######## block 1 ########
`src/rtl/reescalador_par_if.sv`:
```
// Stream bundle for the rescaler: coefficient input beats and rescaled output beats.
// Both directions use valid/ready; a beat transfers on a rising edge where valid and ready are both high.
interface reescalador_par_if #(
    parameter int IN_W  = 16,
    parameter int OUT_W = 24,
    parameter int LANES = 1
);
    logic                   in_valid;
    logic                   in_ready;
    logic [LANES*IN_W-1:0]  in_coef;
    logic [5:0]             in_qp;
    logic                   in_dc;
    logic                   out_valid;
    logic                   out_ready;
    logic [LANES*OUT_W-1:0] out_coef;
    logic                   out_last;
    logic                   out_sat;

    modport slave (
        input  in_valid, in_coef, in_qp, in_dc, out_ready,
        output in_ready, out_valid, out_coef, out_last, out_sat
    );

    modport master (
        output in_valid, in_coef, in_qp, in_dc, out_ready,
        input  in_ready, out_valid, out_coef, out_last, out_sat
    );
endinterface

```
`src/rtl/reescalador_par.sv`:
```
// H.264 inverse-quantisation rescaler for 4x4 blocks, LANES coefficients per beat,
// AC or Intra16x16 luma-DC mode, two-stage stallable pipeline with output saturation.
module reescalador_par #(
    parameter int IN_W  = 16,
    parameter int OUT_W = 24,
    parameter int LANES = 1
) (
    input  logic              clk,
    input  logic              rst,
    reescalador_par_if.slave  bus
);
    localparam int BEATS = 16 / LANES;
    localparam int PW    = IN_W + 6;
    localparam int WI    = IN_W + 14;
    localparam int WX    = ((WI > OUT_W) ? WI : OUT_W) + 1;
    localparam logic signed [WX-1:0] SAT_MAX = {{(WX-OUT_W+1){1'b0}}, {(OUT_W-1){1'b1}}};
    localparam logic signed [WX-1:0] SAT_MIN = {{(WX-OUT_W+1){1'b1}}, {(OUT_W-1){1'b0}}};

    logic [3:0]             r_bcnt;
    logic [5:0]             r_qp;
    logic                   r_dc;
    logic                   r_s1_valid;
    logic                   r_s1_dc;
    logic                   r_s1_last;
    logic [3:0]             r_s1_e;
    logic                   r_out_valid;
    logic                   r_out_last;
    logic                   r_out_sat;
    logic [LANES*OUT_W-1:0] r_out_coef;

    logic                   w_s2_move;
    logic                   w_in_ready;
    logic                   w_in_fire;
    logic                   w_first;
    logic                   w_last;
    logic [5:0]             w_qp_in;
    logic [5:0]             w_qp;
    logic                   w_dc;
    logic [2:0]             w_m;
    logic [3:0]             w_e;
    logic [LANES*OUT_W-1:0] w_d_pack;
    logic [LANES-1:0]       w_sat;

    // Packed {v0,v1,v2} per qp%6; k selects the position class (0,1,2).
    function automatic logic [4:0] f_vtab(input logic [2:0] m, input logic [1:0] k);
        logic [14:0] w_row;
        case (m)
            3'd0:    w_row = {5'd10, 5'd16, 5'd13};
            3'd1:    w_row = {5'd11, 5'd18, 5'd14};
            3'd2:    w_row = {5'd13, 5'd20, 5'd16};
            3'd3:    w_row = {5'd14, 5'd23, 5'd18};
            3'd4:    w_row = {5'd16, 5'd25, 5'd20};
            default: w_row = {5'd18, 5'd29, 5'd23};
        endcase
        case (k)
            2'd0:    return w_row[14:10];
            2'd1:    return w_row[9:5];
            default: return w_row[4:0];
        endcase
    endfunction

    // Stage 2 drains when downstream takes it or it is empty; stage 1 loads when it is empty or drains.
    assign w_s2_move  = bus.out_ready | ~r_out_valid;
    assign w_in_ready = ~r_s1_valid | w_s2_move;
    assign w_in_fire  = bus.in_valid & w_in_ready;
    assign w_first    = (r_bcnt == 4'd0);
    assign w_last     = (r_bcnt == 4'(BEATS - 1));
    assign w_qp_in    = (bus.in_qp > 6'd51) ? 6'd51 : bus.in_qp;
    assign w_qp       = w_first ? w_qp_in : r_qp;
    assign w_dc       = w_first ? bus.in_dc : r_dc;
    assign w_m        = 3'(w_qp % 6);
    assign w_e        = 4'(w_qp / 6);

    for (genvar l = 0; l < LANES; l++) begin : g_lane
        logic [3:0]             w_pos;
        logic [1:0]             w_cls;
        logic [4:0]             w_v;
        logic [IN_W-1:0]        w_c;
        logic signed [PW-1:0]   w_cx;
        logic signed [PW-1:0]   w_vx;
        logic signed [PW-1:0]   w_prod;
        logic signed [PW-1:0]   r_prod;
        logic signed [WI-1:0]   w_ext;
        logic signed [WI-1:0]   w_shl;
        logic signed [WI-1:0]   w_rnd;
        logic signed [WI-1:0]   w_res;
        logic signed [WX-1:0]   w_wide;
        logic [OUT_W-1:0]       w_ld;
        logic                   w_lsat;

        assign w_pos  = 4'(r_bcnt * LANES + l);
        assign w_cls  = (w_dc || (!w_pos[2] && !w_pos[0])) ? 2'd0 :
                        (w_pos[2] && w_pos[0])             ? 2'd1 : 2'd2;
        assign w_v    = f_vtab(w_m, w_cls);
        assign w_c    = bus.in_coef[l*IN_W +: IN_W];
        assign w_cx   = {{6{w_c[IN_W-1]}}, w_c};
        assign w_vx   = {{(PW-6){1'b0}}, 1'b0, w_v};
        assign w_prod = w_cx * w_vx;

        always_ff @(posedge clk or posedge rst) begin
            if (rst) begin
                r_prod <= '0;
            end else if (w_in_fire) begin
                r_prod <= w_prod;
            end
        end

        always_comb begin
            w_ext  = {{(WI-PW){r_prod[PW-1]}}, r_prod};
            w_shl  = w_ext <<< r_s1_e;
            w_rnd  = w_ext + ((r_s1_e == 4'd0) ? WI'(2) : WI'(1));
            if (!r_s1_dc) begin
                w_res = w_shl;
            end else if (r_s1_e >= 4'd2) begin
                w_res = w_shl >>> 2;
            end else begin
                w_res = w_rnd >>> ((r_s1_e == 4'd0) ? 2 : 1);
            end
            w_wide = {{(WX-WI){w_res[WI-1]}}, w_res};
            w_ld   = w_wide[OUT_W-1:0];
            w_lsat = 1'b0;
            if (w_wide > SAT_MAX) begin
                w_ld   = SAT_MAX[OUT_W-1:0];
                w_lsat = 1'b1;
            end else if (w_wide < SAT_MIN) begin
                w_ld   = SAT_MIN[OUT_W-1:0];
                w_lsat = 1'b1;
            end
        end

        assign w_d_pack[l*OUT_W +: OUT_W] = w_ld;
        assign w_sat[l]                   = w_lsat;
    end

    always_ff @(posedge clk or posedge rst) begin
        if (rst) begin
            r_bcnt      <= 4'd0;
            r_qp        <= 6'd0;
            r_dc        <= 1'b0;
            r_s1_valid  <= 1'b0;
            r_s1_dc     <= 1'b0;
            r_s1_last   <= 1'b0;
            r_s1_e      <= 4'd0;
            r_out_valid <= 1'b0;
            r_out_last  <= 1'b0;
            r_out_sat   <= 1'b0;
            r_out_coef  <= '0;
        end else begin
            if (w_in_fire) begin
                r_bcnt    <= w_last ? 4'd0 : r_bcnt + 4'd1;
                r_s1_dc   <= w_dc;
                r_s1_e    <= w_e;
                r_s1_last <= w_last;
                if (w_first) begin
                    r_qp <= w_qp_in;
                    r_dc <= bus.in_dc;
                end
            end
            if (w_in_ready) begin
                r_s1_valid <= bus.in_valid;
            end
            if (w_s2_move) begin
                r_out_valid <= r_s1_valid;
                if (r_s1_valid) begin
                    r_out_coef <= w_d_pack;
                    r_out_last <= r_s1_last;
                    r_out_sat  <= |w_sat;
                end
            end
        end
    end

    assign bus.in_ready  = w_in_ready;
    assign bus.out_valid = r_out_valid;
    assign bus.out_coef  = r_out_coef;
    assign bus.out_last  = r_out_last;
    assign bus.out_sat   = r_out_sat;
endmodule

```
`src/flat_wrapper.sv`:
```
// flat-port wrapper written by rule: the top's interface ports become plain ports
module reescalador_par_flat 
#(
    parameter int IN_W  = 16,
    parameter int OUT_W = 24,
    parameter int LANES = 1
)
  (clk, rst, bus_in_valid, bus_in_coef, bus_in_qp, bus_in_dc, bus_out_ready, bus_in_ready, bus_out_valid, bus_out_coef, bus_out_last, bus_out_sat);
  reescalador_par_if #(.IN_W(IN_W), .OUT_W(OUT_W), .LANES(LANES)) bus_i ();
  input  logic clk;
  input  logic rst;
  input wire logic [$bits(bus_i.in_valid)-1:0] bus_in_valid;
  input wire logic [$bits(bus_i.in_coef)-1:0] bus_in_coef;
  input wire logic [$bits(bus_i.in_qp)-1:0] bus_in_qp;
  input wire logic [$bits(bus_i.in_dc)-1:0] bus_in_dc;
  input wire logic [$bits(bus_i.out_ready)-1:0] bus_out_ready;
  output wire logic [$bits(bus_i.in_ready)-1:0] bus_in_ready;
  output wire logic [$bits(bus_i.out_valid)-1:0] bus_out_valid;
  output wire logic [$bits(bus_i.out_coef)-1:0] bus_out_coef;
  output wire logic [$bits(bus_i.out_last)-1:0] bus_out_last;
  output wire logic [$bits(bus_i.out_sat)-1:0] bus_out_sat;
  assign bus_i.in_valid = bus_in_valid;
  assign bus_i.in_coef = bus_in_coef;
  assign bus_i.in_qp = bus_in_qp;
  assign bus_i.in_dc = bus_in_dc;
  assign bus_i.out_ready = bus_out_ready;
  assign bus_in_ready = bus_i.in_ready;
  assign bus_out_valid = bus_i.out_valid;
  assign bus_out_coef = bus_i.out_coef;
  assign bus_out_last = bus_i.out_last;
  assign bus_out_sat = bus_i.out_sat;
  reescalador_par #(.IN_W(IN_W), .OUT_W(OUT_W), .LANES(LANES)) u_core (.clk(clk), .rst(rst), .bus(bus_i));
endmodule
```
`config.mk`:
```
export PLATFORM = sky130hd
export DESIGN_NAME = reescalador_par_flat
export DESIGN_NICKNAME = d
export VERILOG_FILES = /design/src/rtl/reescalador_par_if.sv /design/src/rtl/reescalador_par.sv /design/src/flat_wrapper.sv
export SDC_FILE = /design/constraint.sdc
export NUM_CORES = 1
export LEC_CHECK = 0
export CELL_PAD_IN_SITES_DETAIL_PLACEMENT = 1
export CELL_PAD_IN_SITES_GLOBAL_PLACEMENT = 1
export CORE_MARGIN = 2
export CORE_UTILIZATION = 50
export DETAILED_ROUTE_END_ITERATION = 8
export PLACE_DENSITY = 0.95
export SKIP_CTS_REPAIR_TIMING = 1
export SKIP_LAST_GASP = 1
export SYNTH_ARGS = -nofsm -noshare
export SYNTH_HDL_FRONTEND = slang
export SYNTH_SLANG_ARGS = --single-unit
```
`constraint.sdc`:
```
create_clock -name clk -period 13.8 [get_ports clk]
set_input_delay 1.38 -clock clk [delete_from_list [all_inputs] [get_ports clk]]
set_output_delay 1.38 -clock clk [all_outputs]
set_load 0.005 [all_outputs]
```
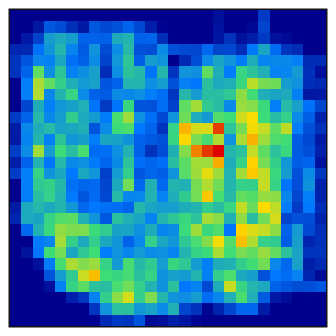
Fig. 1. Signal metal coverage by tile (block 1).
28 x 28 tiles, from dark blue (low) to red (high), scaled to the fullest tile. Values are wire area over tile area, all layers added.
fullest tile: 0.77
tiles over half the peak: 16%
mean over tiles: 0.23
nearly empty tiles: 14%
Avg WL per Cell: 20.6 um
via count: 9,036
total track usage: 29.2%
final WL: 28,400 um

==> results_slide.txt <==
Physical Implementation Snapshot

Logic synthesis
  • Yosys cell count: 1,156
  • Dominant cell area share: ~18%
  • Aoi share: 24.3%
  • Fraction of registers with async set/reset: 100%
  • Area contributors post-synth: dfrtp_1, fa_1, ha_1
  • Synthesized net count: around 1,300
  • MUX share of area: 9.35%

Cells and area
  • Top Layout Cells: nand2_1, inv_1, o21ai_0
  • Layout Cells excl Fill: 1,378
  • Layout cell share with drive strength beyond 1: 8.09%

Critical path
  • Worst path required time: roughly 14,000 ps
  • Crit-path leading delay family: simple AND/OR/NAND/NOR gates

Outcome
  • Failing checks: design-rule violations
  • Status: finished, violations left

Global route
  • First-pass GRT wire length: between 40,000 and 50,000 um

Drt
  • DRT antenna net count: 0
  • DRC: 11

Floorplanning
  • N_taps: ~230
  • Die H: around 140 um
  • Chip width: approximately 140 um

Worst hold path
  • Worst Hold Launch: u_core.bus.out_last

Clock tree
  • # clock sinks: 66

Placement
  • Pre-CTS WS: 4520 ps
## state kept, by name (all words and copies together) (netlist names)
register,count
u_core.g_lane.r_prod,22
u_core.r_s1_last,1
u_core.bus.out_last,1
u_core.r_s1_valid,1
u_core.r_qp,6
u_core.r_s1_e,4
u_core.bus.out_sat,1
u_core.r_dc,1
u_core.bus.out_valid,1
u_core.bus.out_coef,24
u_core.r_bcnt,4
## cells by family after synthesis
| group | Yosys count |
|---|---|
| AOI/OAI and AO/OA | 333 |
| xor gates and xnor gates | 26 |
| adders and majority gates | 95 |
| buffers and inverters | 185 |
| DFF | 66 |
| muxes | 58 |
| and+or+nand+nor | 393 |

######## block 2 ########
Fig. 2: block 2, signal metal coverage by tile
10 x 10 tiles, from dark blue (low) to red (high), scaled to the fullest tile. Values are wire area over tile area, all layers added.
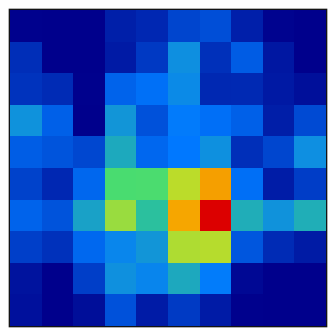
Fig. 3: block 2, wires at chosen ports, followed through buffers
Scale bar: 20 um.
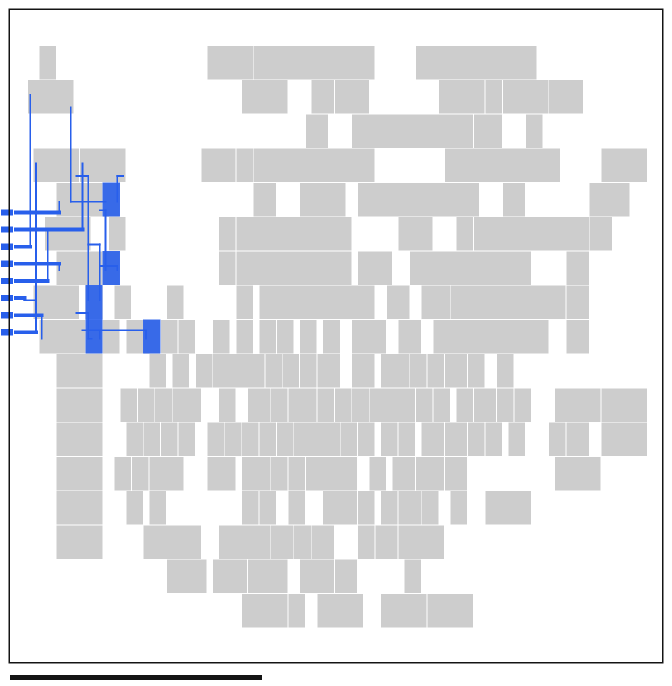
$ cat src/rtl/p_status_unit_if.sv
// Signal bundle between the 6502 sequencer/ALU and the processor status unit.
// The master drives the microcode controls; the slave (status unit) returns P and interrupt requests.
interface p_status_unit_if;
  logic [2:0] p_op;
  logic [7:0] alu_result;
  logic       alu_c;
  logic       alu_v;
  logic       bittest;
  logic       nz_we;
  logic       c_we;
  logic       v_we;
  logic [2:0] flag_sel;
  logic       flag_val;
  logic [7:0] db_in;
  logic       intr_enter;
  logic       push_brk;
  logic       irq_n;
  logic       nmi_n;
  logic       nmi_ack;
  logic [7:0] p_out;
  logic       c_flag;
  logic       d_flag;
  logic       irq_pending;
  logic       nmi_pending;

  modport master (
    output p_op, alu_result, alu_c, alu_v, bittest, nz_we, c_we, v_we,
    output flag_sel, flag_val, db_in, intr_enter, push_brk, irq_n, nmi_n, nmi_ack,
    input  p_out, c_flag, d_flag, irq_pending, nmi_pending
  );

  modport slave (
    input  p_op, alu_result, alu_c, alu_v, bittest, nz_we, c_we, v_we,
    input  flag_sel, flag_val, db_in, intr_enter, push_brk, irq_n, nmi_n, nmi_ack,
    output p_out, c_flag, d_flag, irq_pending, nmi_pending
  );
endinterface

$ cat src/rtl/p_status_unit.sv
// 6502 processor status register (N V D I Z C) with IRQ/NMI synchronisation and latching.
// Flags are updated under microcode control; interrupt entry forces I (and D on the 65C02).
module p_status_unit #(
  parameter bit CMOS = 1'b0
) (
  input  logic          clk,
  input  logic          reset_n,
  p_status_unit_if.slave bus
);

  localparam logic [2:0] OP_ALU    = 3'd1;
  localparam logic [2:0] OP_LOAD   = 3'd2;
  localparam logic [2:0] OP_BIT    = 3'd3;
  localparam logic [2:0] OP_SETCLR = 3'd4;

  function automatic logic f_is_zero(input logic [7:0] value);
    return (value == 8'h00);
  endfunction

  logic r_n, r_v, r_d, r_i, r_z, r_c;
  logic w_n_nxt, w_v_nxt, w_z_nxt, w_c_nxt;
  logic w_d_op, w_i_op;
  logic w_d_nxt, w_i_nxt;

  logic r_irq_s1, r_irq_s2;
  logic r_nmi_s1, r_nmi_s2, r_nmi_prev;
  logic r_nmi_latched;
  logic r_irq_pending, r_nmi_pending;
  logic w_nmi_edge;
  logic w_nmi_latched_nxt;

  // Next-state flag values selected by the microcode operation
  always_comb begin
    w_n_nxt = r_n;
    w_v_nxt = r_v;
    w_z_nxt = r_z;
    w_c_nxt = r_c;
    w_d_op  = r_d;
    w_i_op  = r_i;
    case (bus.p_op)
      OP_ALU: begin
        w_n_nxt = bus.nz_we ? bus.alu_result[7]         : r_n;
        w_z_nxt = bus.nz_we ? f_is_zero(bus.alu_result) : r_z;
        w_c_nxt = bus.c_we  ? bus.alu_c                 : r_c;
        w_v_nxt = bus.v_we  ? bus.alu_v                 : r_v;
      end
      OP_LOAD: begin
        w_n_nxt = bus.db_in[7];
        w_v_nxt = bus.db_in[6];
        w_d_op  = bus.db_in[3];
        w_i_op  = bus.db_in[2];
        w_z_nxt = bus.db_in[1];
        w_c_nxt = bus.db_in[0];
      end
      OP_BIT: begin
        // Immediate-mode BIT on the 65C02 touches Z only, so N/V follow nz_we
        w_z_nxt = ~bus.bittest;
        w_n_nxt = bus.nz_we ? bus.db_in[7] : r_n;
        w_v_nxt = bus.nz_we ? bus.db_in[6] : r_v;
      end
      OP_SETCLR: begin
        case (bus.flag_sel)
          3'd0:    w_c_nxt = bus.flag_val;
          3'd1:    w_z_nxt = bus.flag_val;
          3'd2:    w_i_op  = bus.flag_val;
          3'd3:    w_d_op  = bus.flag_val;
          3'd6:    w_v_nxt = bus.flag_val;
          3'd7:    w_n_nxt = bus.flag_val;
          default: w_c_nxt = r_c;
        endcase
      end
      default: w_c_nxt = r_c;
    endcase
  end

  // Interrupt entry takes priority over the microcode operation for I and D
  always_comb begin
    w_i_nxt = bus.intr_enter ? 1'b1 : w_i_op;
    w_d_nxt = (bus.intr_enter && CMOS) ? 1'b0 : w_d_op;
  end

  // NMI falling-edge detect; a fresh edge beats a simultaneous acknowledge
  always_comb begin
    w_nmi_edge        = r_nmi_prev & ~r_nmi_s2;
    w_nmi_latched_nxt = w_nmi_edge | (r_nmi_latched & ~bus.nmi_ack);
  end

  // Status flag register
  always_ff @(posedge clk or negedge reset_n) begin
    if (!reset_n) begin
      r_n <= 1'b0;
      r_v <= 1'b0;
      r_d <= 1'b0;
      r_i <= 1'b1;
      r_z <= 1'b0;
      r_c <= 1'b0;
    end else begin
      r_n <= w_n_nxt;
      r_v <= w_v_nxt;
      r_d <= w_d_nxt;
      r_i <= w_i_nxt;
      r_z <= w_z_nxt;
      r_c <= w_c_nxt;
    end
  end

  // Interrupt pin synchronisers, NMI latch and pending requests
  always_ff @(posedge clk or negedge reset_n) begin
    if (!reset_n) begin
      r_irq_s1      <= 1'b1;
      r_irq_s2      <= 1'b1;
      r_nmi_s1      <= 1'b1;
      r_nmi_s2      <= 1'b1;
      r_nmi_prev    <= 1'b1;
      r_nmi_latched <= 1'b0;
      r_irq_pending <= 1'b0;
      r_nmi_pending <= 1'b0;
    end else begin
      r_irq_s1      <= bus.irq_n;
      r_irq_s2      <= r_irq_s1;
      r_nmi_s1      <= bus.nmi_n;
      r_nmi_s2      <= r_nmi_s1;
      r_nmi_prev    <= r_nmi_s2;
      r_nmi_latched <= w_nmi_latched_nxt;
      // Uses the I value being written so CLI/SEI take effect on the same edge
      r_irq_pending <= ~r_irq_s2 & ~w_i_nxt;
      r_nmi_pending <= w_nmi_latched_nxt;
    end
  end

  assign bus.p_out       = {r_n, r_v, 1'b1, bus.push_brk, r_d, r_i, r_z, r_c};
  assign bus.c_flag      = r_c;
  assign bus.d_flag      = r_d;
  assign bus.irq_pending = r_irq_pending;
  assign bus.nmi_pending = r_nmi_pending;

endmodule

$ cat src/flat_wrapper.sv
// flat-port wrapper written by rule: the top's interface ports become plain ports
module p_status_unit_flat 
#(
  parameter bit CMOS = 1'b0
)
  (clk, reset_n, bus_p_op, bus_alu_result, bus_alu_c, bus_alu_v, bus_bittest, bus_nz_we, bus_c_we, bus_v_we, bus_flag_sel, bus_flag_val, bus_db_in, bus_intr_enter, bus_push_brk, bus_irq_n, bus_nmi_n, bus_nmi_ack, bus_p_out, bus_c_flag, bus_d_flag, bus_irq_pending, bus_nmi_pending);
  p_status_unit_if bus_i ();
  input  logic clk;
  input  logic reset_n;
  input wire logic [$bits(bus_i.p_op)-1:0] bus_p_op;
  input wire logic [$bits(bus_i.alu_result)-1:0] bus_alu_result;
  input wire logic [$bits(bus_i.alu_c)-1:0] bus_alu_c;
  input wire logic [$bits(bus_i.alu_v)-1:0] bus_alu_v;
  input wire logic [$bits(bus_i.bittest)-1:0] bus_bittest;
  input wire logic [$bits(bus_i.nz_we)-1:0] bus_nz_we;
  input wire logic [$bits(bus_i.c_we)-1:0] bus_c_we;
  input wire logic [$bits(bus_i.v_we)-1:0] bus_v_we;
  input wire logic [$bits(bus_i.flag_sel)-1:0] bus_flag_sel;
  input wire logic [$bits(bus_i.flag_val)-1:0] bus_flag_val;
  input wire logic [$bits(bus_i.db_in)-1:0] bus_db_in;
  input wire logic [$bits(bus_i.intr_enter)-1:0] bus_intr_enter;
  input wire logic [$bits(bus_i.push_brk)-1:0] bus_push_brk;
  input wire logic [$bits(bus_i.irq_n)-1:0] bus_irq_n;
  input wire logic [$bits(bus_i.nmi_n)-1:0] bus_nmi_n;
  input wire logic [$bits(bus_i.nmi_ack)-1:0] bus_nmi_ack;
  output wire logic [$bits(bus_i.p_out)-1:0] bus_p_out;
  output wire logic [$bits(bus_i.c_flag)-1:0] bus_c_flag;
  output wire logic [$bits(bus_i.d_flag)-1:0] bus_d_flag;
  output wire logic [$bits(bus_i.irq_pending)-1:0] bus_irq_pending;
  output wire logic [$bits(bus_i.nmi_pending)-1:0] bus_nmi_pending;
  assign bus_i.p_op = bus_p_op;
  assign bus_i.alu_result = bus_alu_result;
  assign bus_i.alu_c = bus_alu_c;
  assign bus_i.alu_v = bus_alu_v;
  assign bus_i.bittest = bus_bittest;
  assign bus_i.nz_we = bus_nz_we;
  assign bus_i.c_we = bus_c_we;
  assign bus_i.v_we = bus_v_we;
  assign bus_i.flag_sel = bus_flag_sel;
  assign bus_i.flag_val = bus_flag_val;
  assign bus_i.db_in = bus_db_in;
  assign bus_i.intr_enter = bus_intr_enter;
  assign bus_i.push_brk = bus_push_brk;
  assign bus_i.irq_n = bus_irq_n;
  assign bus_i.nmi_n = bus_nmi_n;
  assign bus_i.nmi_ack = bus_nmi_ack;
  assign bus_p_out = bus_i.p_out;
  assign bus_c_flag = bus_i.c_flag;
  assign bus_d_flag = bus_i.d_flag;
  assign bus_irq_pending = bus_i.irq_pending;
  assign bus_nmi_pending = bus_i.nmi_pending;
  p_status_unit #(.CMOS(CMOS)) u_core (.clk(clk), .reset_n(reset_n), .bus(bus_i));
endmodule
$ cat config.mk
export PLATFORM = sky130hd
export DESIGN_NAME = p_status_unit_flat
export DESIGN_NICKNAME = d
export VERILOG_FILES = /design/src/rtl/p_status_unit_if.sv /design/src/rtl/p_status_unit.sv /design/src/flat_wrapper.sv
export SDC_FILE = /design/constraint.sdc
export NUM_CORES = 1
export LEC_CHECK = 0
export ABC_AREA = 1
export CORE_UTILIZATION = 35
export DETAILED_ROUTE_END_ITERATION = 10
export PLACE_DENSITY = 0.85
export SLEW_MARGIN = 20
export SYNTH_ARGS = -nofsm -noshare
export SYNTH_HDL_FRONTEND = slang
export SYNTH_SLANG_ARGS = --single-unit
$ cat constraint.sdc
create_clock -name clk -period 1.26 [get_ports clk]
set_input_delay 0.252 -clock clk [delete_from_list [all_inputs] [get_ports clk]]
set_output_delay 0.252 -clock clk [all_outputs]
set_load 0.02 [all_outputs]
==> results_slide.txt <==
Physical Implementation Snapshot

Timing
  • Final min period: between 1000 and 1500 ps

Floorplanning
  • Chip width: about 52 um
  • Init Core Util: 38.1%

Power and ir drop
  • Combinational Power Share: about a third
  • Pint: slightly below 0.8 mW

Logic synthesis
  • Yosys cell count: 135
  • Synth warn: 0
  • Fraction of registers with async set/reset: 100%

Global route
  • First-pass GRT wire length: 3340 um
  • Grt met1 use: 19.1%

Clock tree
  • Clock root cell: clkbuf_4
  • Setup repair bufs after CTS: 0
  • CTS Buffer Depth: 2

Outcome
  • Status: finished clean

Placement
  • HPWL after DPL: approximately 1800 um
Notes on Fig. 2 above:
mean over tiles: 0.14
emptiest ninth of the die: top left
fullest tile: 0.71
densest ninth of the die: middle
nearly empty tiles: 18%
tiles over half the peak: 9.0%
Avg WL per Cell: 10.5 um
via count: 994
total track usage: 16.9%
final WL: 2170 um

Notes on Fig. 3 above:
| colour | port | bits | direction | end cells | wire |
|---|---|---|---|---|---|
| blue | bus_alu_result | 8 | input | 5 | 105 um |
num ports: 48
IO buf count: 42

-- cells in the final DEF, fill, tap and decap left out, drive strengths merged --
cell type and count:
nand3 17, nor2 18, dlymetal6s2s 1, buf 7, clkbuf 9, a21oi 1, o22ai 1, clkdlybuf4s15 2
nand2 51, o21bai 1, dfstp 6, clkdlybuf4s50 29, nand4 2, dlygate4sd2 3, conb 1, clkinv 1
inv 22, dfrtp 7
-- cell families after synthesis --
family,count (synthesis),share of synthesized area [%]
flops,13,38.4
simple gates,88,42.6
other cells,1,0.432
compound gates,3,2.16
buf+inv,30,16.5

######## block 3 ########
**config.mk**
```make
export PLATFORM = sky130hd
export DESIGN_NAME = spi_controller
export DESIGN_NICKNAME = d
export VERILOG_FILES = /design/src/rtl/spi_pkg.sv /design/src/rtl/spi_sclk_gen.sv /design/src/rtl/spi_controller.sv
export SDC_FILE = /design/constraint.sdc
export NUM_CORES = 1
export LEC_CHECK = 0
export ABC_AREA = 0
export CAP_MARGIN = 20
export CORE_MARGIN = 10
export CORE_UTILIZATION = 34
export DETAILED_ROUTE_END_ITERATION = 10
export GPL_ROUTABILITY_DRIVEN = 1
export GPL_TIMING_DRIVEN = 0
export MAX_ROUTING_LAYER = met4
export PLACE_DENSITY = 0.68
export SLEW_MARGIN = 25
export SYNTH_ARGS = -nofsm -noshare
export SYNTH_HDL_FRONTEND = slang
export SYNTH_SLANG_ARGS = --single-unit
```
**constraint.sdc**
```tcl
create_clock -name iclk -period 2.3 [get_ports iclk]
set_input_delay 0.69 -clock iclk [delete_from_list [all_inputs] [get_ports iclk]]
set_output_delay 0.69 -clock iclk [all_outputs]
set_load 0.05 [all_outputs]
```
**src/rtl/spi_pkg.sv**
```systemverilog
// Shared SPI link definitions: controller state encoding, frame size and register address map limits.
package spi_pkg;
   typedef enum logic [2:0] {IDLE, SHIFT, GAP, ERR, RESP} spi_ctrl_state_t;

   localparam int         FRAME_BITS   = 16;
   localparam logic [7:0] RW_ADDR_MIN  = 8'd1;
   localparam logic [7:0] RW_ADDR_MAX  = 8'd3;
   localparam logic [7:0] REG_ADDR_MAX = 8'd59;

   // Writes may only target the programmable regs; reads cover the whole populated map.
   function automatic logic cmd_illegal(input logic write, input logic [7:0] addr);
      return (addr == 8'd0) || (addr > REG_ADDR_MAX) ||
             (write && ((addr < RW_ADDR_MIN) || (addr > RW_ADDR_MAX)));
   endfunction
endpackage

```
**src/rtl/spi_sclk_gen.sv**
```systemverilog
// Mode-0 sclk generator: CLK_DIV iclk cycles per half period, with strobes flagging the next edge.
module spi_sclk_gen #(
   parameter int CLK_DIV = 4
) (
   input  logic iclk,
   input  logic rstn,
   input  logic en,
   output logic sclk,
   output logic rise,
   output logic fall
);
   localparam int             HW     = $clog2(CLK_DIV + 1);
   localparam logic [HW-1:0]  RELOAD = HW'(CLK_DIV - 1);

   logic [HW-1:0] half_cnt;
   logic          tc;

   // Strobes are high in the cycle whose closing edge moves sclk.
   assign tc   = en && (half_cnt == '0);
   assign rise = tc && !sclk;
   assign fall = tc && sclk;

   always_ff @(posedge iclk or negedge rstn) begin
      if (!rstn) begin
         half_cnt <= '0;
         sclk     <= 1'b0;
      end else if (!en) begin
         half_cnt <= RELOAD;
         sclk     <= 1'b0;
      end else if (tc) begin
         half_cnt <= RELOAD;
         sclk     <= ~sclk;
      end else begin
         half_cnt <= half_cnt - HW'(1);
      end
   end
endmodule

```
**src/rtl/spi_controller.sv**
```systemverilog
// SPI initiator: turns single-register commands into 16-bit address/data frames and returns read data.
module spi_controller
   import spi_pkg::*;
#(
   parameter int CLK_DIV     = 4,
   parameter int IDLE_CYCLES = 16
) (
   input  logic       iclk,
   input  logic       rstn,
   input  logic       cmd_valid,
   output logic       cmd_ready,
   input  logic       cmd_write,
   input  logic [7:0] cmd_addr,
   input  logic [7:0] cmd_wdata,
   output logic       rsp_valid,
   output logic       rsp_err,
   output logic [7:0] rsp_rdata,
   output logic       busy,
   output logic       sclk,
   output logic       pico,
   input  logic       poci
);
   // state | meaning
   // IDLE  | waiting for a command, cmd_ready high
   // SHIFT | frame on the wire, 16 sclk pulses
   // GAP   | sclk held low so the target sees the frame end
   // ERR   | illegal command, no frame sent
   // RESP  | one-cycle rsp_valid
   localparam int GW = $clog2(IDLE_CYCLES + 1);

   spi_ctrl_state_t       state;
   logic [FRAME_BITS-1:0] tx_sr;
   logic [7:0]            rx_sr;
   logic [3:0]            bit_cnt;
   logic [GW-1:0]         gap_cnt;
   logic                  is_write;
   logic                  shift_en;
   logic                  sclk_rise;
   logic                  sclk_fall;

   assign shift_en = (state == SHIFT);

   spi_sclk_gen #(.CLK_DIV(CLK_DIV)) u_sclk_gen (
      .iclk (iclk),
      .rstn (rstn),
      .en   (shift_en),
      .sclk (sclk),
      .rise (sclk_rise),
      .fall (sclk_fall)
   );

   always_ff @(posedge iclk or negedge rstn) begin
      if (!rstn) begin
         state     <= IDLE;
         tx_sr     <= '0;
         rx_sr     <= '0;
         bit_cnt   <= '0;
         gap_cnt   <= '0;
         is_write  <= 1'b0;
         pico      <= 1'b0;
         cmd_ready <= 1'b1;
         rsp_valid <= 1'b0;
         rsp_err   <= 1'b0;
         rsp_rdata <= '0;
         busy      <= 1'b0;
      end else begin
         rsp_valid <= 1'b0;
         case (state)
            IDLE: begin
               if (cmd_valid) begin
                  cmd_ready <= 1'b0;
                  busy      <= 1'b1;
                  is_write  <= cmd_write;
                  if (cmd_illegal(cmd_write, cmd_addr)) begin
                     state <= ERR;
                  end else begin
                     state   <= SHIFT;
                     tx_sr   <= {cmd_addr, cmd_write ? cmd_wdata : 8'h00};
                     pico    <= cmd_addr[7];
                     bit_cnt <= '0;
                     rx_sr   <= '0;
                  end
               end
            end
            SHIFT: begin
               if (sclk_rise && bit_cnt[3]) begin
                  rx_sr <= {rx_sr[6:0], poci};
               end
               if (sclk_fall) begin
                  if (bit_cnt == 4'(FRAME_BITS - 1)) begin
                     state   <= GAP;
                     gap_cnt <= GW'(IDLE_CYCLES - 1);
                     pico    <= 1'b0;
                  end else begin
                     bit_cnt <= bit_cnt + 4'd1;
                     tx_sr   <= {tx_sr[FRAME_BITS-2:0], 1'b0};
                     pico    <= tx_sr[FRAME_BITS-2];
                  end
               end
            end
            GAP: begin
               if (gap_cnt == '0) begin
                  state     <= RESP;
                  rsp_valid <= 1'b1;
                  rsp_err   <= 1'b0;
                  rsp_rdata <= is_write ? 8'h00 : rx_sr;
               end else begin
                  gap_cnt <= gap_cnt - GW'(1);
               end
            end
            ERR: begin
               state     <= RESP;
               rsp_valid <= 1'b1;
               rsp_err   <= 1'b1;
               rsp_rdata <= 8'h00;
            end
            RESP: begin
               state     <= IDLE;
               cmd_ready <= 1'b1;
               busy      <= 1'b0;
               rsp_err   <= 1'b0;
            end
            default: state <= IDLE;
         endcase
      end
   end
endmodule
```
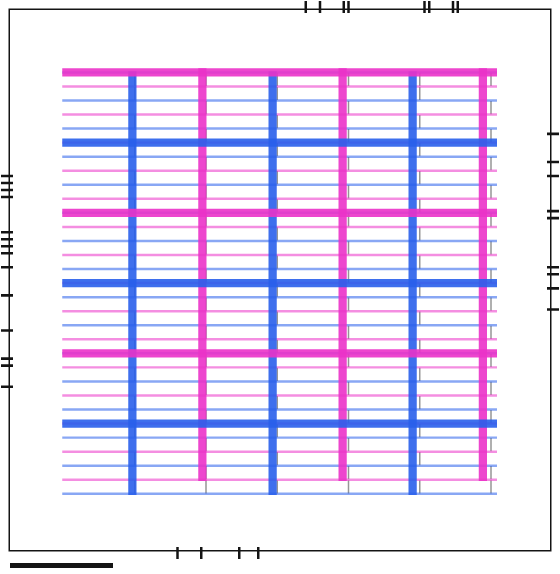
Fig. 4. Supply network (block 3).
Scale bar: 20 um. Pins as bars on the die edge. Tap cells in grey.
| colour | net |
|---|---|
| blue | VSS |
| magenta | VDD |
met5 straps: 6
tap cells: 96
total core area: 0.00687 mm2
Die H: 105 um
chip width: 105 um
Max IR drop VDD: 0.718 mV

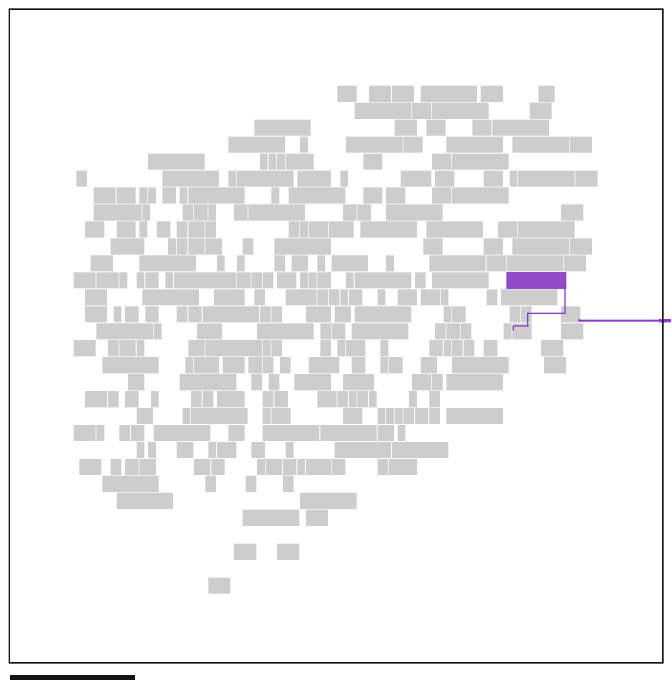
Fig. 5. Wires at chosen ports, followed through buffers (block 3).
Scale bar: 20 um.
| colour | port | bits | direction | end cells | wire |
|---|---|---|---|---|---|
| purple | cmd_ready | 1 | output | 1 | 28.8 um |
num ports: 35
IO buf count: 33

==> results_slide.txt <==
Physical Implementation Snapshot

Outcome
  • Status: finished clean

Critical path
  • Slowest Stage Delay on Critical Path: between 800 and 900 ps

Drt
  • Avg WL per Cell: roughly 14 um

Cells and area
  • Top Registers: tx_sr x15, rsp_rdata x8, rx_sr x8
  • Comb_multi_in: between 150 and 200
  • Clock buffer count: 5
  • Most flop-heavy register: tx_sr

Timing
  • Final period utilization: 96.9%
  • Final hold violation count: 0

Global route
  • First-pass GRT wire length: slightly above 9000 um
  • Grt met1 use: between 10% and 20%

Logic synthesis
  • Synthesized cell area: between 0.002 and 0.0025 mm2
  • Commonest register cell after synthesis: dfrtp_1
  • Adder Share, Synth: under 10%
  • Number of synthesized flops with an enable pin: 0
  • Most common cell in the netlist: dfrtp_1

Clock tree
  • # clock sinks: 53
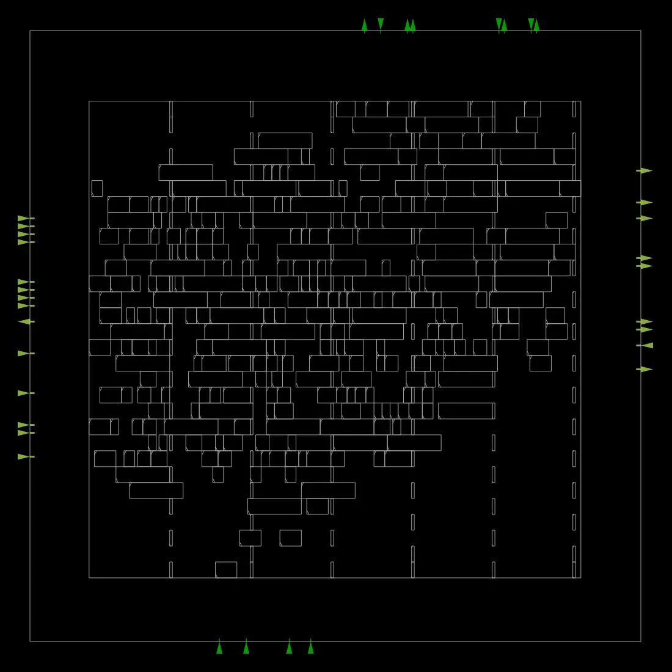
Fig. 6. Placement view (block 3).
n_taps: 96
cell row count: 30
Fill cells: 665

[where the power goes]
group | switching, mW | internal, mW | total [mW]
clock | 0.327 | 0.220 | 0.548
combinational | 0.842 | 0.568 | 1.41
sequential | 0.178 | 1.21 | 1.38
total | 1.35 | 1.99 | 3.34
[logic make-up (layout without fill, tap and decap cells)]
logic type	after synthesis	in the layout
compound gates	66	66
xor+xnor	1	1
fa+ha+maj	4	4
buf+inv	23	69
flops	53	53
mux	4	4
simple gates	86	86
[metal layers]
metal | vias up | wire length (um)
met5 | - | 0
met4 | 0 | 85
met3 | 5 | 205
met2 | 40 | 2410
met1 | 935 | 2670
li1 | 947 | -

######## block 4 ########
Fig. 7: block 4, cell classes on the final placement
Fill, decap, tap and diode cells in grey.
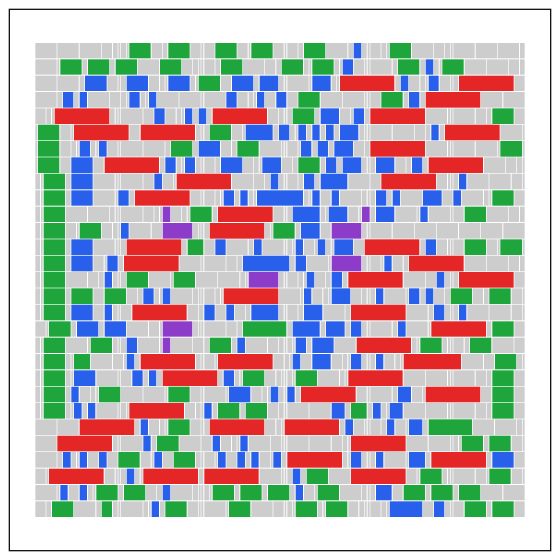
### src/rtl/z80_exec_ld_a_ind_bcde.sv
// LD A,(BC) / LD A,(DE) sequencer: one memory-read machine cycle, then A and WZ writeback.
// Optional macro Z80_BUS_WAIT_EN enables wait-state (TW) insertion from wait_n.
module z80_exec_ld_a_ind_bcde (
  input  logic        clk,
  input  logic        reset_n,
  input  logic        start,
  input  logic [7:0]  opcode,
  input  logic [15:0] bc,
  input  logic [15:0] de,
  input  logic        wait_n,
  input  logic [7:0]  mem_din,
  output logic [15:0] mem_addr,
  output logic        mreq_n,
  output logic        rd_n,
  output logic        busy,
  output logic        done,
  output logic        a_we,
  output logic [7:0]  a_wdata,
  output logic        wz_we,
  output logic [15:0] wz_wdata,
  output logic        illegal
);

  typedef enum logic [2:0] {
    S_IDLE = 3'd0,
    S_T1   = 3'd1,
    S_T2   = 3'd2,
    S_TW   = 3'd3,
    S_T3   = 3'd4,
    S_DONE = 3'd5
  } state_t;

  state_t      state_r;
  state_t      state_next_s;
  logic        legal_s;
  logic        accept_s;
  logic        strobe_next_s;
  logic [15:0] mem_addr_r;
  logic        mreq_n_r;
  logic        rd_n_r;
  logic        busy_r;
  logic        done_r;
  logic        a_we_r;
  logic [7:0]  a_wdata_r;
  logic        wz_we_r;
  logic [15:0] wz_wdata_r;
  logic        illegal_r;

`ifndef Z80_BUS_WAIT_EN
  logic unused_wait_s;
  assign unused_wait_s = wait_n;
`endif

  assign legal_s  = (opcode[7:5] == 3'b000) && (opcode[3:0] == 4'b1010);
  assign accept_s = (state_r == S_IDLE) && start && legal_s;

  // Next-state selection for the read machine cycle
  always_comb begin
    state_next_s = state_r;
    case (state_r)
      S_IDLE: begin
        if (accept_s) state_next_s = S_T1;
        else          state_next_s = S_IDLE;
      end
      S_T1: state_next_s = S_T2;
      S_T2: begin
`ifdef Z80_BUS_WAIT_EN
        if (!wait_n) state_next_s = S_TW;
        else         state_next_s = S_T3;
`else
        state_next_s = S_T3;
`endif
      end
      S_TW: begin
`ifdef Z80_BUS_WAIT_EN
        if (wait_n) state_next_s = S_T3;
        else        state_next_s = S_TW;
`else
        state_next_s = S_T3;
`endif
      end
      S_T3:    state_next_s = S_DONE;
      S_DONE:  state_next_s = S_IDLE;
      default: state_next_s = S_IDLE;
    endcase
  end

  assign strobe_next_s = (state_next_s == S_T2) || (state_next_s == S_TW) ||
                         (state_next_s == S_T3);

  // State register and registered outputs, decoded one cycle ahead from the next state
  always_ff @(posedge clk or negedge reset_n) begin
    if (!reset_n) begin
      state_r    <= S_IDLE;
      mem_addr_r <= 16'h0000;
      mreq_n_r   <= 1'b1;
      rd_n_r     <= 1'b1;
      busy_r     <= 1'b0;
      done_r     <= 1'b0;
      a_we_r     <= 1'b0;
      a_wdata_r  <= 8'h00;
      wz_we_r    <= 1'b0;
      wz_wdata_r <= 16'h0000;
      illegal_r  <= 1'b0;
    end else begin
      state_r   <= state_next_s;
      mreq_n_r  <= !strobe_next_s;
      rd_n_r    <= !strobe_next_s;
      busy_r    <= (state_next_s != S_IDLE);
      done_r    <= (state_next_s == S_DONE);
      a_we_r    <= (state_next_s == S_DONE);
      wz_we_r   <= (state_next_s == S_DONE);
      illegal_r <= (state_r == S_IDLE) && start && !legal_s;
      if (accept_s) begin
        mem_addr_r <= opcode[4] ? de : bc;
      end
      // Read data is taken only on the edge leaving T3
      if (state_r == S_T3) begin
        a_wdata_r  <= mem_din;
        wz_wdata_r <= mem_addr_r + 16'd1;
      end
    end
  end

  assign mem_addr = mem_addr_r;
  assign mreq_n   = mreq_n_r;
  assign rd_n     = rd_n_r;
  assign busy     = busy_r;
  assign done     = done_r;
  assign a_we     = a_we_r;
  assign a_wdata  = a_wdata_r;
  assign wz_we    = wz_we_r;
  assign wz_wdata = wz_wdata_r;
  assign illegal  = illegal_r;

endmodule

### config.mk
export PLATFORM = sky130hd
export DESIGN_NAME = z80_exec_ld_a_ind_bcde
export DESIGN_NICKNAME = d
export VERILOG_FILES = /design/src/rtl/z80_exec_ld_a_ind_bcde.sv
export SDC_FILE = /design/constraint.sdc
export NUM_CORES = 1
export LEC_CHECK = 0
export ABC_CLOCK_PERIOD_IN_PS = 2400
export CAP_MARGIN = 25
export CELL_PAD_IN_SITES_DETAIL_PLACEMENT = 1
export CELL_PAD_IN_SITES_GLOBAL_PLACEMENT = 1
export CORE_MARGIN = 4
export CORE_UTILIZATION = 33
export CTS_CLUSTER_DIAMETER = 150
export DETAILED_ROUTE_END_ITERATION = 16
export PLACE_DENSITY_LB_ADDON = 0.2
export SYNTH_ARGS = -nofsm -noshare
export SYNTH_HDL_FRONTEND = slang
export SYNTH_SLANG_ARGS = --single-unit
### constraint.sdc
create_clock -name clk -period 2.4 [get_ports clk]
set_input_delay 0.48 -clock clk [delete_from_list [all_inputs] [get_ports clk]]
set_output_delay 0.48 -clock clk [all_outputs]
set_load 0.05 [all_outputs]
==> results_slide.txt <==
Physical Implementation Snapshot

Outcome
  • Status: finished clean

Placement
  • HPWL after DPL: around 4500 um

Clock tree
  • CTS tree: built
  • Clk ins delay skew pair: around 280 ps
  • # clock sinks: 47

Critical path
  • Critical Path AT: around 1700 ps
  • CP max stage cell: clkdlybuf4s50_1
  • Critical Path Start Type: flip-flop
  • Logic depth of the worst path, buffers included: 1

Power and ir drop
  • Seq pwr share: about a third
  • Pint: ~1.9 mW
  • Clock share of power: between 10% and 20%
  • Combinational Power: approximately 1.9 mW
  • Seq group: around 1.2 mW

Worst hold path
  • HP Class: input port to asynchronous set/reset pin

Timing
  • Setup_tns: 0 ps

Logic synthesis
  • Commonest register cell after synthesis: dfrtp_1
  • Largest logic family: simple AND/OR/NAND/NOR gates
  • Area contributors post-synth: dfrtp_1, nand2_1, mux2i_1
  • Fraction of registers with async set/reset: 100%
  • XOR/XNOR Area Share: around 5.6%
  • Yosys stat chip area: approximately 0.0022 mm2
  • Synthesized net count: between 200 and 300

Job
  • Max-cap viol count: 0

Global route
  • Most Used Layer, Global Route: met2
  • Initial antenna violation count: 0

Drt
  • DRC: 0
  • Avg WL per Cell: around 14 um

Cells and area
  • # diodes: 0

Floorplanning
  • Num ports: 99
## Picture notes: Fig. 7
| colour | class | cells | share of their area |
|---|---|---|---|
| red | flops | 47 | 36% |
| green | other buffers and delay cells | 102 | 32% |
| blue | combinational and other logic | 159 | 29% |
| purple | clock drivers and dummy loads | 8 | 2.5% |
sequential share of cell area: 35.3%
final core occ: 51.9%
total core area: 0.00642 mm2
cell row count: 29

## final cells by class
type | count | area [um2]
sequential | 47 | 1180
fill | 742 | 3090
multi-input combinational | 154 | 931
clock buffer | 8 | 80.1
timing repair buffer | 102 | 1030
inverter | 5 | 18.8
tap | 77 | 96.3
## logic make-up after synthesis
group / after synthesis
buf+inv: 19
flops: 47
mux: 16
xor+xnor: 14
fa+ha+maj: 1
simple gates: 90
compound gates: 33
## registers in the layout, indices dropped and copies added (netlist names)
name / flops
mem_addr: 16
wz_wdata: 16
a_wdata: 8
state_r: 3
busy: 1
illegal: 1
rd_n: 1
wz_we: 1

######## block 5 ########
Fig. 8: block 5, wires at chosen ports, followed through buffers
Scale bar: 20 um.
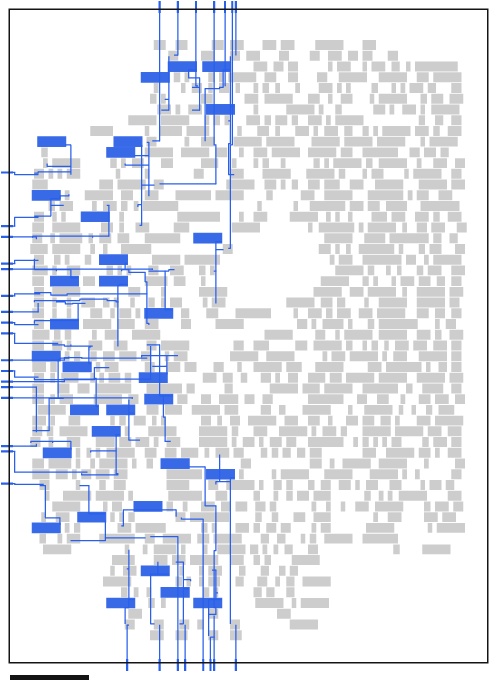
Fig. 9: block 5, supply network
Scale bar: 20 um. Pins as bars on the die edge. Tap cells in grey.
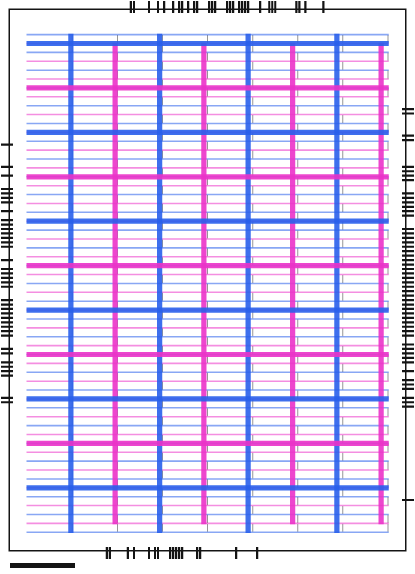
===== src/rtl/cpu_pkg.sv =====
// Shared CPU handshake constants and the instruction-fetch state encoding.
package cpu_pkg;

  // Handshake levels shared with the PC/branch unit.
  localparam logic ACTIVE   = 1'b0;
  localparam logic INACTIVE = 1'b1;
  localparam logic FULL     = 1'b1;
  localparam logic EMPTY    = 1'b0;

  typedef enum logic [2:0] {
    S_IDLE,
    S_SYNC,
    S_REQ,
    S_WAIT,
    S_VALID,
    S_FAULT
  } fetch_state_e;

  // Instruction addresses must be 32-bit word aligned.
  function automatic logic word_aligned(input logic [1:0] lsbs);
    return (lsbs == 2'b00);
  endfunction

endpackage


===== src/rtl/instr_fetch_responder_if.sv =====
// PC-unit handshake plus instruction-memory read port of the fetch responder.
interface instr_fetch_responder_if;
  logic        pcir_cs;
  logic [31:0] program_count;
  logic [31:0] opcode;
  logic        finish;
  logic        imem_rd_en;
  logic [31:0] imem_addr;
  logic [31:0] imem_rdata;
  logic        imem_ready;
  logic        fault;

  // Fetch responder side.
  modport slave (
    input  pcir_cs, program_count, imem_rdata, imem_ready,
    output opcode, finish, imem_rd_en, imem_addr, fault
  );

  // Environment side: PC unit and instruction memory.
  modport master (
    output pcir_cs, program_count, imem_rdata, imem_ready,
    input  opcode, finish, imem_rd_en, imem_addr, fault
  );
endinterface


===== src/rtl/fetch_tag_reg.sv =====
// One-entry tag/data/valid register remembering the last fetched PC/opcode pair.
module fetch_tag_reg (
  input  logic        clk,
  input  logic        rst,
  input  logic        wr_en,
  input  logic [31:0] wr_tag,
  input  logic [31:0] wr_data,
  input  logic [31:0] lookup_addr,
  output logic        hit,
  output logic [31:0] rd_data
);

  logic        valid_q;
  logic [31:0] tag_q;
  logic [31:0] data_q;

  // Entry is overwritten on every write; only reset invalidates it.
  always_ff @(posedge clk) begin
    if (rst) begin
      valid_q <= 1'b0;
      tag_q   <= '0;
      data_q  <= '0;
    end else if (wr_en) begin
      valid_q <= 1'b1;
      tag_q   <= wr_tag;
      data_q  <= wr_data;
    end
  end

  assign hit     = valid_q && (tag_q == lookup_addr);
  assign rd_data = data_q;

endmodule


===== src/rtl/instr_fetch_responder.sv =====
// Instruction fetch responder: serves PC requests from a one-entry tag or
// from a variable-latency instruction memory, with a sticky fault state.
module instr_fetch_responder
  import cpu_pkg::*;
#(
  parameter int unsigned TIMEOUT = 255,
  parameter int unsigned CNT_W   = 8
) (
  input  logic                     clk,
  input  logic                     rst,
  instr_fetch_responder_if.slave   bus
);

  fetch_state_e      state_q, state_d;
  logic [CNT_W-1:0]  cnt_q, cnt_d;
  logic [CNT_W:0]    cnt_inc;
  logic [31:0]       opcode_q, opcode_d;
  logic [31:0]       addr_q, addr_d;
  logic              tag_wr;
  logic              tag_hit;
  logic [31:0]       tag_data;

  fetch_tag_reg u_tag (
    .clk         (clk),
    .rst         (rst),
    .wr_en       (tag_wr),
    .wr_tag      (addr_q),
    .wr_data     (bus.imem_rdata),
    .lookup_addr (bus.program_count),
    .hit         (tag_hit),
    .rd_data     (tag_data)
  );

  assign cnt_inc = {1'b0, cnt_q} + (CNT_W+1)'(1);

  // State, wait counter, opcode and read-address registers.
  always_ff @(posedge clk) begin
    if (rst) begin
      state_q  <= S_IDLE;
      cnt_q    <= '0;
      opcode_q <= '0;
      addr_q   <= '0;
    end else begin
      state_q  <= state_d;
      cnt_q    <= cnt_d;
      opcode_q <= opcode_d;
      addr_q   <= addr_d;
    end
  end

  // Next-state logic; ready takes priority over the timeout in S_WAIT.
  always_comb begin
    state_d  = state_q;
    cnt_d    = cnt_q;
    opcode_d = opcode_q;
    addr_d   = addr_q;
    tag_wr   = 1'b0;
    unique case (state_q)
      S_IDLE: state_d = S_SYNC;
      S_SYNC: begin
        if (!word_aligned(bus.program_count[1:0])) begin
          state_d = S_FAULT;
        end else if (tag_hit) begin
          opcode_d = tag_data;
          state_d  = S_VALID;
        end else begin
          addr_d  = bus.program_count;
          state_d = S_REQ;
        end
      end
      S_REQ: begin
        cnt_d   = '0;
        state_d = S_WAIT;
      end
      S_WAIT: begin
        if (bus.imem_ready) begin
          opcode_d = bus.imem_rdata;
          tag_wr   = 1'b1;
          state_d  = S_VALID;
        end else begin
          if (cnt_q != '1) cnt_d = cnt_inc[CNT_W-1:0];
          if (cnt_inc >= (CNT_W+1)'(TIMEOUT)) state_d = S_FAULT;
        end
      end
      S_VALID: begin
        if (bus.pcir_cs == ACTIVE) state_d = S_SYNC;
      end
      S_FAULT: state_d = S_FAULT;
      default: state_d = S_IDLE;
    endcase
  end

  assign bus.opcode     = opcode_q;
  assign bus.imem_addr  = addr_q;
  assign bus.finish     = (state_q == S_VALID) ? FULL : EMPTY;
  assign bus.imem_rd_en = (state_q == S_REQ);
  assign bus.fault      = (state_q == S_FAULT);

endmodule


===== src/flat_wrapper.sv =====
// flat-port wrapper written by rule: the top's interface ports become plain ports
module instr_fetch_responder_flat import cpu_pkg::*;
#(
  parameter int unsigned TIMEOUT = 255,
  parameter int unsigned CNT_W   = 8
)
  (clk, rst, bus_pcir_cs, bus_program_count, bus_imem_rdata, bus_imem_ready, bus_opcode, bus_finish, bus_imem_rd_en, bus_imem_addr, bus_fault);
  instr_fetch_responder_if bus_i ();
  input  logic clk;
  input  logic rst;
  input wire logic [$bits(bus_i.pcir_cs)-1:0] bus_pcir_cs;
  input wire logic [$bits(bus_i.program_count)-1:0] bus_program_count;
  input wire logic [$bits(bus_i.imem_rdata)-1:0] bus_imem_rdata;
  input wire logic [$bits(bus_i.imem_ready)-1:0] bus_imem_ready;
  output wire logic [$bits(bus_i.opcode)-1:0] bus_opcode;
  output wire logic [$bits(bus_i.finish)-1:0] bus_finish;
  output wire logic [$bits(bus_i.imem_rd_en)-1:0] bus_imem_rd_en;
  output wire logic [$bits(bus_i.imem_addr)-1:0] bus_imem_addr;
  output wire logic [$bits(bus_i.fault)-1:0] bus_fault;
  assign bus_i.pcir_cs = bus_pcir_cs;
  assign bus_i.program_count = bus_program_count;
  assign bus_i.imem_rdata = bus_imem_rdata;
  assign bus_i.imem_ready = bus_imem_ready;
  assign bus_opcode = bus_i.opcode;
  assign bus_finish = bus_i.finish;
  assign bus_imem_rd_en = bus_i.imem_rd_en;
  assign bus_imem_addr = bus_i.imem_addr;
  assign bus_fault = bus_i.fault;
  instr_fetch_responder #(.TIMEOUT(TIMEOUT), .CNT_W(CNT_W)) u_core (.clk(clk), .rst(rst), .bus(bus_i));
endmodule

===== config.mk =====
export PLATFORM = sky130hd
export DESIGN_NAME = instr_fetch_responder_flat
export DESIGN_NICKNAME = d
export VERILOG_FILES = /design/src/rtl/cpu_pkg.sv /design/src/rtl/instr_fetch_responder_if.sv /design/src/rtl/fetch_tag_reg.sv /design/src/rtl/instr_fetch_responder.sv /design/src/flat_wrapper.sv
export SDC_FILE = /design/constraint.sdc
export NUM_CORES = 1
export LEC_CHECK = 0
export ABC_AREA = 0
export CELL_PAD_IN_SITES_DETAIL_PLACEMENT = 1
export CELL_PAD_IN_SITES_GLOBAL_PLACEMENT = 1
export CORE_ASPECT_RATIO = 1.4
export CORE_MARGIN = 5
export CORE_UTILIZATION = 34
export DETAILED_ROUTE_END_ITERATION = 8
export PLACE_DENSITY = 0.82
export SLEW_MARGIN = 30
export SYNTH_ARGS = -nofsm -noshare
export SYNTH_HDL_FRONTEND = slang
export SYNTH_HIERARCHICAL = 1
export SYNTH_SLANG_ARGS = --single-unit

===== constraint.sdc =====
create_clock -name clk -period 2.7 [get_ports clk]
set_input_delay 0.54 -clock clk [delete_from_list [all_inputs] [get_ports clk]]
set_output_delay 0.54 -clock clk [all_outputs]
set_load 0.1 [all_outputs]

==> results_slide.txt <==
Physical Implementation Snapshot

Cells and area
  • # nets final: approximately 870
  • Fill cells: 1,937
  • Top cell category: multi-input combinational cells
  • Plain + repair buffers: about 170
  • Top Layout Cells: dfxtp_1, nand2_1, nor2_1
  • Clock-cell share: between 7 and 8%
  • Flop area: around 0.0028 mm2

Worst hold path
  • Hold Path End: u_core/bus.imem_addr[21]
  • Hold Path Depth: 3

Logic synthesis
  • Synth area leader: dfxtp_1
  • Area contributors post-synth: dfxtp_1, mux2i_1, nand2_1
  • Yosys stat chip area: 0.00586 mm2
  • Flops after synth: approximately 140

Critical path
  • Critical path destination: u_core/bus.opcode[31]
  • RR Startpoint: u_core/u_tag/tag_q[7]

Timing
  • Unrepaired setup endpoints after global routing: yes
  • Setup_tns: -3670 ps
  • Final Slew Violations: 0
  • Final setup vio count: 32
  • Final WS setup: -167 ps

Global route
  • M3 GR Usage: about 4.2%

Job
  • Tool warning count: 29

Placement
  • Placed Area: between 0.007 and 0.008 mm2

Outcome
  • Status: finished, violations left
  • Failing checks: negative setup slack

Power and ir drop
  • Overall power: approximately 5.4 mW
  • Psw: about 1.6 mW

Clock tree
  • Clk ins delay skew pair: roughly 420 ps
## Picture notes: Fig. 8
| colour | port | bits | direction | end cells | wire |
|---|---|---|---|---|---|
| blue | bus_imem_addr | 32 | output | 32 | 1,450 um |
IO buf count: 134
num ports: 135

## Picture notes: Fig. 9
| colour | net |
|---|---|
| magenta | VDD |
| blue | VSS |
tap cells: 232
met5 straps: 11
chip width: 121 um
Max IR drop VDD: 0.378 mV

worst max-delay path, cell delays in order:
cell and delay [ps]:
clkdlybuf4s50_1 440, xor2_1 190, nor4_2 180, nand3_1 140
nor3_2 230, or4b_4 500, a211oi_4 210, buf_6 140
buf_12 110, buf_12 110, buf_16 130, nor2_2 40
a311oi_1 230
registers in the layout, summed over array words and instances (netlist names):
name                  count
u_core/state_q            3
u_core/cnt_q              8
u_core/bus.imem_addr     32
u_core/u_tag/valid_q      1
u_core/bus.opcode        32
u_core/u_tag/tag_q       32
u_core/u_tag/rd_data     32

######## block 6 ########
Fig. 10: block 6, supply network
Scale bar: 50 um. Pins as bars on the die edge. Tap cells in grey.
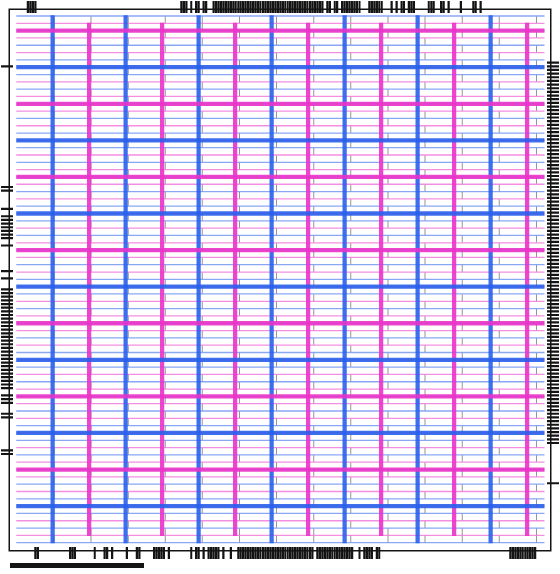
Fig. 11: block 6, placement view
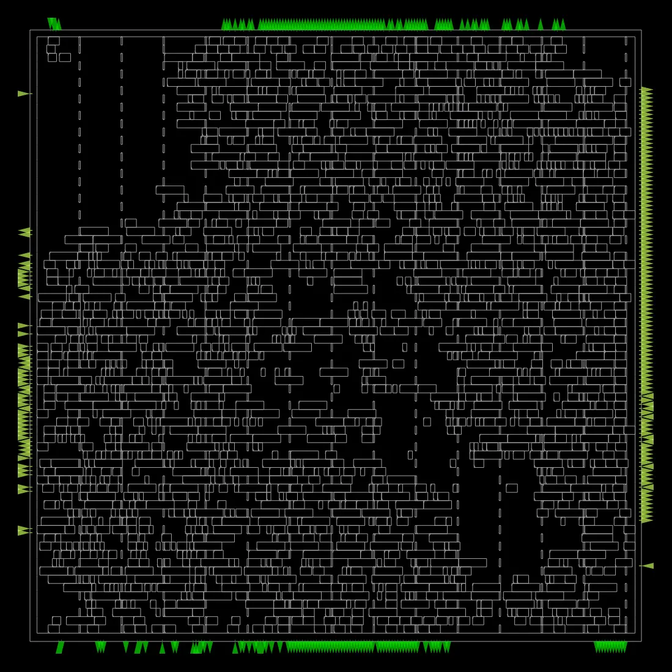
Fig. 12: block 6, signal metal coverage by tile
20 x 20 tiles, from dark blue (low) to red (high), scaled to the fullest tile. Values are wire area over tile area, all layers added.
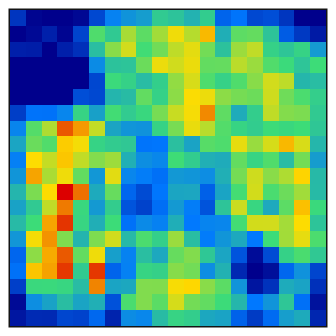
File: config.mk
export PLATFORM = sky130hd
export DESIGN_NAME = load_vector
export DESIGN_NICKNAME = d
export VERILOG_FILES = /design/src/rtl/load_vector_pkg.sv /design/src/rtl/rd_latency_tracker.sv /design/src/rtl/load_vector.sv
export SDC_FILE = /design/constraint.sdc
export NUM_CORES = 1
export LEC_CHECK = 0
export CAP_MARGIN = 20
export CORE_MARGIN = 2
export CORE_UTILIZATION = 40
export CTS_BUF_LIST = sky130_fd_sc_hd__clkbuf_16
export DETAILED_ROUTE_END_ITERATION = 12
export GPL_TIMING_DRIVEN = 0
export PLACE_DENSITY = 0.66
export SLEW_MARGIN = 20
export SYNTH_ARGS = -nofsm -noshare
export SYNTH_HDL_FRONTEND = slang
export SYNTH_SLANG_ARGS = --single-unit
File: constraint.sdc
create_clock -name clk -period 5.5 [get_ports clk]
set_input_delay 0.55 -clock clk [delete_from_list [all_inputs] [get_ports clk]]
set_output_delay 0.55 -clock clk [all_outputs]
set_load 0.01 [all_outputs]
File: src/rtl/load_vector_pkg.sv
// Shared types and helpers for the DRAM-to-vector-buffer loader.
// Tile geometry here matches the default 256-bit tile of 8-bit elements.
package load_vector_pkg;

   typedef enum logic [2:0] {
      S_IDLE    = 3'd0,
      S_FETCH   = 3'd1,
      S_DRAIN   = 3'd2,
      S_WRITE   = 3'd3,
      S_ADVANCE = 3'd4,
      S_FINISH  = 3'd5
   } ld_state_t;

   localparam int LV_TILE_ELEMS = 32;
   localparam int IDX_W         = $clog2(LV_TILE_ELEMS);

   localparam logic [10:0]    TILE_ELEMS_REM = 11'(LV_TILE_ELEMS);
   localparam logic [IDX_W:0] TILE_CNT_FULL  = (IDX_W+1)'(LV_TILE_ELEMS);

   // Elements carried by the next tile: a full tile or whatever is left.
   function automatic logic [IDX_W:0] tile_count(input logic [10:0] rem);
      logic [IDX_W:0] cnt;
      if (rem >= TILE_ELEMS_REM) begin
         cnt = TILE_CNT_FULL;
      end else begin
         cnt = rem[IDX_W:0];
      end
      return cnt;
   endfunction

endpackage

File: src/rtl/rd_latency_tracker.sv
// Follows each accepted DRAM read through the memory pipeline so the
// returning byte can be steered to its tile slot.
module rd_latency_tracker #(
   parameter int LATENCY = 1,
   parameter int IDX_W   = 5
) (
   input  logic             clk,
   input  logic             rst_n,
   input  logic             push,
   input  logic [IDX_W-1:0] push_idx,
   output logic             out_valid,
   output logic [IDX_W-1:0] out_idx,
   output logic             empty
);

   logic [LATENCY-1:0] valid_r;
   logic [IDX_W-1:0]   idx_r [LATENCY];
   logic               pending_s;

   // Shift register of {valid, idx}; stage LATENCY-1 lines up with mem_rdata.
   always_ff @(posedge clk or negedge rst_n) begin
      if (!rst_n) begin
         valid_r <= '0;
         for (int i = 0; i < LATENCY; i++) begin
            idx_r[i] <= '0;
         end
      end else begin
         valid_r[0] <= push;
         idx_r[0]   <= push_idx;
         for (int i = 1; i < LATENCY; i++) begin
            valid_r[i] <= valid_r[i-1];
            idx_r[i]   <= idx_r[i-1];
         end
      end
   end

   // Empty once nothing is in flight beyond the stage retiring on this edge.
   always_comb begin
      pending_s = push;
      for (int i = 0; i < LATENCY - 1; i++) begin
         pending_s = pending_s | valid_r[i];
      end
   end

   assign out_valid = valid_r[LATENCY-1];
   assign out_idx   = idx_r[LATENCY-1];
   assign empty     = ~pending_s;

endmodule

File: src/rtl/load_vector.sv
// Loads `length` consecutive DRAM bytes into zero-padded tiles and writes
// each tile to vector buffer `buf_id`, one acknowledged tile at a time.
module load_vector
   import load_vector_pkg::*;
#(
   parameter int ADDR_WIDTH  = 24,
   parameter int DATA_WIDTH  = 8,
   parameter int TILE_WIDTH  = 256,
   parameter int TILE_ELEMS  = TILE_WIDTH / DATA_WIDTH,
   parameter int MEM_LATENCY = 1
) (
   input  logic                  clk,
   input  logic                  rst_n,
   input  logic                  start,
   input  logic [ADDR_WIDTH-1:0] dram_addr,
   input  logic [9:0]            length,
   input  logic [4:0]            buf_id,
   output logic                  mem_re,
   output logic [ADDR_WIDTH-1:0] mem_addr,
   input  logic [DATA_WIDTH-1:0] mem_rdata,
   output logic                  buf_write_en,
   output logic [4:0]            buf_write_id,
   output logic [DATA_WIDTH-1:0] buf_write_data [0:TILE_ELEMS-1],
   input  logic                  buf_write_done,
   output logic                  busy,
   output logic                  done
);

   localparam logic [IDX_W:0] CNT_ONE = (IDX_W+1)'(1);

   ld_state_t             state_r;
   ld_state_t             state_next_s;
   logic [ADDR_WIDTH-1:0] base_addr_r;
   logic [10:0]           remaining_r;
   logic [IDX_W-1:0]      issue_idx_r;
   logic [IDX_W-1:0]      req_idx_r;
   logic [IDX_W:0]        tile_cnt_r;
   logic [DATA_WIDTH-1:0] tile_r [0:TILE_ELEMS-1];
   logic                  mem_re_r;
   logic [ADDR_WIDTH-1:0] mem_addr_r;
   logic                  buf_write_en_r;
   logic                  busy_r;
   logic                  done_r;

   logic                  launch_s;
   logic                  init_s;
   logic                  issue_s;
   logic                  ack_s;
   logic                  capture_s;
   logic                  last_issue_s;
   logic [10:0]           tile_src_s;
   logic                  trk_valid_s;
   logic [IDX_W-1:0]      trk_idx_s;
   logic                  trk_empty_s;

   // The tracker sees a request on the edge the memory samples mem_re.
   rd_latency_tracker #(
      .LATENCY (MEM_LATENCY),
      .IDX_W   (IDX_W)
   ) u_tracker (
      .clk       (clk),
      .rst_n     (rst_n),
      .push      (mem_re_r),
      .push_idx  (req_idx_r),
      .out_valid (trk_valid_s),
      .out_idx   (trk_idx_s),
      .empty     (trk_empty_s)
   );

   assign last_issue_s = ({1'b0, issue_idx_r} == (tile_cnt_r - CNT_ONE));
   assign capture_s    = trk_valid_s && ((state_r == S_FETCH) || (state_r == S_DRAIN));

   // Next-state and per-cycle control decode.
   always_comb begin
      state_next_s = state_r;
      launch_s     = 1'b0;
      init_s       = 1'b0;
      issue_s      = 1'b0;
      ack_s        = 1'b0;
      tile_src_s   = remaining_r;
      case (state_r)
         S_IDLE: begin
            tile_src_s = {1'b0, length};
            if (start) begin
               launch_s = 1'b1;
               if (length == 10'd0) begin
                  state_next_s = S_FINISH;
               end else begin
                  state_next_s = S_FETCH;
                  init_s       = 1'b1;
               end
            end else begin
               state_next_s = S_IDLE;
            end
         end
         S_FETCH: begin
            issue_s = 1'b1;
            if (last_issue_s) begin
               state_next_s = S_DRAIN;
            end else begin
               state_next_s = S_FETCH;
            end
         end
         S_DRAIN: begin
            if (trk_empty_s) begin
               state_next_s = S_WRITE;
            end else begin
               state_next_s = S_DRAIN;
            end
         end
         S_WRITE: begin
            if (buf_write_done) begin
               ack_s        = 1'b1;
               state_next_s = S_ADVANCE;
            end else begin
               state_next_s = S_WRITE;
            end
         end
         S_ADVANCE: begin
            if (remaining_r != 11'd0) begin
               state_next_s = S_FETCH;
               init_s       = 1'b1;
            end else begin
               state_next_s = S_FINISH;
            end
         end
         S_FINISH: begin
            state_next_s = S_IDLE;
         end
         default: begin
            state_next_s = S_IDLE;
         end
      endcase
   end

   // State, counters, read issue and tile capture.
   always_ff @(posedge clk or negedge rst_n) begin
      if (!rst_n) begin
         state_r        <= S_IDLE;
         base_addr_r    <= '0;
         remaining_r    <= 11'd0;
         issue_idx_r    <= '0;
         req_idx_r      <= '0;
         tile_cnt_r     <= '0;
         mem_re_r       <= 1'b0;
         mem_addr_r     <= '0;
         buf_write_en_r <= 1'b0;
         busy_r         <= 1'b0;
         done_r         <= 1'b0;
         for (int i = 0; i < TILE_ELEMS; i++) begin
            tile_r[i] <= '0;
         end
      end else begin
         state_r        <= state_next_s;
         busy_r         <= (state_next_s != S_IDLE);
         done_r         <= (state_r == S_FINISH);
         buf_write_en_r <= (state_next_s == S_WRITE);
         mem_re_r       <= issue_s;

         if (issue_s) begin
            mem_addr_r  <= base_addr_r + ADDR_WIDTH'(issue_idx_r);
            req_idx_r   <= issue_idx_r;
            issue_idx_r <= issue_idx_r + 1'b1;
         end

         if (launch_s) begin
            base_addr_r <= dram_addr;
            remaining_r <= {1'b0, length};
         end else if (ack_s) begin
            base_addr_r <= base_addr_r + ADDR_WIDTH'(TILE_ELEMS);
            remaining_r <= remaining_r - 11'(tile_cnt_r);
         end

         // Slots past tile_cnt are never captured, so they stay zero.
         if (init_s) begin
            issue_idx_r <= '0;
            tile_cnt_r  <= tile_count(tile_src_s);
            for (int i = 0; i < TILE_ELEMS; i++) begin
               tile_r[i] <= '0;
            end
         end else if (capture_s) begin
            tile_r[trk_idx_s] <= mem_rdata;
         end
      end
   end

   assign mem_re         = mem_re_r;
   assign mem_addr       = mem_addr_r;
   assign buf_write_en   = buf_write_en_r;
   assign buf_write_id   = buf_id;
   assign buf_write_data = tile_r;
   assign busy           = busy_r;
   assign done           = done_r;

endmodule

==> results_slide.txt <==
Physical Implementation Snapshot

Outcome
  • Status: finished clean

Logic synthesis
  • Number of synthesized flops with an enable pin: 0
  • Largest logic family: simple AND/OR/NAND/NOR gates
  • Synthesized net count: approximately 1,500
  • MUX share of area: roughly 15%
  • Adder Share, Synth: between 1 and 1.5%

Power and ir drop
  • Sw Share: a little under two fifths
  • Seq pwr share: between 30 and 40%

Cells and area
  • Comb_multi_in: between 900 and 1,000

Placement
  • HPWL after DPL: between 30,000 and 40,000 um

Floorplanning
  • Num ports: ~340
  • Cell row count: 72

Timing
  • Final Slew Violations: 0
  • Final setup vio count: 0

Clock tree
  • # clock sinks: approximately 340

Global route
  • Congestion Overflow GR: 0

Drt
  • DRT antenna net count: 0
  • M1 wire length: 21,000 um

Critical path
  • Worst path required time: around 5900 ps
Notes on Fig. 10 above:
| colour | net |
|---|---|
| blue | VSS |
| magenta | VDD |
met1 rails: 73
met5 straps: 14
Max IR drop VDD: 0.250 mV
Die H: 201 um
chip width: 201 um
total core area: 0.0385 mm2

Notes on Fig. 11 above:
Fill cells: 3,467
sequential share of cell area: 41.4%
Layout Cells excl Fill: 2,371
n_taps: 518

Notes on Fig. 12 above:
mean over tiles: 0.19
nearly empty tiles: 6.2%
emptiest ninth of the die: top left
total track usage: 23.9%
Avg WL per Cell: 20.5 um
final WL: 48,600 um
via count: 12,300

## path summary, 6_finish.rpt
kind / start / to / depth (start not counted) / slack, ps
hold / removal: req_idx_r[3] / u_tracker.out_idx[3] / 0 / 380
hold reg to reg: req_idx_r[3] / u_tracker.out_idx[3] / 0 / 380
max in group asynchronous: rst_n / buf_write_data[36] / 4 / 3880
min in group asynchronous: rst_n / buf_write_data[15] / 2 / 450
setup reg to reg: state_r[2] / buf_write_data[128] / 7 / 2700
setup / recovery: state_r[2] / buf_write_data[128] / 7 / 2700

######## block 7 ########
### src/rtl/serial_ripple_borrow_sub4b_pkg.sv
// Shared constants and FSM state type for the serial 4-bit ripple-borrow subtractor.
package sub4b_pkg;

    localparam int unsigned SUB_W = 4;
    localparam int unsigned IDX_W = 2;

    typedef enum logic [1:0] {
        IDLE = 2'd0,
        SUB  = 2'd1,
        DONE = 2'd2
    } sub_state_t;

endpackage

### src/rtl/serial_ripple_borrow_sub4b_full_subtractor_1b.sv
// One-bit combinational full subtractor: d = a - b - bin, with borrow-out.
module full_subtractor_1b (
    input  logic a,
    input  logic b,
    input  logic bin,
    output logic d,
    output logic bout
);

    logic w_axb;

    assign w_axb = a ^ b;
    assign d     = w_axb ^ bin;
    assign bout  = (~a & b) | (bin & ~w_axb);

endmodule

### src/rtl/serial_ripple_borrow_sub4b.sv
// Bit-serial 4-bit subtractor D = A - B - Bin, LSB first, one bit per clock,
// with a start/busy/done handshake and a single registered borrow stage.
module serial_ripple_borrow_sub4b
    import sub4b_pkg::*;
(
    input  logic clk,
    input  logic rst,
    input  logic en,
    input  logic start,
    input  logic A3,
    input  logic A2,
    input  logic A1,
    input  logic A0,
    input  logic B3,
    input  logic B2,
    input  logic B1,
    input  logic B0,
    input  logic Bin,
    output logic busy,
    output logic done,
    output logic D3,
    output logic D2,
    output logic D1,
    output logic D0,
    output logic Bout
);

    sub_state_t       r_state;
    sub_state_t       w_state_next;
    logic [SUB_W-1:0] r_a;
    logic [SUB_W-1:0] r_b;
    logic [SUB_W-1:0] r_d;
    logic             r_br;
    logic             r_bout;
    logic [IDX_W-1:0] r_idx;

    logic [SUB_W-1:0] w_a_in;
    logic [SUB_W-1:0] w_b_in;
    logic             w_accept;
    logic             w_last_bit;
    logic             w_a_bit;
    logic             w_b_bit;
    logic             w_d_bit;
    logic             w_bout_bit;

    assign w_a_in     = {A3, A2, A1, A0};
    assign w_b_in     = {B3, B2, B1, B0};
    assign w_a_bit    = r_a[r_idx];
    assign w_b_bit    = r_b[r_idx];
    assign w_last_bit = (r_idx == IDX_W'(SUB_W - 1));
    assign w_accept   = en && start && ((r_state == IDLE) || (r_state == DONE));

    full_subtractor_1b u_fs (
        .a    (w_a_bit),
        .b    (w_b_bit),
        .bin  (r_br),
        .d    (w_d_bit),
        .bout (w_bout_bit)
    );

    always_ff @(posedge clk) begin
        if (rst) begin
            r_state <= IDLE;
        end else begin
            r_state <= w_state_next;
        end
    end

    always_comb begin
        w_state_next = r_state;
        if (!en) begin
            w_state_next = IDLE;
        end else begin
            case (r_state)
                IDLE:    w_state_next = start ? SUB : IDLE;
                SUB:     w_state_next = w_last_bit ? DONE : SUB;
                DONE:    w_state_next = start ? SUB : IDLE;
                default: w_state_next = IDLE;
            endcase
        end
    end

    // Enable-low clears only the visible results; operands survive until reset.
    always_ff @(posedge clk) begin
        if (rst) begin
            r_a    <= '0;
            r_b    <= '0;
            r_br   <= 1'b0;
            r_idx  <= '0;
            r_d    <= '0;
            r_bout <= 1'b0;
        end else if (!en) begin
            r_d    <= '0;
            r_bout <= 1'b0;
        end else if (w_accept) begin
            r_a    <= w_a_in;
            r_b    <= w_b_in;
            r_br   <= Bin;
            r_idx  <= '0;
            r_d    <= '0;
            r_bout <= 1'b0;
        end else if (r_state == SUB) begin
            r_d[r_idx] <= w_d_bit;
            r_br       <= w_bout_bit;
            r_idx      <= r_idx + 1'b1;
            if (w_last_bit) begin
                r_bout <= w_bout_bit;
            end
        end
    end

    assign busy = (r_state == SUB);
    assign done = (r_state == DONE);
    assign D3   = r_d[3];
    assign D2   = r_d[2];
    assign D1   = r_d[1];
    assign D0   = r_d[0];
    assign Bout = r_bout;

endmodule

### config.mk
export PLATFORM = sky130hd
export DESIGN_NAME = serial_ripple_borrow_sub4b
export DESIGN_NICKNAME = d
export VERILOG_FILES = /design/src/rtl/serial_ripple_borrow_sub4b_pkg.sv /design/src/rtl/serial_ripple_borrow_sub4b_full_subtractor_1b.sv /design/src/rtl/serial_ripple_borrow_sub4b.sv
export SDC_FILE = /design/constraint.sdc
export NUM_CORES = 1
export LEC_CHECK = 0
export ABC_AREA = 1
export CAP_MARGIN = 20
export CORE_MARGIN = 2
export CORE_UTILIZATION = 55
export CTS_BUF_LIST = sky130_fd_sc_hd__clkbuf_8
export DETAILED_ROUTE_END_ITERATION = 16
export MAX_ROUTING_LAYER = met4
export PLACE_DENSITY = 0.95
export SETUP_SLACK_MARGIN = 0.15
export SLEW_MARGIN = 20
export SYNTH_ARGS = -nofsm -noshare
export SYNTH_HDL_FRONTEND = slang
export SYNTH_SLANG_ARGS = --single-unit
### constraint.sdc
create_clock -name clk -period 5.1 [get_ports clk]
set_clock_uncertainty 0.05 [all_clocks]
set_input_delay 1.02 -clock clk [delete_from_list [all_inputs] [get_ports clk]]
set_output_delay 1.02 -clock clk [all_outputs]
set_load 0.02 [all_outputs]
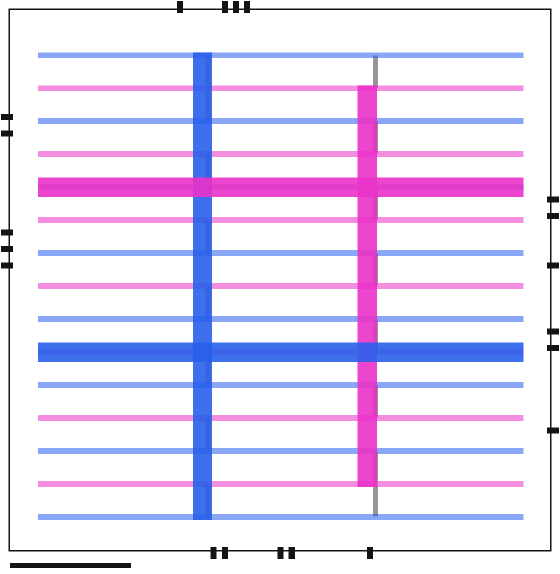
Fig. 13. Supply network (block 7).
Scale bar: 10 um. Pins as bars on the die edge. Tap cells in grey.
| colour | net |
|---|---|
| blue | VSS |
| magenta | VDD |
signal pins: 20
met1 rails: 15
total core area: 0.00152 mm2
chip width: 44.5 um

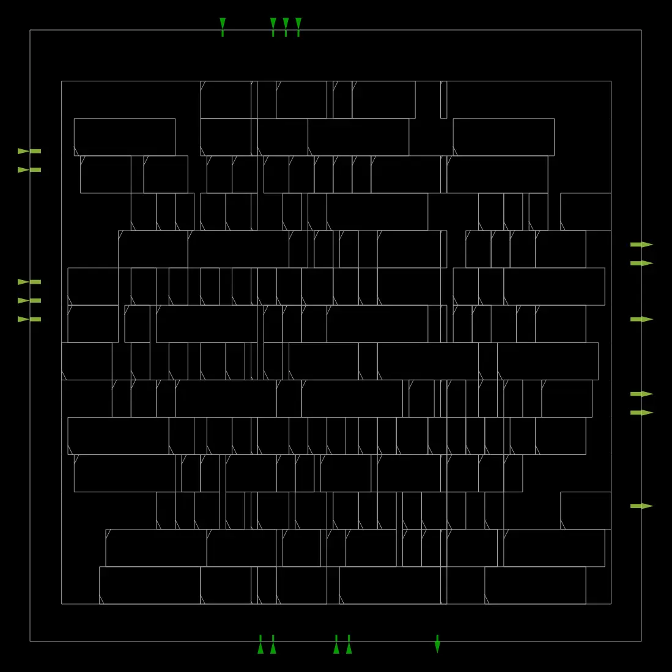
Fig. 14. Placement view (block 7).
Layout Cells excl Fill: 162
Fill cells: 118
cell row count: 14
sequential share of cell area: 31.3%
final core occ: 75.6%

==> results_slide.txt <==
Physical Implementation Snapshot

Logic synthesis
  • Register share after synthesis: 39.9%
  • Synth cell types: 20
  • Flops after synth: 18
  • XOR/XNOR Area Share: 0%
  • Fraction of registers with async set/reset: 0%
  • Largest logic family: simple AND/OR/NAND/NOR gates

Critical path
  • Critical Path AT: roughly 1500 ps
  • Slowest Stage Delay on Critical Path: just over 600 ps
  • Worst-path fanout max: 8

Cells and area
  • # diodes: 0
  • Design area: 0.00115 mm2
  • Commonest non-fill, non-tap cell in the layout: nor2_1

Timing
  • Final Hold Slack: 411 ps

Floorplanning
  • Num ports: 20
  • Die footprint: between 0.0015 and 0.002 mm2

Clock tree
  • CTS Hold Bufs: 0
  • Clock slew at reported path FFs: roughly 70 ps
  • # clock sinks: 18
  • CTS H-tree lvls: 1

Outcome
  • Status: finished clean

Power and ir drop
  • Seq pwr share: a little under half
  • Pint: between 0.2 and 0.25 mW
  • Sw Share: 27.6%

Drt
  • Uppermost routed layer: met4

Placement
  • Placer congestion estimate: between 0.8 and 0.9
[how the worst max path moves through the flow]
stage / endpoint / slack, ps / cells past startpoint
2_1_floorplan: done / 3270 / 2
3_3_place_gp: r_b[3] / 2820 / 4
3_5_place_dp: r_b[3] / 2760 / 4
4_1_cts: busy / 2520 / 3
5_1_grt: busy / 2430 / 3
6_report: busy / 2510 / 3
[tightest hold or removal path, cell delays in order (launching register included)]
cell	delay [ps]
dfxtp_1	300
inv_1	60
a21oi_1	60

######## block 8 ########
Fig. 15: block 8, wires at chosen ports, followed through buffers
Scale bar: 20 um.
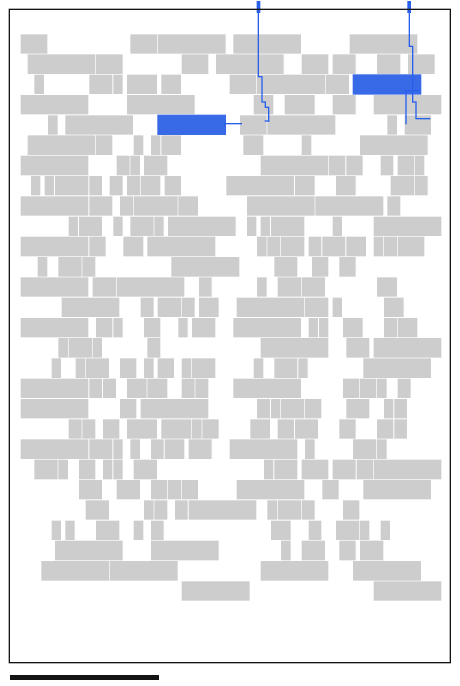
Fig. 16: block 8, cell classes on the final placement
Fill, decap, tap and diode cells in grey.
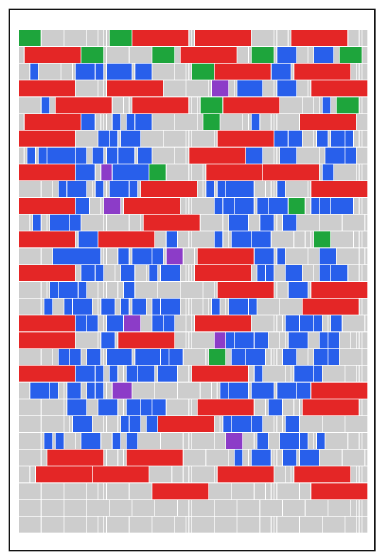
==> src/rtl/input_debouncer.sv <==
// Multi-channel switch/button conditioner: 2-flop synchroniser, per-channel debounce FSM, registered edge pulses.
// Optional DEBOUNCE_EVENT_CNT_EN adds evt_count, a saturating count of channel-0 rise pulses.
module input_debouncer #(
    parameter int NUM_CH          = 2,
    parameter int DEBOUNCE_CYCLES = 1000000,
    parameter int CNT_WIDTH       = 20
) (
    input  logic              clk,
    input  logic              rst,
    input  logic [NUM_CH-1:0] raw_in,
    output logic [NUM_CH-1:0] db_out,
    output logic [NUM_CH-1:0] rise_pulse,
    output logic [NUM_CH-1:0] fall_pulse
`ifdef DEBOUNCE_EVENT_CNT_EN
    ,
    output logic [7:0]        evt_count
`endif
);

    typedef enum logic [1:0] {LOW, WAIT_HIGH, HIGH, WAIT_LOW} state_t;

    localparam logic [CNT_WIDTH-1:0] CNT_LAST = CNT_WIDTH'(DEBOUNCE_CYCLES - 1);
    localparam logic [CNT_WIDTH-1:0] CNT_ONE  = CNT_WIDTH'(1);

    logic [NUM_CH-1:0]    sync1_q, sync1_d;
    logic [NUM_CH-1:0]    s_q, s_d;
    logic [NUM_CH-1:0]    rise_q, rise_d;
    logic [NUM_CH-1:0]    fall_q, fall_d;
    state_t               state_q [NUM_CH];
    state_t               state_d [NUM_CH];
    logic [CNT_WIDTH-1:0] cnt_q   [NUM_CH];
    logic [CNT_WIDTH-1:0] cnt_d   [NUM_CH];

    // The first stable sample is the one that leaves LOW/HIGH, so the wait state starts at 1.
    always_comb begin
        sync1_d = raw_in;
        s_d     = sync1_q;
        rise_d  = '0;
        fall_d  = '0;
        for (int i = 0; i < NUM_CH; i++) begin
            state_d[i] = state_q[i];
            cnt_d[i]   = cnt_q[i];
            case (state_q[i])
                LOW: begin
                    if (s_q[i]) begin
                        state_d[i] = WAIT_HIGH;
                        cnt_d[i]   = CNT_ONE;
                    end else begin
                        cnt_d[i] = '0;
                    end
                end
                WAIT_HIGH: begin
                    if (!s_q[i]) begin
                        state_d[i] = LOW;
                        cnt_d[i]   = '0;
                    end else if (cnt_q[i] == CNT_LAST) begin
                        state_d[i] = HIGH;
                        cnt_d[i]   = '0;
                        rise_d[i]  = 1'b1;
                    end else begin
                        cnt_d[i] = cnt_q[i] + CNT_ONE;
                    end
                end
                HIGH: begin
                    if (!s_q[i]) begin
                        state_d[i] = WAIT_LOW;
                        cnt_d[i]   = CNT_ONE;
                    end else begin
                        cnt_d[i] = '0;
                    end
                end
                WAIT_LOW: begin
                    if (s_q[i]) begin
                        state_d[i] = HIGH;
                        cnt_d[i]   = '0;
                    end else if (cnt_q[i] == CNT_LAST) begin
                        state_d[i] = LOW;
                        cnt_d[i]   = '0;
                        fall_d[i]  = 1'b1;
                    end else begin
                        cnt_d[i] = cnt_q[i] + CNT_ONE;
                    end
                end
                default: begin
                    state_d[i] = LOW;
                    cnt_d[i]   = '0;
                end
            endcase
        end
    end

    always_ff @(posedge clk or posedge rst) begin
        if (rst) begin
            sync1_q <= '0;
            s_q     <= '0;
            rise_q  <= '0;
            fall_q  <= '0;
            for (int i = 0; i < NUM_CH; i++) begin
                state_q[i] <= LOW;
                cnt_q[i]   <= '0;
            end
        end else begin
            sync1_q <= sync1_d;
            s_q     <= s_d;
            rise_q  <= rise_d;
            fall_q  <= fall_d;
            state_q <= state_d;
            cnt_q   <= cnt_d;
        end
    end

    // The level is decoded from the state register so it moves on the same edge as the pulses.
    always_comb begin
        db_out = '0;
        for (int i = 0; i < NUM_CH; i++) begin
            db_out[i] = (state_q[i] == HIGH) || (state_q[i] == WAIT_LOW);
        end
    end

    assign rise_pulse = rise_q;
    assign fall_pulse = fall_q;

`ifdef DEBOUNCE_EVENT_CNT_EN
    logic [7:0] evt_q, evt_d;

    always_comb begin
        evt_d = evt_q;
        if (rise_d[0] && (evt_q != 8'hFF)) begin
            evt_d = evt_q + 8'd1;
        end
    end

    always_ff @(posedge clk or posedge rst) begin
        if (rst) begin
            evt_q <= '0;
        end else begin
            evt_q <= evt_d;
        end
    end

    assign evt_count = evt_q;
`endif

endmodule

==> config.mk <==
export PLATFORM = sky130hd
export DESIGN_NAME = input_debouncer
export DESIGN_NICKNAME = d
export VERILOG_FILES = /design/src/rtl/input_debouncer.sv
export SDC_FILE = /design/constraint.sdc
export NUM_CORES = 1
export LEC_CHECK = 0
export CORE_ASPECT_RATIO = 1.5
export CORE_MARGIN = 1
export CORE_UTILIZATION = 50
export CTS_BUF_LIST = sky130_fd_sc_hd__clkbuf_4
export DETAILED_ROUTE_END_ITERATION = 16
export PLACE_DENSITY = 0.67
export SYNTH_ARGS = -nofsm -noshare
export SYNTH_HDL_FRONTEND = slang
export SYNTH_SLANG_ARGS = --single-unit
==> constraint.sdc <==
create_clock -name clk -period 2.4 [get_ports clk]
set_input_delay 0.48 -clock clk [delete_from_list [all_inputs] [get_ports clk]]
set_output_delay 0.48 -clock clk [all_outputs]
set_load 0.01 [all_outputs]
==> results_slide.txt <==
Physical Implementation Snapshot

Outcome
  • Status: finished clean

Logic synthesis
  • Synthesized net count: about 240
  • Yosys simple share: between 20% and 30%
  • Synth warn: 0
  • Synthesized cell area: 0.00244 mm2

Critical path
  • CP max stage cell: or4_4
  • Logic depth of the worst path, buffers included: 5
  • Critical Path AT: 2400 ps
  • Reg2Reg Depth: 5

Cells and area
  • Syn-to-layout area delta: 9.70%
  • Most flop-heavy register: cnt_q
  • Commonest non-fill, non-tap cell in the layout: dfrtp_1
  • Layout Cells excl Fill: 314
  • Design area: 0.00267 mm2
  • Layout cell share with drive strength beyond 1: 8.80%

Floorplanning
  • Die footprint: approximately 0.0052 mm2
  • Init Core Util: between 50% and 60%
  • Chip width: 59.0 um
  • N_taps: ~64

Timing
  • Final min period: around 2100 ps
  • Final WS setup: between 300 and 400 ps

Power and ir drop
  • Seq pwr share: 67.0%
  • Main power group: registers
  • Max IR drop VDD: 0.332 mV

Worst hold path
  • Hold Path End: s_q[0]

Drt
  • Avg WL per Cell: roughly 14 um

Clock tree
  • # resized after CTS: 0

Global route
  • Initial antenna violation count: 0
Notes on Fig. 15 above:
| colour | port | bits | direction | end cells | wire |
|---|---|---|---|---|---|
| blue | rise_pulse | 2 | output | 2 | 42.5 um |
IO buf count: 9
num ports: 10

Notes on Fig. 16 above:
| colour | class | cells | share of their area |
|---|---|---|---|
| blue | combinational and other logic | 176 | 43% |
| green | other buffers and delay cells | 14 | 4.9% |
| purple | clock drivers and dummy loads | 8 | 2.2% |
| red | flops | 52 | 50% |
final core occ: 57.9%
cell row count: 30
sequential share of cell area: 48.7%

## Yosys cell counts, drive strengths merged
cell type   n
nor4        5
and4        6
o311ai      1
o31ai       2
a31o        1
mux2        2
and2        2
o22ai       1
xor2       17
nand4b      3
nor2       31
a21oi      10
nand4      11
clkbuf      7
nand2      15
and3b       2
ha          2
or4         5
or4b        1
xnor2      11
and4b       1
nor4b       1
a21o        1
buf         2
dfrtp      52
and3        5
nand2b      1
inv         8
nand3b      1
nor3        4
a211oi      1
or3         4
nand3      12
nor3b       2
o21ai       7

######## block 9 ########
File: config.mk
export PLATFORM = sky130hd
export DESIGN_NAME = asic_seq_multiplier
export DESIGN_NICKNAME = d
export VERILOG_FILES = /design/src/rtl/asic_seq_multiplier.sv
export SDC_FILE = /design/constraint.sdc
export NUM_CORES = 1
export LEC_CHECK = 0
export ABC_CLOCK_PERIOD_IN_PS = 2500
export CORE_MARGIN = 8
export CORE_UTILIZATION = 24
export CTS_CLUSTER_SIZE = 28
export DETAILED_ROUTE_END_ITERATION = 10
export PLACE_DENSITY = 0.48
export SYNTH_ARGS = -nofsm -noshare
export SYNTH_HDL_FRONTEND = slang
export SYNTH_SLANG_ARGS = --single-unit
export TNS_END_PERCENT = 5
File: constraint.sdc
create_clock -name clk -period 2.5 [get_ports clk]
set_input_delay 0.75 -clock clk [delete_from_list [all_inputs] [get_ports clk]]
set_output_delay 0.75 -clock clk [all_outputs]
set_load 0.005 [all_outputs]
File: src/rtl/asic_seq_multiplier.sv
// Sequential shift-add WIDTH x WIDTH unsigned multiplier with a start/busy/done
// handshake, plus a multiplexed hex 7-segment scan of the last product.
module asic_seq_multiplier #(
  parameter int unsigned WIDTH      = 4,
  parameter int unsigned MAX_COUNT  = 1250,
  localparam int unsigned NUM_DIGITS = (2 * WIDTH + 3) / 4
) (
  input  logic                    clk,
  input  logic                    reset,
  input  logic [WIDTH-1:0]        i_factor_a,
  input  logic [WIDTH-1:0]        i_factor_b,
  input  logic                    i_start,
  output logic                    o_busy,
  output logic                    o_done,
  output logic [2*WIDTH-1:0]      o_product,
  output logic [6:0]              o_segments,
  output logic [NUM_DIGITS-1:0]   o_digit_sel
);

  localparam int unsigned PW     = 2 * WIDTH;
  localparam int unsigned STEP_W = $clog2(WIDTH + 1);
  localparam int unsigned PRE_W  = (MAX_COUNT > 0) ? $clog2(MAX_COUNT + 1) : 1;
  localparam int unsigned IDX_W  = (NUM_DIGITS > 1) ? $clog2(NUM_DIGITS) : 1;
  localparam int unsigned PAD_W  = 4 * NUM_DIGITS;

  typedef enum logic [1:0] {ST_IDLE, ST_RUN, ST_DONE} state_e;

  state_e               state_q, state_d;
  logic [PW-1:0]        mcand_q, mcand_d;
  logic [WIDTH-1:0]     mplier_q, mplier_d;
  logic [PW-1:0]        acc_q, acc_d;
  logic [STEP_W-1:0]    step_q, step_d;
  logic [PW-1:0]        product_q, product_d;
  logic                 busy_q, busy_d;
  logic                 done_q, done_d;

  logic [PRE_W-1:0]       pre_q, pre_d;
  logic [IDX_W-1:0]       idx_q, idx_d;
  logic [NUM_DIGITS-1:0]  sel_q, sel_d;
  logic [PW-1:0]          snap_q, snap_d;
  logic [3:0]             digit_q, digit_d;

  always_ff @(posedge clk or negedge reset) begin
    if (!reset) begin
      state_q   <= ST_IDLE;
      mcand_q   <= '0;
      mplier_q  <= '0;
      acc_q     <= '0;
      step_q    <= '0;
      product_q <= '0;
      busy_q    <= 1'b0;
      done_q    <= 1'b0;
    end else begin
      state_q   <= state_d;
      mcand_q   <= mcand_d;
      mplier_q  <= mplier_d;
      acc_q     <= acc_d;
      step_q    <= step_d;
      product_q <= product_d;
      busy_q    <= busy_d;
      done_q    <= done_d;
    end
  end

  // Control and shift-add datapath: one multiplier bit consumed per RUN cycle.
  always_comb begin
    state_d   = state_q;
    mcand_d   = mcand_q;
    mplier_d  = mplier_q;
    acc_d     = acc_q;
    step_d    = step_q;
    product_d = product_q;
    done_d    = 1'b0;
    case (state_q)
      ST_IDLE: begin
        if (i_start) begin
          mcand_d  = PW'(i_factor_a);
          mplier_d = i_factor_b;
          acc_d    = '0;
          step_d   = '0;
          state_d  = ST_RUN;
        end
      end
      ST_RUN: begin
        if (mplier_q[0]) acc_d = acc_q + mcand_q;
        mcand_d  = mcand_q << 1;
        mplier_d = mplier_q >> 1;
        step_d   = step_q + STEP_W'(1);
        if (step_q == STEP_W'(WIDTH - 1)) begin
          product_d = acc_d;
          done_d    = 1'b1;
          state_d   = ST_DONE;
        end
      end
      ST_DONE: state_d = ST_IDLE;
      default: state_d = ST_IDLE;
    endcase
    busy_d = (state_d != ST_IDLE);
  end

  always_ff @(posedge clk or negedge reset) begin
    if (!reset) begin
      pre_q   <= '0;
      idx_q   <= '0;
      sel_q   <= NUM_DIGITS'(1);
      snap_q  <= '0;
      digit_q <= '0;
    end else begin
      pre_q   <= pre_d;
      idx_q   <= idx_d;
      sel_q   <= sel_d;
      snap_q  <= snap_d;
      digit_q <= digit_d;
    end
  end

  // Digit scan; a frame always starts from a fresh snapshot so nibbles never mix.
  always_comb begin
    pre_d   = pre_q + PRE_W'(1);
    idx_d   = idx_q;
    sel_d   = sel_q;
    snap_d  = snap_q;
    digit_d = digit_q;
    if (pre_q == PRE_W'(MAX_COUNT)) begin
      pre_d = '0;
      if (idx_q == IDX_W'(NUM_DIGITS - 1)) begin
        idx_d   = '0;
        snap_d  = product_q;
        digit_d = 4'(PAD_W'(product_q));
      end else begin
        idx_d   = idx_q + IDX_W'(1);
        digit_d = 4'(PAD_W'(snap_q) >> {idx_d, 2'b00});
      end
      sel_d = NUM_DIGITS'(1) << idx_d;
    end
  end

  always_comb begin
    o_segments = 7'h00;
    case (digit_q)
      4'h0: o_segments = 7'h3F;
      4'h1: o_segments = 7'h06;
      4'h2: o_segments = 7'h5B;
      4'h3: o_segments = 7'h4F;
      4'h4: o_segments = 7'h66;
      4'h5: o_segments = 7'h6D;
      4'h6: o_segments = 7'h7D;
      4'h7: o_segments = 7'h07;
      4'h8: o_segments = 7'h7F;
      4'h9: o_segments = 7'h6F;
      4'hA: o_segments = 7'h77;
      4'hB: o_segments = 7'h7C;
      4'hC: o_segments = 7'h39;
      4'hD: o_segments = 7'h5E;
      4'hE: o_segments = 7'h79;
      4'hF: o_segments = 7'h71;
      default: o_segments = 7'h00;
    endcase
  end

  assign o_busy      = busy_q;
  assign o_done      = done_q;
  assign o_product   = product_q;
  assign o_digit_sel = sel_q;

endmodule

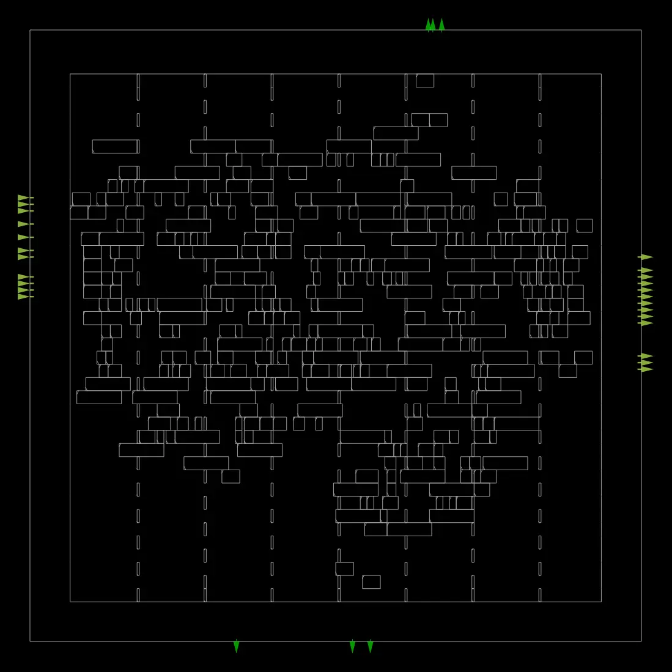
Fig. 17. Placement view (block 9).
n_taps: 147
total core area: 0.0119 mm2

cells in the final DEF (no fill, tap or decap), drive strengths merged, types with 4 or more instances in the layout:
master and count:
dfrtp 55, nand2 36, o21ai 30, clkdlybuf4s50 21, a21oi 19, nor2 18
ha 18, mux2i 13, inv 13, buf 11, a22o 9, xnor2 8
xor2 7, nand3 7, nor2b 6, dlygate4sd2 6, and3 5, clkbuf 5
nor3 4, mux2 4
layout make-up:
class	count	area, um2
inverter	11	41.3
fill	1262	8370
sequential	56	1410
clock buffer	5	125
timing repair buffer	39	355
tap	147	184
multi-input combinational	210	1410
clock inverter	3	25.0
==> results_slide.txt <==
Physical Implementation Snapshot

Cells and area
  • Final core occ: 29.8%
  • Design area: 0.00355 mm2
  • # diodes: 0
  • Most flop-heavy register: pre_q

Drt
  • Iteration-0 DRC Markers: just under 60
  • Vias/cell: roughly 4.5
  • Uppermost routed layer: met4
  • Met2 wire length: between 2000 and 3000 um
  • M1 wire length: between 3000 and 4000 um

Floorplanning
  • Die H: 126 um

Critical path
  • Reg2Reg Depth: 7
  • Critical Path AT: approximately 1600 ps
  • Crit path capture type: output port
  • Reg2Reg Setup Slack: about 310 ps

Logic synthesis
  • Fraction of registers with async set/reset: 100%
  • Cell count after synthesis: just under 300
  • Yosys cell count: slightly below 300

Timing
  • Final setup vio count: 0
  • Slew HR: roughly 74%

Global route
  • Congestion Overflow GR: 0
  • Grt met1 use: approximately a tenth

Outcome
  • Status: finished clean

Placement
  • Placed Area: approximately 0.0034 mm2
  • IO buf count: 29

######## block 10 ########
Fig. 18: block 10, placement view
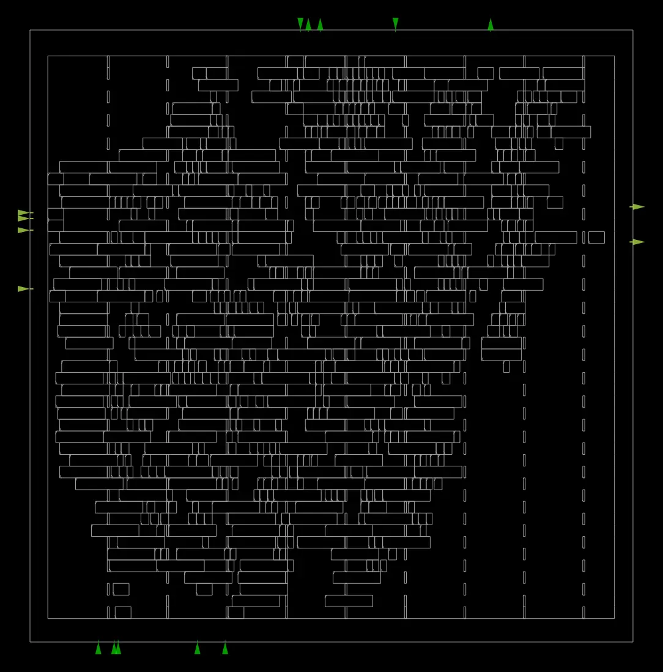
Fig. 19: block 10, supply network
Scale bar: 50 um. Pins as bars on the die edge. Tap cells in grey.
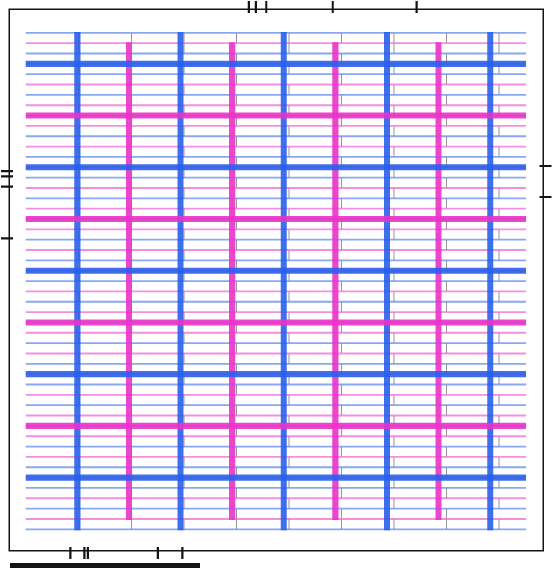
File: config.mk
export PLATFORM = sky130hd
export DESIGN_NAME = uart_tx
export DESIGN_NICKNAME = d
export VERILOG_FILES = /design/src/rtl/uart_tx.sv
export SDC_FILE = /design/constraint.sdc
export NUM_CORES = 1
export LEC_CHECK = 0
export ABC_AREA = 1
export CAP_MARGIN = 20
export CORE_AREA = 4 4 136 138
export DETAILED_ROUTE_END_ITERATION = 8
export DIE_AREA = 0 0 140 142
export GPL_TIMING_DRIVEN = 0
export HOLD_SLACK_MARGIN = 0.15
export PLACE_DENSITY_LB_ADDON = 0.3
export SLEW_MARGIN = 20
export SYNTH_ARGS = -nofsm -noshare
export SYNTH_HDL_FRONTEND = slang
export SYNTH_SLANG_ARGS = --single-unit
File: constraint.sdc
create_clock -name clk_tx -period 5.8 [get_ports clk_tx]
set_input_delay 0.87 -clock clk_tx [delete_from_list [all_inputs] [get_ports clk_tx]]
set_output_delay 0.87 -clock clk_tx [all_outputs]
set_load 0.01 [all_outputs]
File: src/rtl/uart_tx.sv
// rtl/uart_tx.sv - buffered 8N1 UART transmitter with x16 baud divider and byte FIFO
//
// Purpose:
//   Host logic queues bytes with a one-cycle write strobe. Each byte is sent
//   as a start bit, eight data bits LSB first, optional even parity, and one
//   stop bit. Frames run back to back while the FIFO holds data.
//
// Parameters:
//   BAUD_RATE   serial bit rate
//   CLOCK_RATE  clk_tx frequency in Hz
//   FIFO_DEPTH  byte entries, power of two, >= 2
//
// Ports:
//   clk_tx         in   transmit clock
//   rst_clk_tx     in   asynchronous active-high reset
//   tx_data[7:0]   in   byte to queue, sampled when write_en = 1
//   write_en       in   push tx_data into the FIFO
//   txd_tx         out  registered serial output, idles high
//   tx_fifo_full   out  FIFO holds FIFO_DEPTH bytes
//   tx_fifo_empty  out  FIFO holds no bytes
//   tx_busy        out  frame in progress or FIFO non-empty
//   lost_data      out  sticky: a write arrived while the FIFO was full
//
// Build option:
//   UART_TX_PARITY_EN  when defined, an even-parity bit is inserted between
//                      the last data bit and the stop bit.

module uart_tx #(
  parameter int BAUD_RATE  = 115_200,
  parameter int CLOCK_RATE = 50_000_000,
  parameter int FIFO_DEPTH = 16
) (
  input  logic       clk_tx,
  input  logic       rst_clk_tx,
  input  logic [7:0] tx_data,
  input  logic       write_en,
  output logic       txd_tx,
  output logic       tx_fifo_full,
  output logic       tx_fifo_empty,
  output logic       tx_busy,
  output logic       lost_data
);

  // Rounded divide so the x16 enable lands as close as possible to 16x baud.
  localparam int DIV   = (CLOCK_RATE + BAUD_RATE * 8) / (BAUD_RATE * 16);
  localparam int DIV_W = (DIV > 1) ? $clog2(DIV) : 1;
  localparam int PTR_W = $clog2(FIFO_DEPTH);
  localparam int CNT_W = PTR_W + 1;

  localparam logic [DIV_W-1:0] DIV_LAST  = DIV_W'(DIV - 1);
  localparam logic [CNT_W-1:0] CNT_FULL  = CNT_W'(FIFO_DEPTH);
  localparam logic [3:0]       OS_LAST   = 4'd15;
  localparam logic [2:0]       BIT_LAST  = 3'd7;

  // --------------------------------------------------------------------------
  // Baud divider: free-running, one enable pulse every DIV cycles
  // --------------------------------------------------------------------------
  logic [DIV_W-1:0] div_cnt_q;
  logic [DIV_W-1:0] div_cnt_d;
  logic             baud_x16_en;

  assign baud_x16_en = (div_cnt_q == DIV_LAST);
  assign div_cnt_d   = baud_x16_en ? '0 : div_cnt_q + DIV_W'(1);

  always_ff @(posedge clk_tx or posedge rst_clk_tx) begin
    if (rst_clk_tx) begin
      div_cnt_q <= '0;
    end else begin
      div_cnt_q <= div_cnt_d;
    end
  end

  // --------------------------------------------------------------------------
  // Byte FIFO
  // --------------------------------------------------------------------------
  logic [7:0]       mem_q [FIFO_DEPTH];
  logic [PTR_W-1:0] wr_ptr_q;
  logic [PTR_W-1:0] rd_ptr_q;
  logic [CNT_W-1:0] count_q;
  logic [CNT_W-1:0] count_d;
  logic             full_q;
  logic             empty_q;
  logic             lost_q;
  logic             wr_accept;
  logic             pop;
  logic [7:0]       head;

  assign wr_accept = write_en & ~full_q;
  assign head      = mem_q[rd_ptr_q];

  always_comb begin
    count_d = count_q;
    case ({wr_accept, pop})
      2'b10:   count_d = count_q + CNT_W'(1);
      2'b01:   count_d = count_q - CNT_W'(1);
      default: count_d = count_q;
    endcase
  end

  // Flags are computed from the next occupancy so they are registered yet
  // still track the count on the same edge.
  always_ff @(posedge clk_tx or posedge rst_clk_tx) begin
    if (rst_clk_tx) begin
      wr_ptr_q <= '0;
      rd_ptr_q <= '0;
      count_q  <= '0;
      full_q   <= 1'b0;
      empty_q  <= 1'b1;
      lost_q   <= 1'b0;
    end else begin
      if (wr_accept) begin
        wr_ptr_q <= wr_ptr_q + PTR_W'(1);
      end
      if (pop) begin
        rd_ptr_q <= rd_ptr_q + PTR_W'(1);
      end
      count_q <= count_d;
      full_q  <= (count_d == CNT_FULL);
      empty_q <= (count_d == '0);
      if (write_en && full_q) begin
        lost_q <= 1'b1;
      end
    end
  end

  // Storage needs no reset; occupancy alone decides what is valid.
  always_ff @(posedge clk_tx) begin
    if (wr_accept) begin
      mem_q[wr_ptr_q] <= tx_data;
    end
  end

  // --------------------------------------------------------------------------
  // Frame FSM
  // --------------------------------------------------------------------------
`ifdef UART_TX_PARITY_EN
  typedef enum logic [2:0] {
    ST_IDLE,
    ST_START,
    ST_DATA,
    ST_PARITY,
    ST_STOP
  } state_t;
`else
  typedef enum logic [1:0] {
    ST_IDLE,
    ST_START,
    ST_DATA,
    ST_STOP
  } state_t;
`endif

  state_t     state_q;
  logic [3:0] os_q;
  logic [2:0] bit_idx_q;
  logic [7:0] shift_q;
  logic       txd_q;
`ifdef UART_TX_PARITY_EN
  logic       parity_q;
`endif

  // A byte is taken from the FIFO either from idle or at the very end of a
  // stop bit, which is what makes back-to-back frames gap-free.
  assign pop = baud_x16_en & ~empty_q &
               ((state_q == ST_IDLE) | ((state_q == ST_STOP) & (os_q == OS_LAST)));

  always_ff @(posedge clk_tx or posedge rst_clk_tx) begin
    if (rst_clk_tx) begin
      state_q   <= ST_IDLE;
      os_q      <= 4'd0;
      bit_idx_q <= 3'd0;
      shift_q   <= 8'd0;
      txd_q     <= 1'b1;
`ifdef UART_TX_PARITY_EN
      parity_q  <= 1'b0;
`endif
    end else if (baud_x16_en) begin
      case (state_q)
        ST_IDLE: begin
          txd_q <= 1'b1;
          if (pop) begin
            shift_q <= head;
`ifdef UART_TX_PARITY_EN
            parity_q <= ^head;
`endif
            txd_q   <= 1'b0;
            os_q    <= 4'd0;
            state_q <= ST_START;
          end
        end

        ST_START: begin
          if (os_q == OS_LAST) begin
            os_q      <= 4'd0;
            bit_idx_q <= 3'd0;
            txd_q     <= shift_q[0];
            state_q   <= ST_DATA;
          end else begin
            os_q <= os_q + 4'd1;
          end
        end

        ST_DATA: begin
          if (os_q == OS_LAST) begin
            os_q <= 4'd0;
            if (bit_idx_q == BIT_LAST) begin
`ifdef UART_TX_PARITY_EN
              txd_q   <= parity_q;
              state_q <= ST_PARITY;
`else
              txd_q   <= 1'b1;
              state_q <= ST_STOP;
`endif
            end else begin
              // Shift right so the next bit to send is always at [1] here
              // and at [0] after the shift.
              bit_idx_q <= bit_idx_q + 3'd1;
              shift_q   <= {1'b0, shift_q[7:1]};
              txd_q     <= shift_q[1];
            end
          end else begin
            os_q <= os_q + 4'd1;
          end
        end

`ifdef UART_TX_PARITY_EN
        ST_PARITY: begin
          if (os_q == OS_LAST) begin
            os_q    <= 4'd0;
            txd_q   <= 1'b1;
            state_q <= ST_STOP;
          end else begin
            os_q <= os_q + 4'd1;
          end
        end
`endif

        ST_STOP: begin
          if (os_q == OS_LAST) begin
            os_q <= 4'd0;
            if (pop) begin
              shift_q <= head;
`ifdef UART_TX_PARITY_EN
              parity_q <= ^head;
`endif
              txd_q   <= 1'b0;
              state_q <= ST_START;
            end else begin
              txd_q   <= 1'b1;
              state_q <= ST_IDLE;
            end
          end else begin
            os_q <= os_q + 4'd1;
          end
        end

        default: begin
          txd_q   <= 1'b1;
          os_q    <= 4'd0;
          state_q <= ST_IDLE;
        end
      endcase
    end
  end

  // --------------------------------------------------------------------------
  // Outputs
  // --------------------------------------------------------------------------
  assign txd_tx        = txd_q;
  assign tx_fifo_full  = full_q;
  assign tx_fifo_empty = empty_q;
  assign lost_data     = lost_q;
  assign tx_busy       = (state_q != ST_IDLE) | ~empty_q;

endmodule

==> results_slide.txt <==
Physical Implementation Snapshot

Outcome
  • Status: finished clean

Logic synthesis
  • Post-synthesis average cell area: between 10 and 15 um2
  • Cell count after synthesis: a little under 700
  • XOR/XNOR Area Share: 1.44%
  • Yosys simple share: a little under a fifth
  • Fraction of registers with async set/reset: a little under a quarter
  • Adder Share, Synth: between 2 and 3%

Critical path
  • Crit-path leading delay family: simple AND/OR/NAND/NOR gates
  • Reg2Reg Depth: 17
  • Crit path buf inv count: 4
  • CP Cell Sequence: clkdlybuf4s50_1, inv_1, nor2_1, inv_1, ha_1, nand2_1, inv_1, nor2_1, ha_1, nand2_1, nand2_1, or2_2, nor2_1, nand3_1, nor2_1
  • Most frequent CP cell: nor2_1
  • Critical Path AT: roughly 3600 ps
  • CP max stage cell: clkdlybuf4s50_1

Timing
  • Final min period: ~3200 ps
  • Final Hold Slack: between 400 and 500 ps
  • Clock Skews: ~10 ps

Placement
  • Cells after DPL: slightly above 900

Global route
  • M2 GR Usage: ~29%
  • M3 GR Usage: under 10%

Clock tree
  • CTS Hold Bufs: 0
  • CTS Buffer Depth: 2
  • Setup repair bufs after CTS: 0
  • CTS H-tree lvls: 4

Drt
  • DRC: 0

Floorplanning
  • Num ports: 16

Cells and area
  • # diodes: 0
Notes on Fig. 18 above:
total core area: 0.0172 mm2
cell row count: 48
Fill cells: 1,549
Layout Cells excl Fill: 952

Notes on Fig. 19 above:
| colour | net |
|---|---|
| blue | VSS |
| magenta | VDD |
met4 straps: 9
met1 rails: 49
tap cells: 225
rows: 48
Die H: 142 um
chip width: 140 um
Max IR drop VDD: 0.220 mV

-- registers in the layout, summed over array words and instances, names as in the netlist, 3 cells and up --
| register | cells |
|---|---|
| os_q | 4 |
| rd_ptr_q | 4 |
| shift_q | 8 |
| bit_idx_q | 3 |
| mem_q | 128 |
| count_q | 5 |
| div_cnt_q | 5 |
| wr_ptr_q | 4 |
-- report_power, final --
group | total, mW | internal, mW | switching (mW)
combinational | 0.536 | 0.160 | 0.376
clock | 1.10 | 0.637 | 0.462
sequential | 1.51 | 1.44 | 0.0653
total | 3.14 | 2.24 | 0.903

######## block 11 ########
--- src/rtl/date_log_pkg.sv ---
// Shared defaults, separator codes and entry-width helper for the date match logger.
// DATE_LOG_SEP_EN widens each logged entry by a 2-bit separator code.
package date_log_pkg;

    localparam int POS_W_DEF = 16;
    localparam int DEPTH_DEF = 8;
    localparam int CNT_W_DEF = 8;

    localparam logic [1:0] SEP_NONE  = 2'd0;
    localparam logic [1:0] SEP_DOT   = 2'd1;
    localparam logic [1:0] SEP_DASH  = 2'd2;
    localparam logic [1:0] SEP_SLASH = 2'd3;

    function automatic int entry_w(input int pos_w);
`ifdef DATE_LOG_SEP_EN
        return pos_w + 2;
`else
        return pos_w;
`endif
    endfunction

    function automatic logic is_digit(input logic [7:0] c);
        return (c >= 8'h30) && (c <= 8'h39);
    endfunction

    function automatic logic [1:0] sep_code(input logic [7:0] c);
        case (c)
            8'h2e:   return SEP_DOT;
            8'h2d:   return SEP_DASH;
            8'h2f:   return SEP_SLASH;
            default: return SEP_NONE;
        endcase
    endfunction

endpackage

--- src/rtl/date_log_fifo.sv ---
// Synchronous event FIFO; pointers carry an extra wrap bit to separate full from empty.
// A push into a full FIFO only lands when a pop frees a slot in the same cycle.
module date_log_fifo #(
    parameter int W     = 16,
    parameter int DEPTH = 8
) (
    input  logic         clk,
    input  logic         reset,
    input  logic         push,
    input  logic [W-1:0] push_data,
    input  logic         pop,
    output logic [W-1:0] head,
    output logic         valid,
    output logic         dropped
);

    localparam int AW = $clog2(DEPTH);

    logic [AW:0]  wr_ptr;
    logic [AW:0]  rd_ptr;
    logic [W-1:0] mem [DEPTH];
    logic         empty;
    logic         full;
    logic         do_pop;
    logic         do_push;

    assign empty   = (wr_ptr == rd_ptr);
    assign full    = (wr_ptr[AW] != rd_ptr[AW]) && (wr_ptr[AW-1:0] == rd_ptr[AW-1:0]);
    assign do_pop  = pop & ~empty;
    assign do_push = push & (~full | do_pop);
    assign dropped = push & full & ~do_pop;

    assign valid = ~empty;
    // Head reads as zero when empty so the output never shows stale storage.
    assign head  = empty ? '0 : mem[rd_ptr[AW-1:0]];

    always_ff @(posedge clk or negedge reset) begin
        if (!reset) begin
            wr_ptr <= '0;
            rd_ptr <= '0;
        end else begin
            if (do_push) wr_ptr <= wr_ptr + 1'b1;
            if (do_pop)  rd_ptr <= rd_ptr + 1'b1;
        end
    end

    always_ff @(posedge clk) begin
        if (do_push) mem[wr_ptr[AW-1:0]] <= push_data;
    end

endmodule

--- src/rtl/date_match_logger.sv ---
// Logs the stream index of the last char of each completed date-match run into a FIFO.
// DATE_LOG_SEP_EN adds the first separator of the run's stream segment (out_sep).
module date_match_logger
    import date_log_pkg::*;
#(
    parameter int POS_W = POS_W_DEF,
    parameter int DEPTH = DEPTH_DEF,
    parameter int CNT_W = CNT_W_DEF
) (
    input  logic             clk,
    input  logic             reset,
    input  logic [7:0]       in_char,
    input  logic             match,
    input  logic             clr,
    output logic             out_valid,
    input  logic             out_ready,
    output logic [POS_W-1:0] out_idx,
    output logic [CNT_W-1:0] ev_count,
`ifdef DATE_LOG_SEP_EN
    output logic [1:0]       out_sep,
`endif
    output logic             overflow
);

    localparam int             EW      = entry_w(POS_W);
    localparam logic [CNT_W-1:0] CNT_MAX = '1;

    logic [POS_W-1:0] pos;
    logic [POS_W-1:0] last_idx;
    logic             prev_match;
    logic             ev;
    logic             dropped;
    logic [EW-1:0]    push_data;
    logic [EW-1:0]    head;

    // match lags the stream by one register, so the char it refers to is pos-1.
    assign ev = prev_match & ~match;

    always_ff @(posedge clk or negedge reset) begin
        if (!reset) begin
            pos        <= '0;
            prev_match <= 1'b0;
            last_idx   <= '0;
        end else begin
            pos        <= pos + 1'b1;
            prev_match <= match;
            if (match) last_idx <= pos - 1'b1;
        end
    end

`ifdef DATE_LOG_SEP_EN
    logic [1:0] cur_sep;
    logic [1:0] last_sep;

    always_ff @(posedge clk or negedge reset) begin
        if (!reset) begin
            cur_sep  <= SEP_NONE;
            last_sep <= SEP_NONE;
        end else begin
            if (!is_digit(in_char)) begin
                if (sep_code(in_char) == SEP_NONE) cur_sep <= SEP_NONE;
                else if (cur_sep == SEP_NONE)      cur_sep <= sep_code(in_char);
            end
            if (match) last_sep <= cur_sep;
        end
    end

    assign push_data = {last_sep, last_idx};
    assign out_sep   = head[EW-1 -: 2];
`else
    logic unused_in_char;
    assign unused_in_char = ^in_char;
    assign push_data      = last_idx;
`endif

    assign out_idx = head[POS_W-1:0];

    date_log_fifo #(
        .W     (EW),
        .DEPTH (DEPTH)
    ) u_fifo (
        .clk       (clk),
        .reset     (reset),
        .push      (ev),
        .push_data (push_data),
        .pop       (out_ready),
        .head      (head),
        .valid     (out_valid),
        .dropped   (dropped)
    );

    // An event in the same cycle as clr takes precedence: count restarts at one.
    always_ff @(posedge clk or negedge reset) begin
        if (!reset) begin
            ev_count <= '0;
            overflow <= 1'b0;
        end else begin
            if (ev) begin
                if (clr)                       ev_count <= CNT_W'(1);
                else if (ev_count != CNT_MAX)  ev_count <= ev_count + 1'b1;
            end else if (clr) begin
                ev_count <= '0;
            end

            if (clr)          overflow <= dropped;
            else if (dropped) overflow <= 1'b1;
        end
    end

endmodule

--- config.mk ---
export PLATFORM = sky130hd
export DESIGN_NAME = date_match_logger
export DESIGN_NICKNAME = d
export VERILOG_FILES = /design/src/rtl/date_log_pkg.sv /design/src/rtl/date_log_fifo.sv /design/src/rtl/date_match_logger.sv
export SDC_FILE = /design/constraint.sdc
export NUM_CORES = 1
export LEC_CHECK = 0
export CORE_ASPECT_RATIO = 1.5
export CORE_MARGIN = 2
export CORE_UTILIZATION = 45
export CTS_BUF_LIST = sky130_fd_sc_hd__clkbuf_2
export CTS_CLUSTER_SIZE = 28
export DETAILED_ROUTE_END_ITERATION = 7
export PLACE_DENSITY = 0.68
export SLEW_MARGIN = 40
export SYNTH_ARGS = -nofsm -noshare
export SYNTH_HDL_FRONTEND = slang
export SYNTH_SLANG_ARGS = --single-unit
--- constraint.sdc ---
create_clock -name clk -period 3.96 [get_ports clk]
set_input_delay 0.99 -clock clk [delete_from_list [all_inputs] [get_ports clk]]
set_output_delay 0.99 -clock clk [all_outputs]
set_load 0.05 [all_outputs]
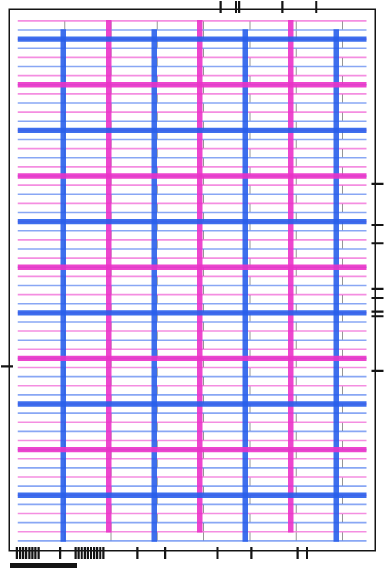
Fig. 20. Supply network (block 11).
Scale bar: 20 um. Pins as bars on the die edge. Tap cells in grey.
| colour | net |
|---|---|
| blue | VSS |
| magenta | VDD |
rows: 57
met4 straps: 7
tap cells: 206
Die H: 161 um
total core area: 0.0161 mm2
Max IR drop VDD: 0.514 mV
chip width: 109 um

==> results_slide.txt <==
Physical Implementation Snapshot

Clock tree
  • CTS Buffer Depth: 2
  • Clk ins delay skew pair: 730 ps
  • CTS Hold Bufs: 0

Timing
  • Final Slew Violations: 0

Drt
  • Drt first pass iters: 4
  • Met3 wire length: ~230 um

Logic synthesis
  • Most common cell in the netlist: edfxtp_1
  • Post-synthesis average cell area: between 15 and 20 um2
  • Cell count after synthesis: between 400 and 500

Global route
  • Initial antenna violation count: 1
  • Vias in the first global route: between 3,000 and 4,000
  • Total track usage: about 16%
  • Largest net degree at the start of global routing: between 50 and 60

Power and ir drop
  • Overall power: roughly 5.3 mW

Placement
  • Pre-CTS WS: 992 ps
  • Placer congestion estimate: 0.762
  • Placed Area: roughly 0.0080 mm2

Cells and area
  • Syn-to-layout area delta: 10.6%
  • Design area: between 0.008 and 0.009 mm2

Outcome
  • Status: finished clean

Critical path
  • Critical Path Start Type: flip-flop
  • Logic depth of the worst path, buffers included: 5
  • Crit path buf inv count: 2
  • Crit-path leading delay family: flip-flops
[cell type report]
cell class,count,area (um2)
multi-input cells,240,2180
clock inverters,15,141
well taps,206,258
flip-flops and latches,178,5100
diodes,1,2.50
repair buffers,47,395
fillers,1392,7940
clock buffers,17,85.1
inverters,5,18.8
[power groups by stage]
stage / Combinational [mW] / Clock, mW / Sequential [mW]
finish: 2.13 / 0.868 / 2.32
global route: 2.28 / 0.963 / 2.34
detailed placement: 2.18 / 0 / 2.36
CTS: 2.18 / 0.899 / 2.32
global placement: 2.15 / 0 / 2.34
floorplan: 1.67 / 0 / 2.26


==> screenshots <==
Cell classes on the final placement.
Fill, decap, tap and diode cells in grey.
shot_01.png
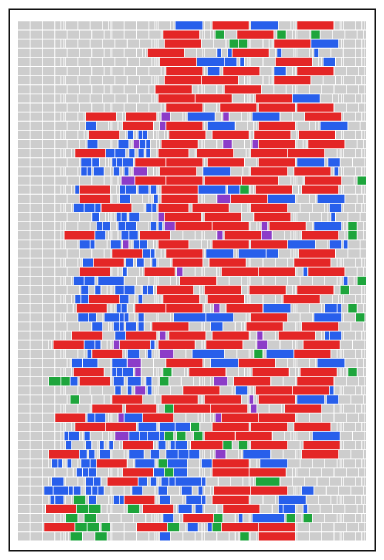
shot_02.png
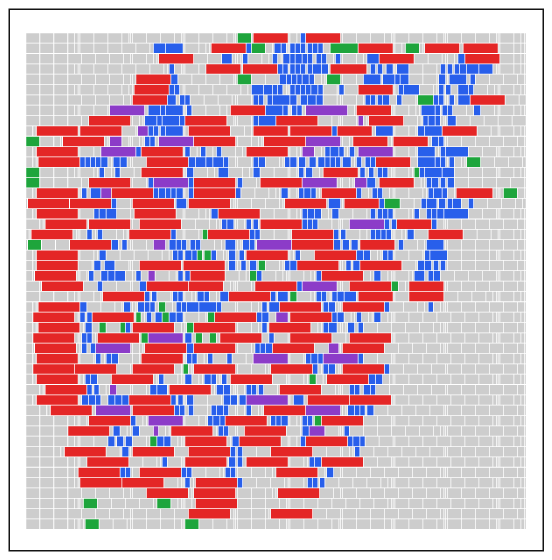
shot_03.png
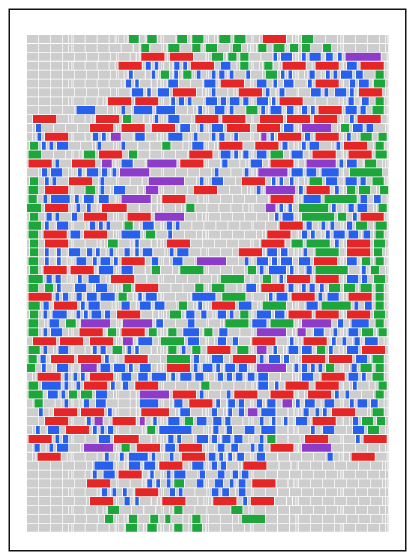
shot_04.png
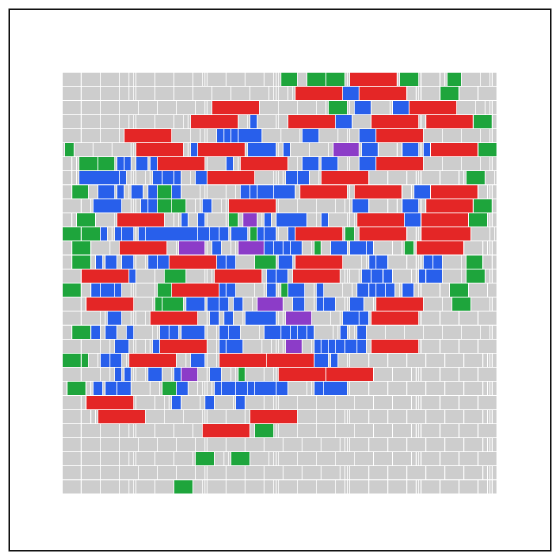
shot_05.png
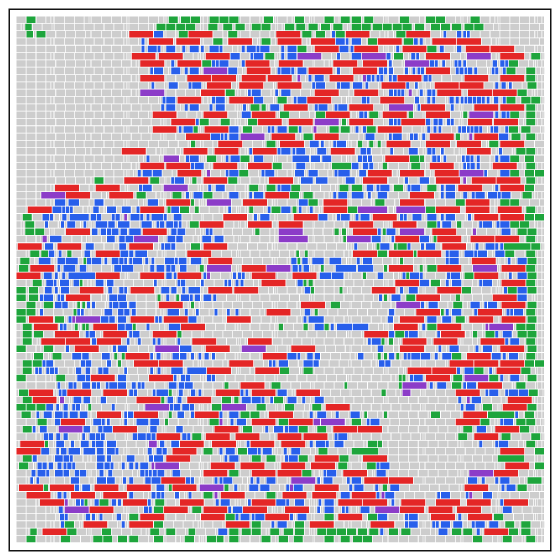
shot_06.png
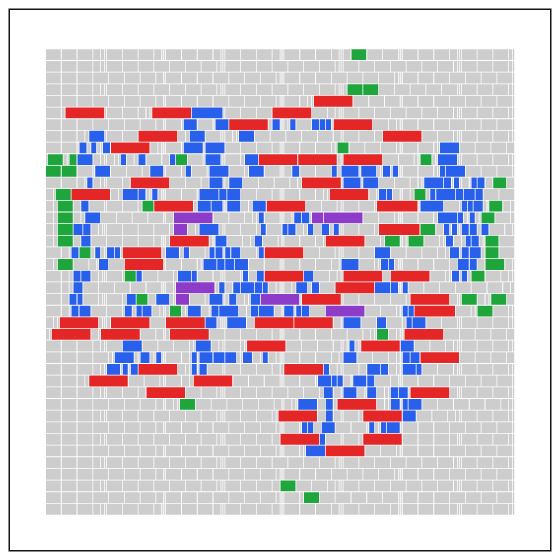
| picture | from |
|---|---|
| shot_02.png | block 10 |
| shot_03.png | block 5 |
| shot_06.png | block 9 |
| shot_05.png | block 6 |
| shot_01.png | block 11 |
| shot_04.png | block 3 |
Of these, lowest utilization: shot_06.png


==> layout pictures side by side <==
Signal metal coverage by tile.
Plate I
28 x 28 tiles, from dark blue (low) to red (high), scaled to the fullest tile. Values are wire area over tile area, all layers added.
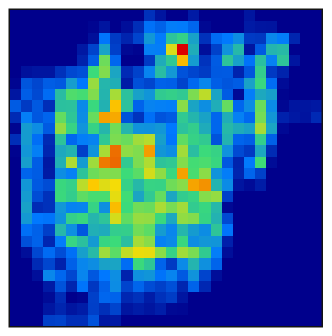
Plate II
9 x 9 tiles, from dark blue (low) to red (high), scaled to the fullest tile. Values are wire area over tile area, all layers added.
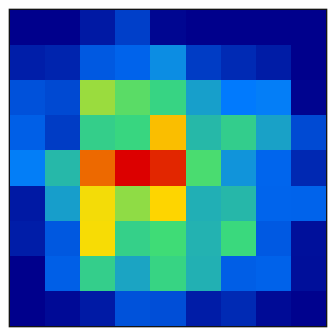
Plate III
22 x 32 tiles, from dark blue (low) to red (high), scaled to the fullest tile. Values are wire area over tile area, all layers added.
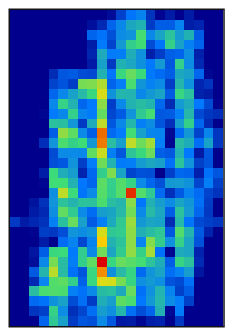
Plate IV
21 x 21 tiles, from dark blue (low) to red (high), scaled to the fullest tile. Values are wire area over tile area, all layers added.
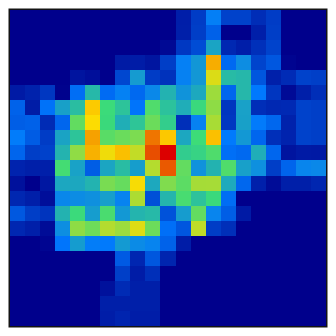
Plate V
25 x 25 tiles, from dark blue (low) to red (high), scaled to the fullest tile. Values are wire area over tile area, all layers added.
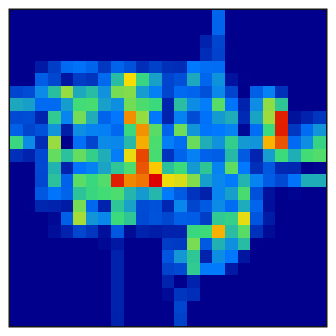
Plate VI
12 x 18 tiles, from dark blue (low) to red (high), scaled to the fullest tile. Values are wire area over tile area, all layers added.
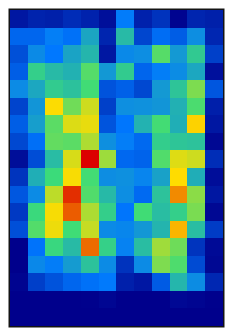
| from | picture |
|---|---|
| block 11 | Plate III |
| block 7 | Plate II |
| block 9 | Plate V |
| block 8 | Plate VI |
| block 10 | Plate I |
| block 3 | Plate IV |

Power is estimated from default activity; no workload was simulated.
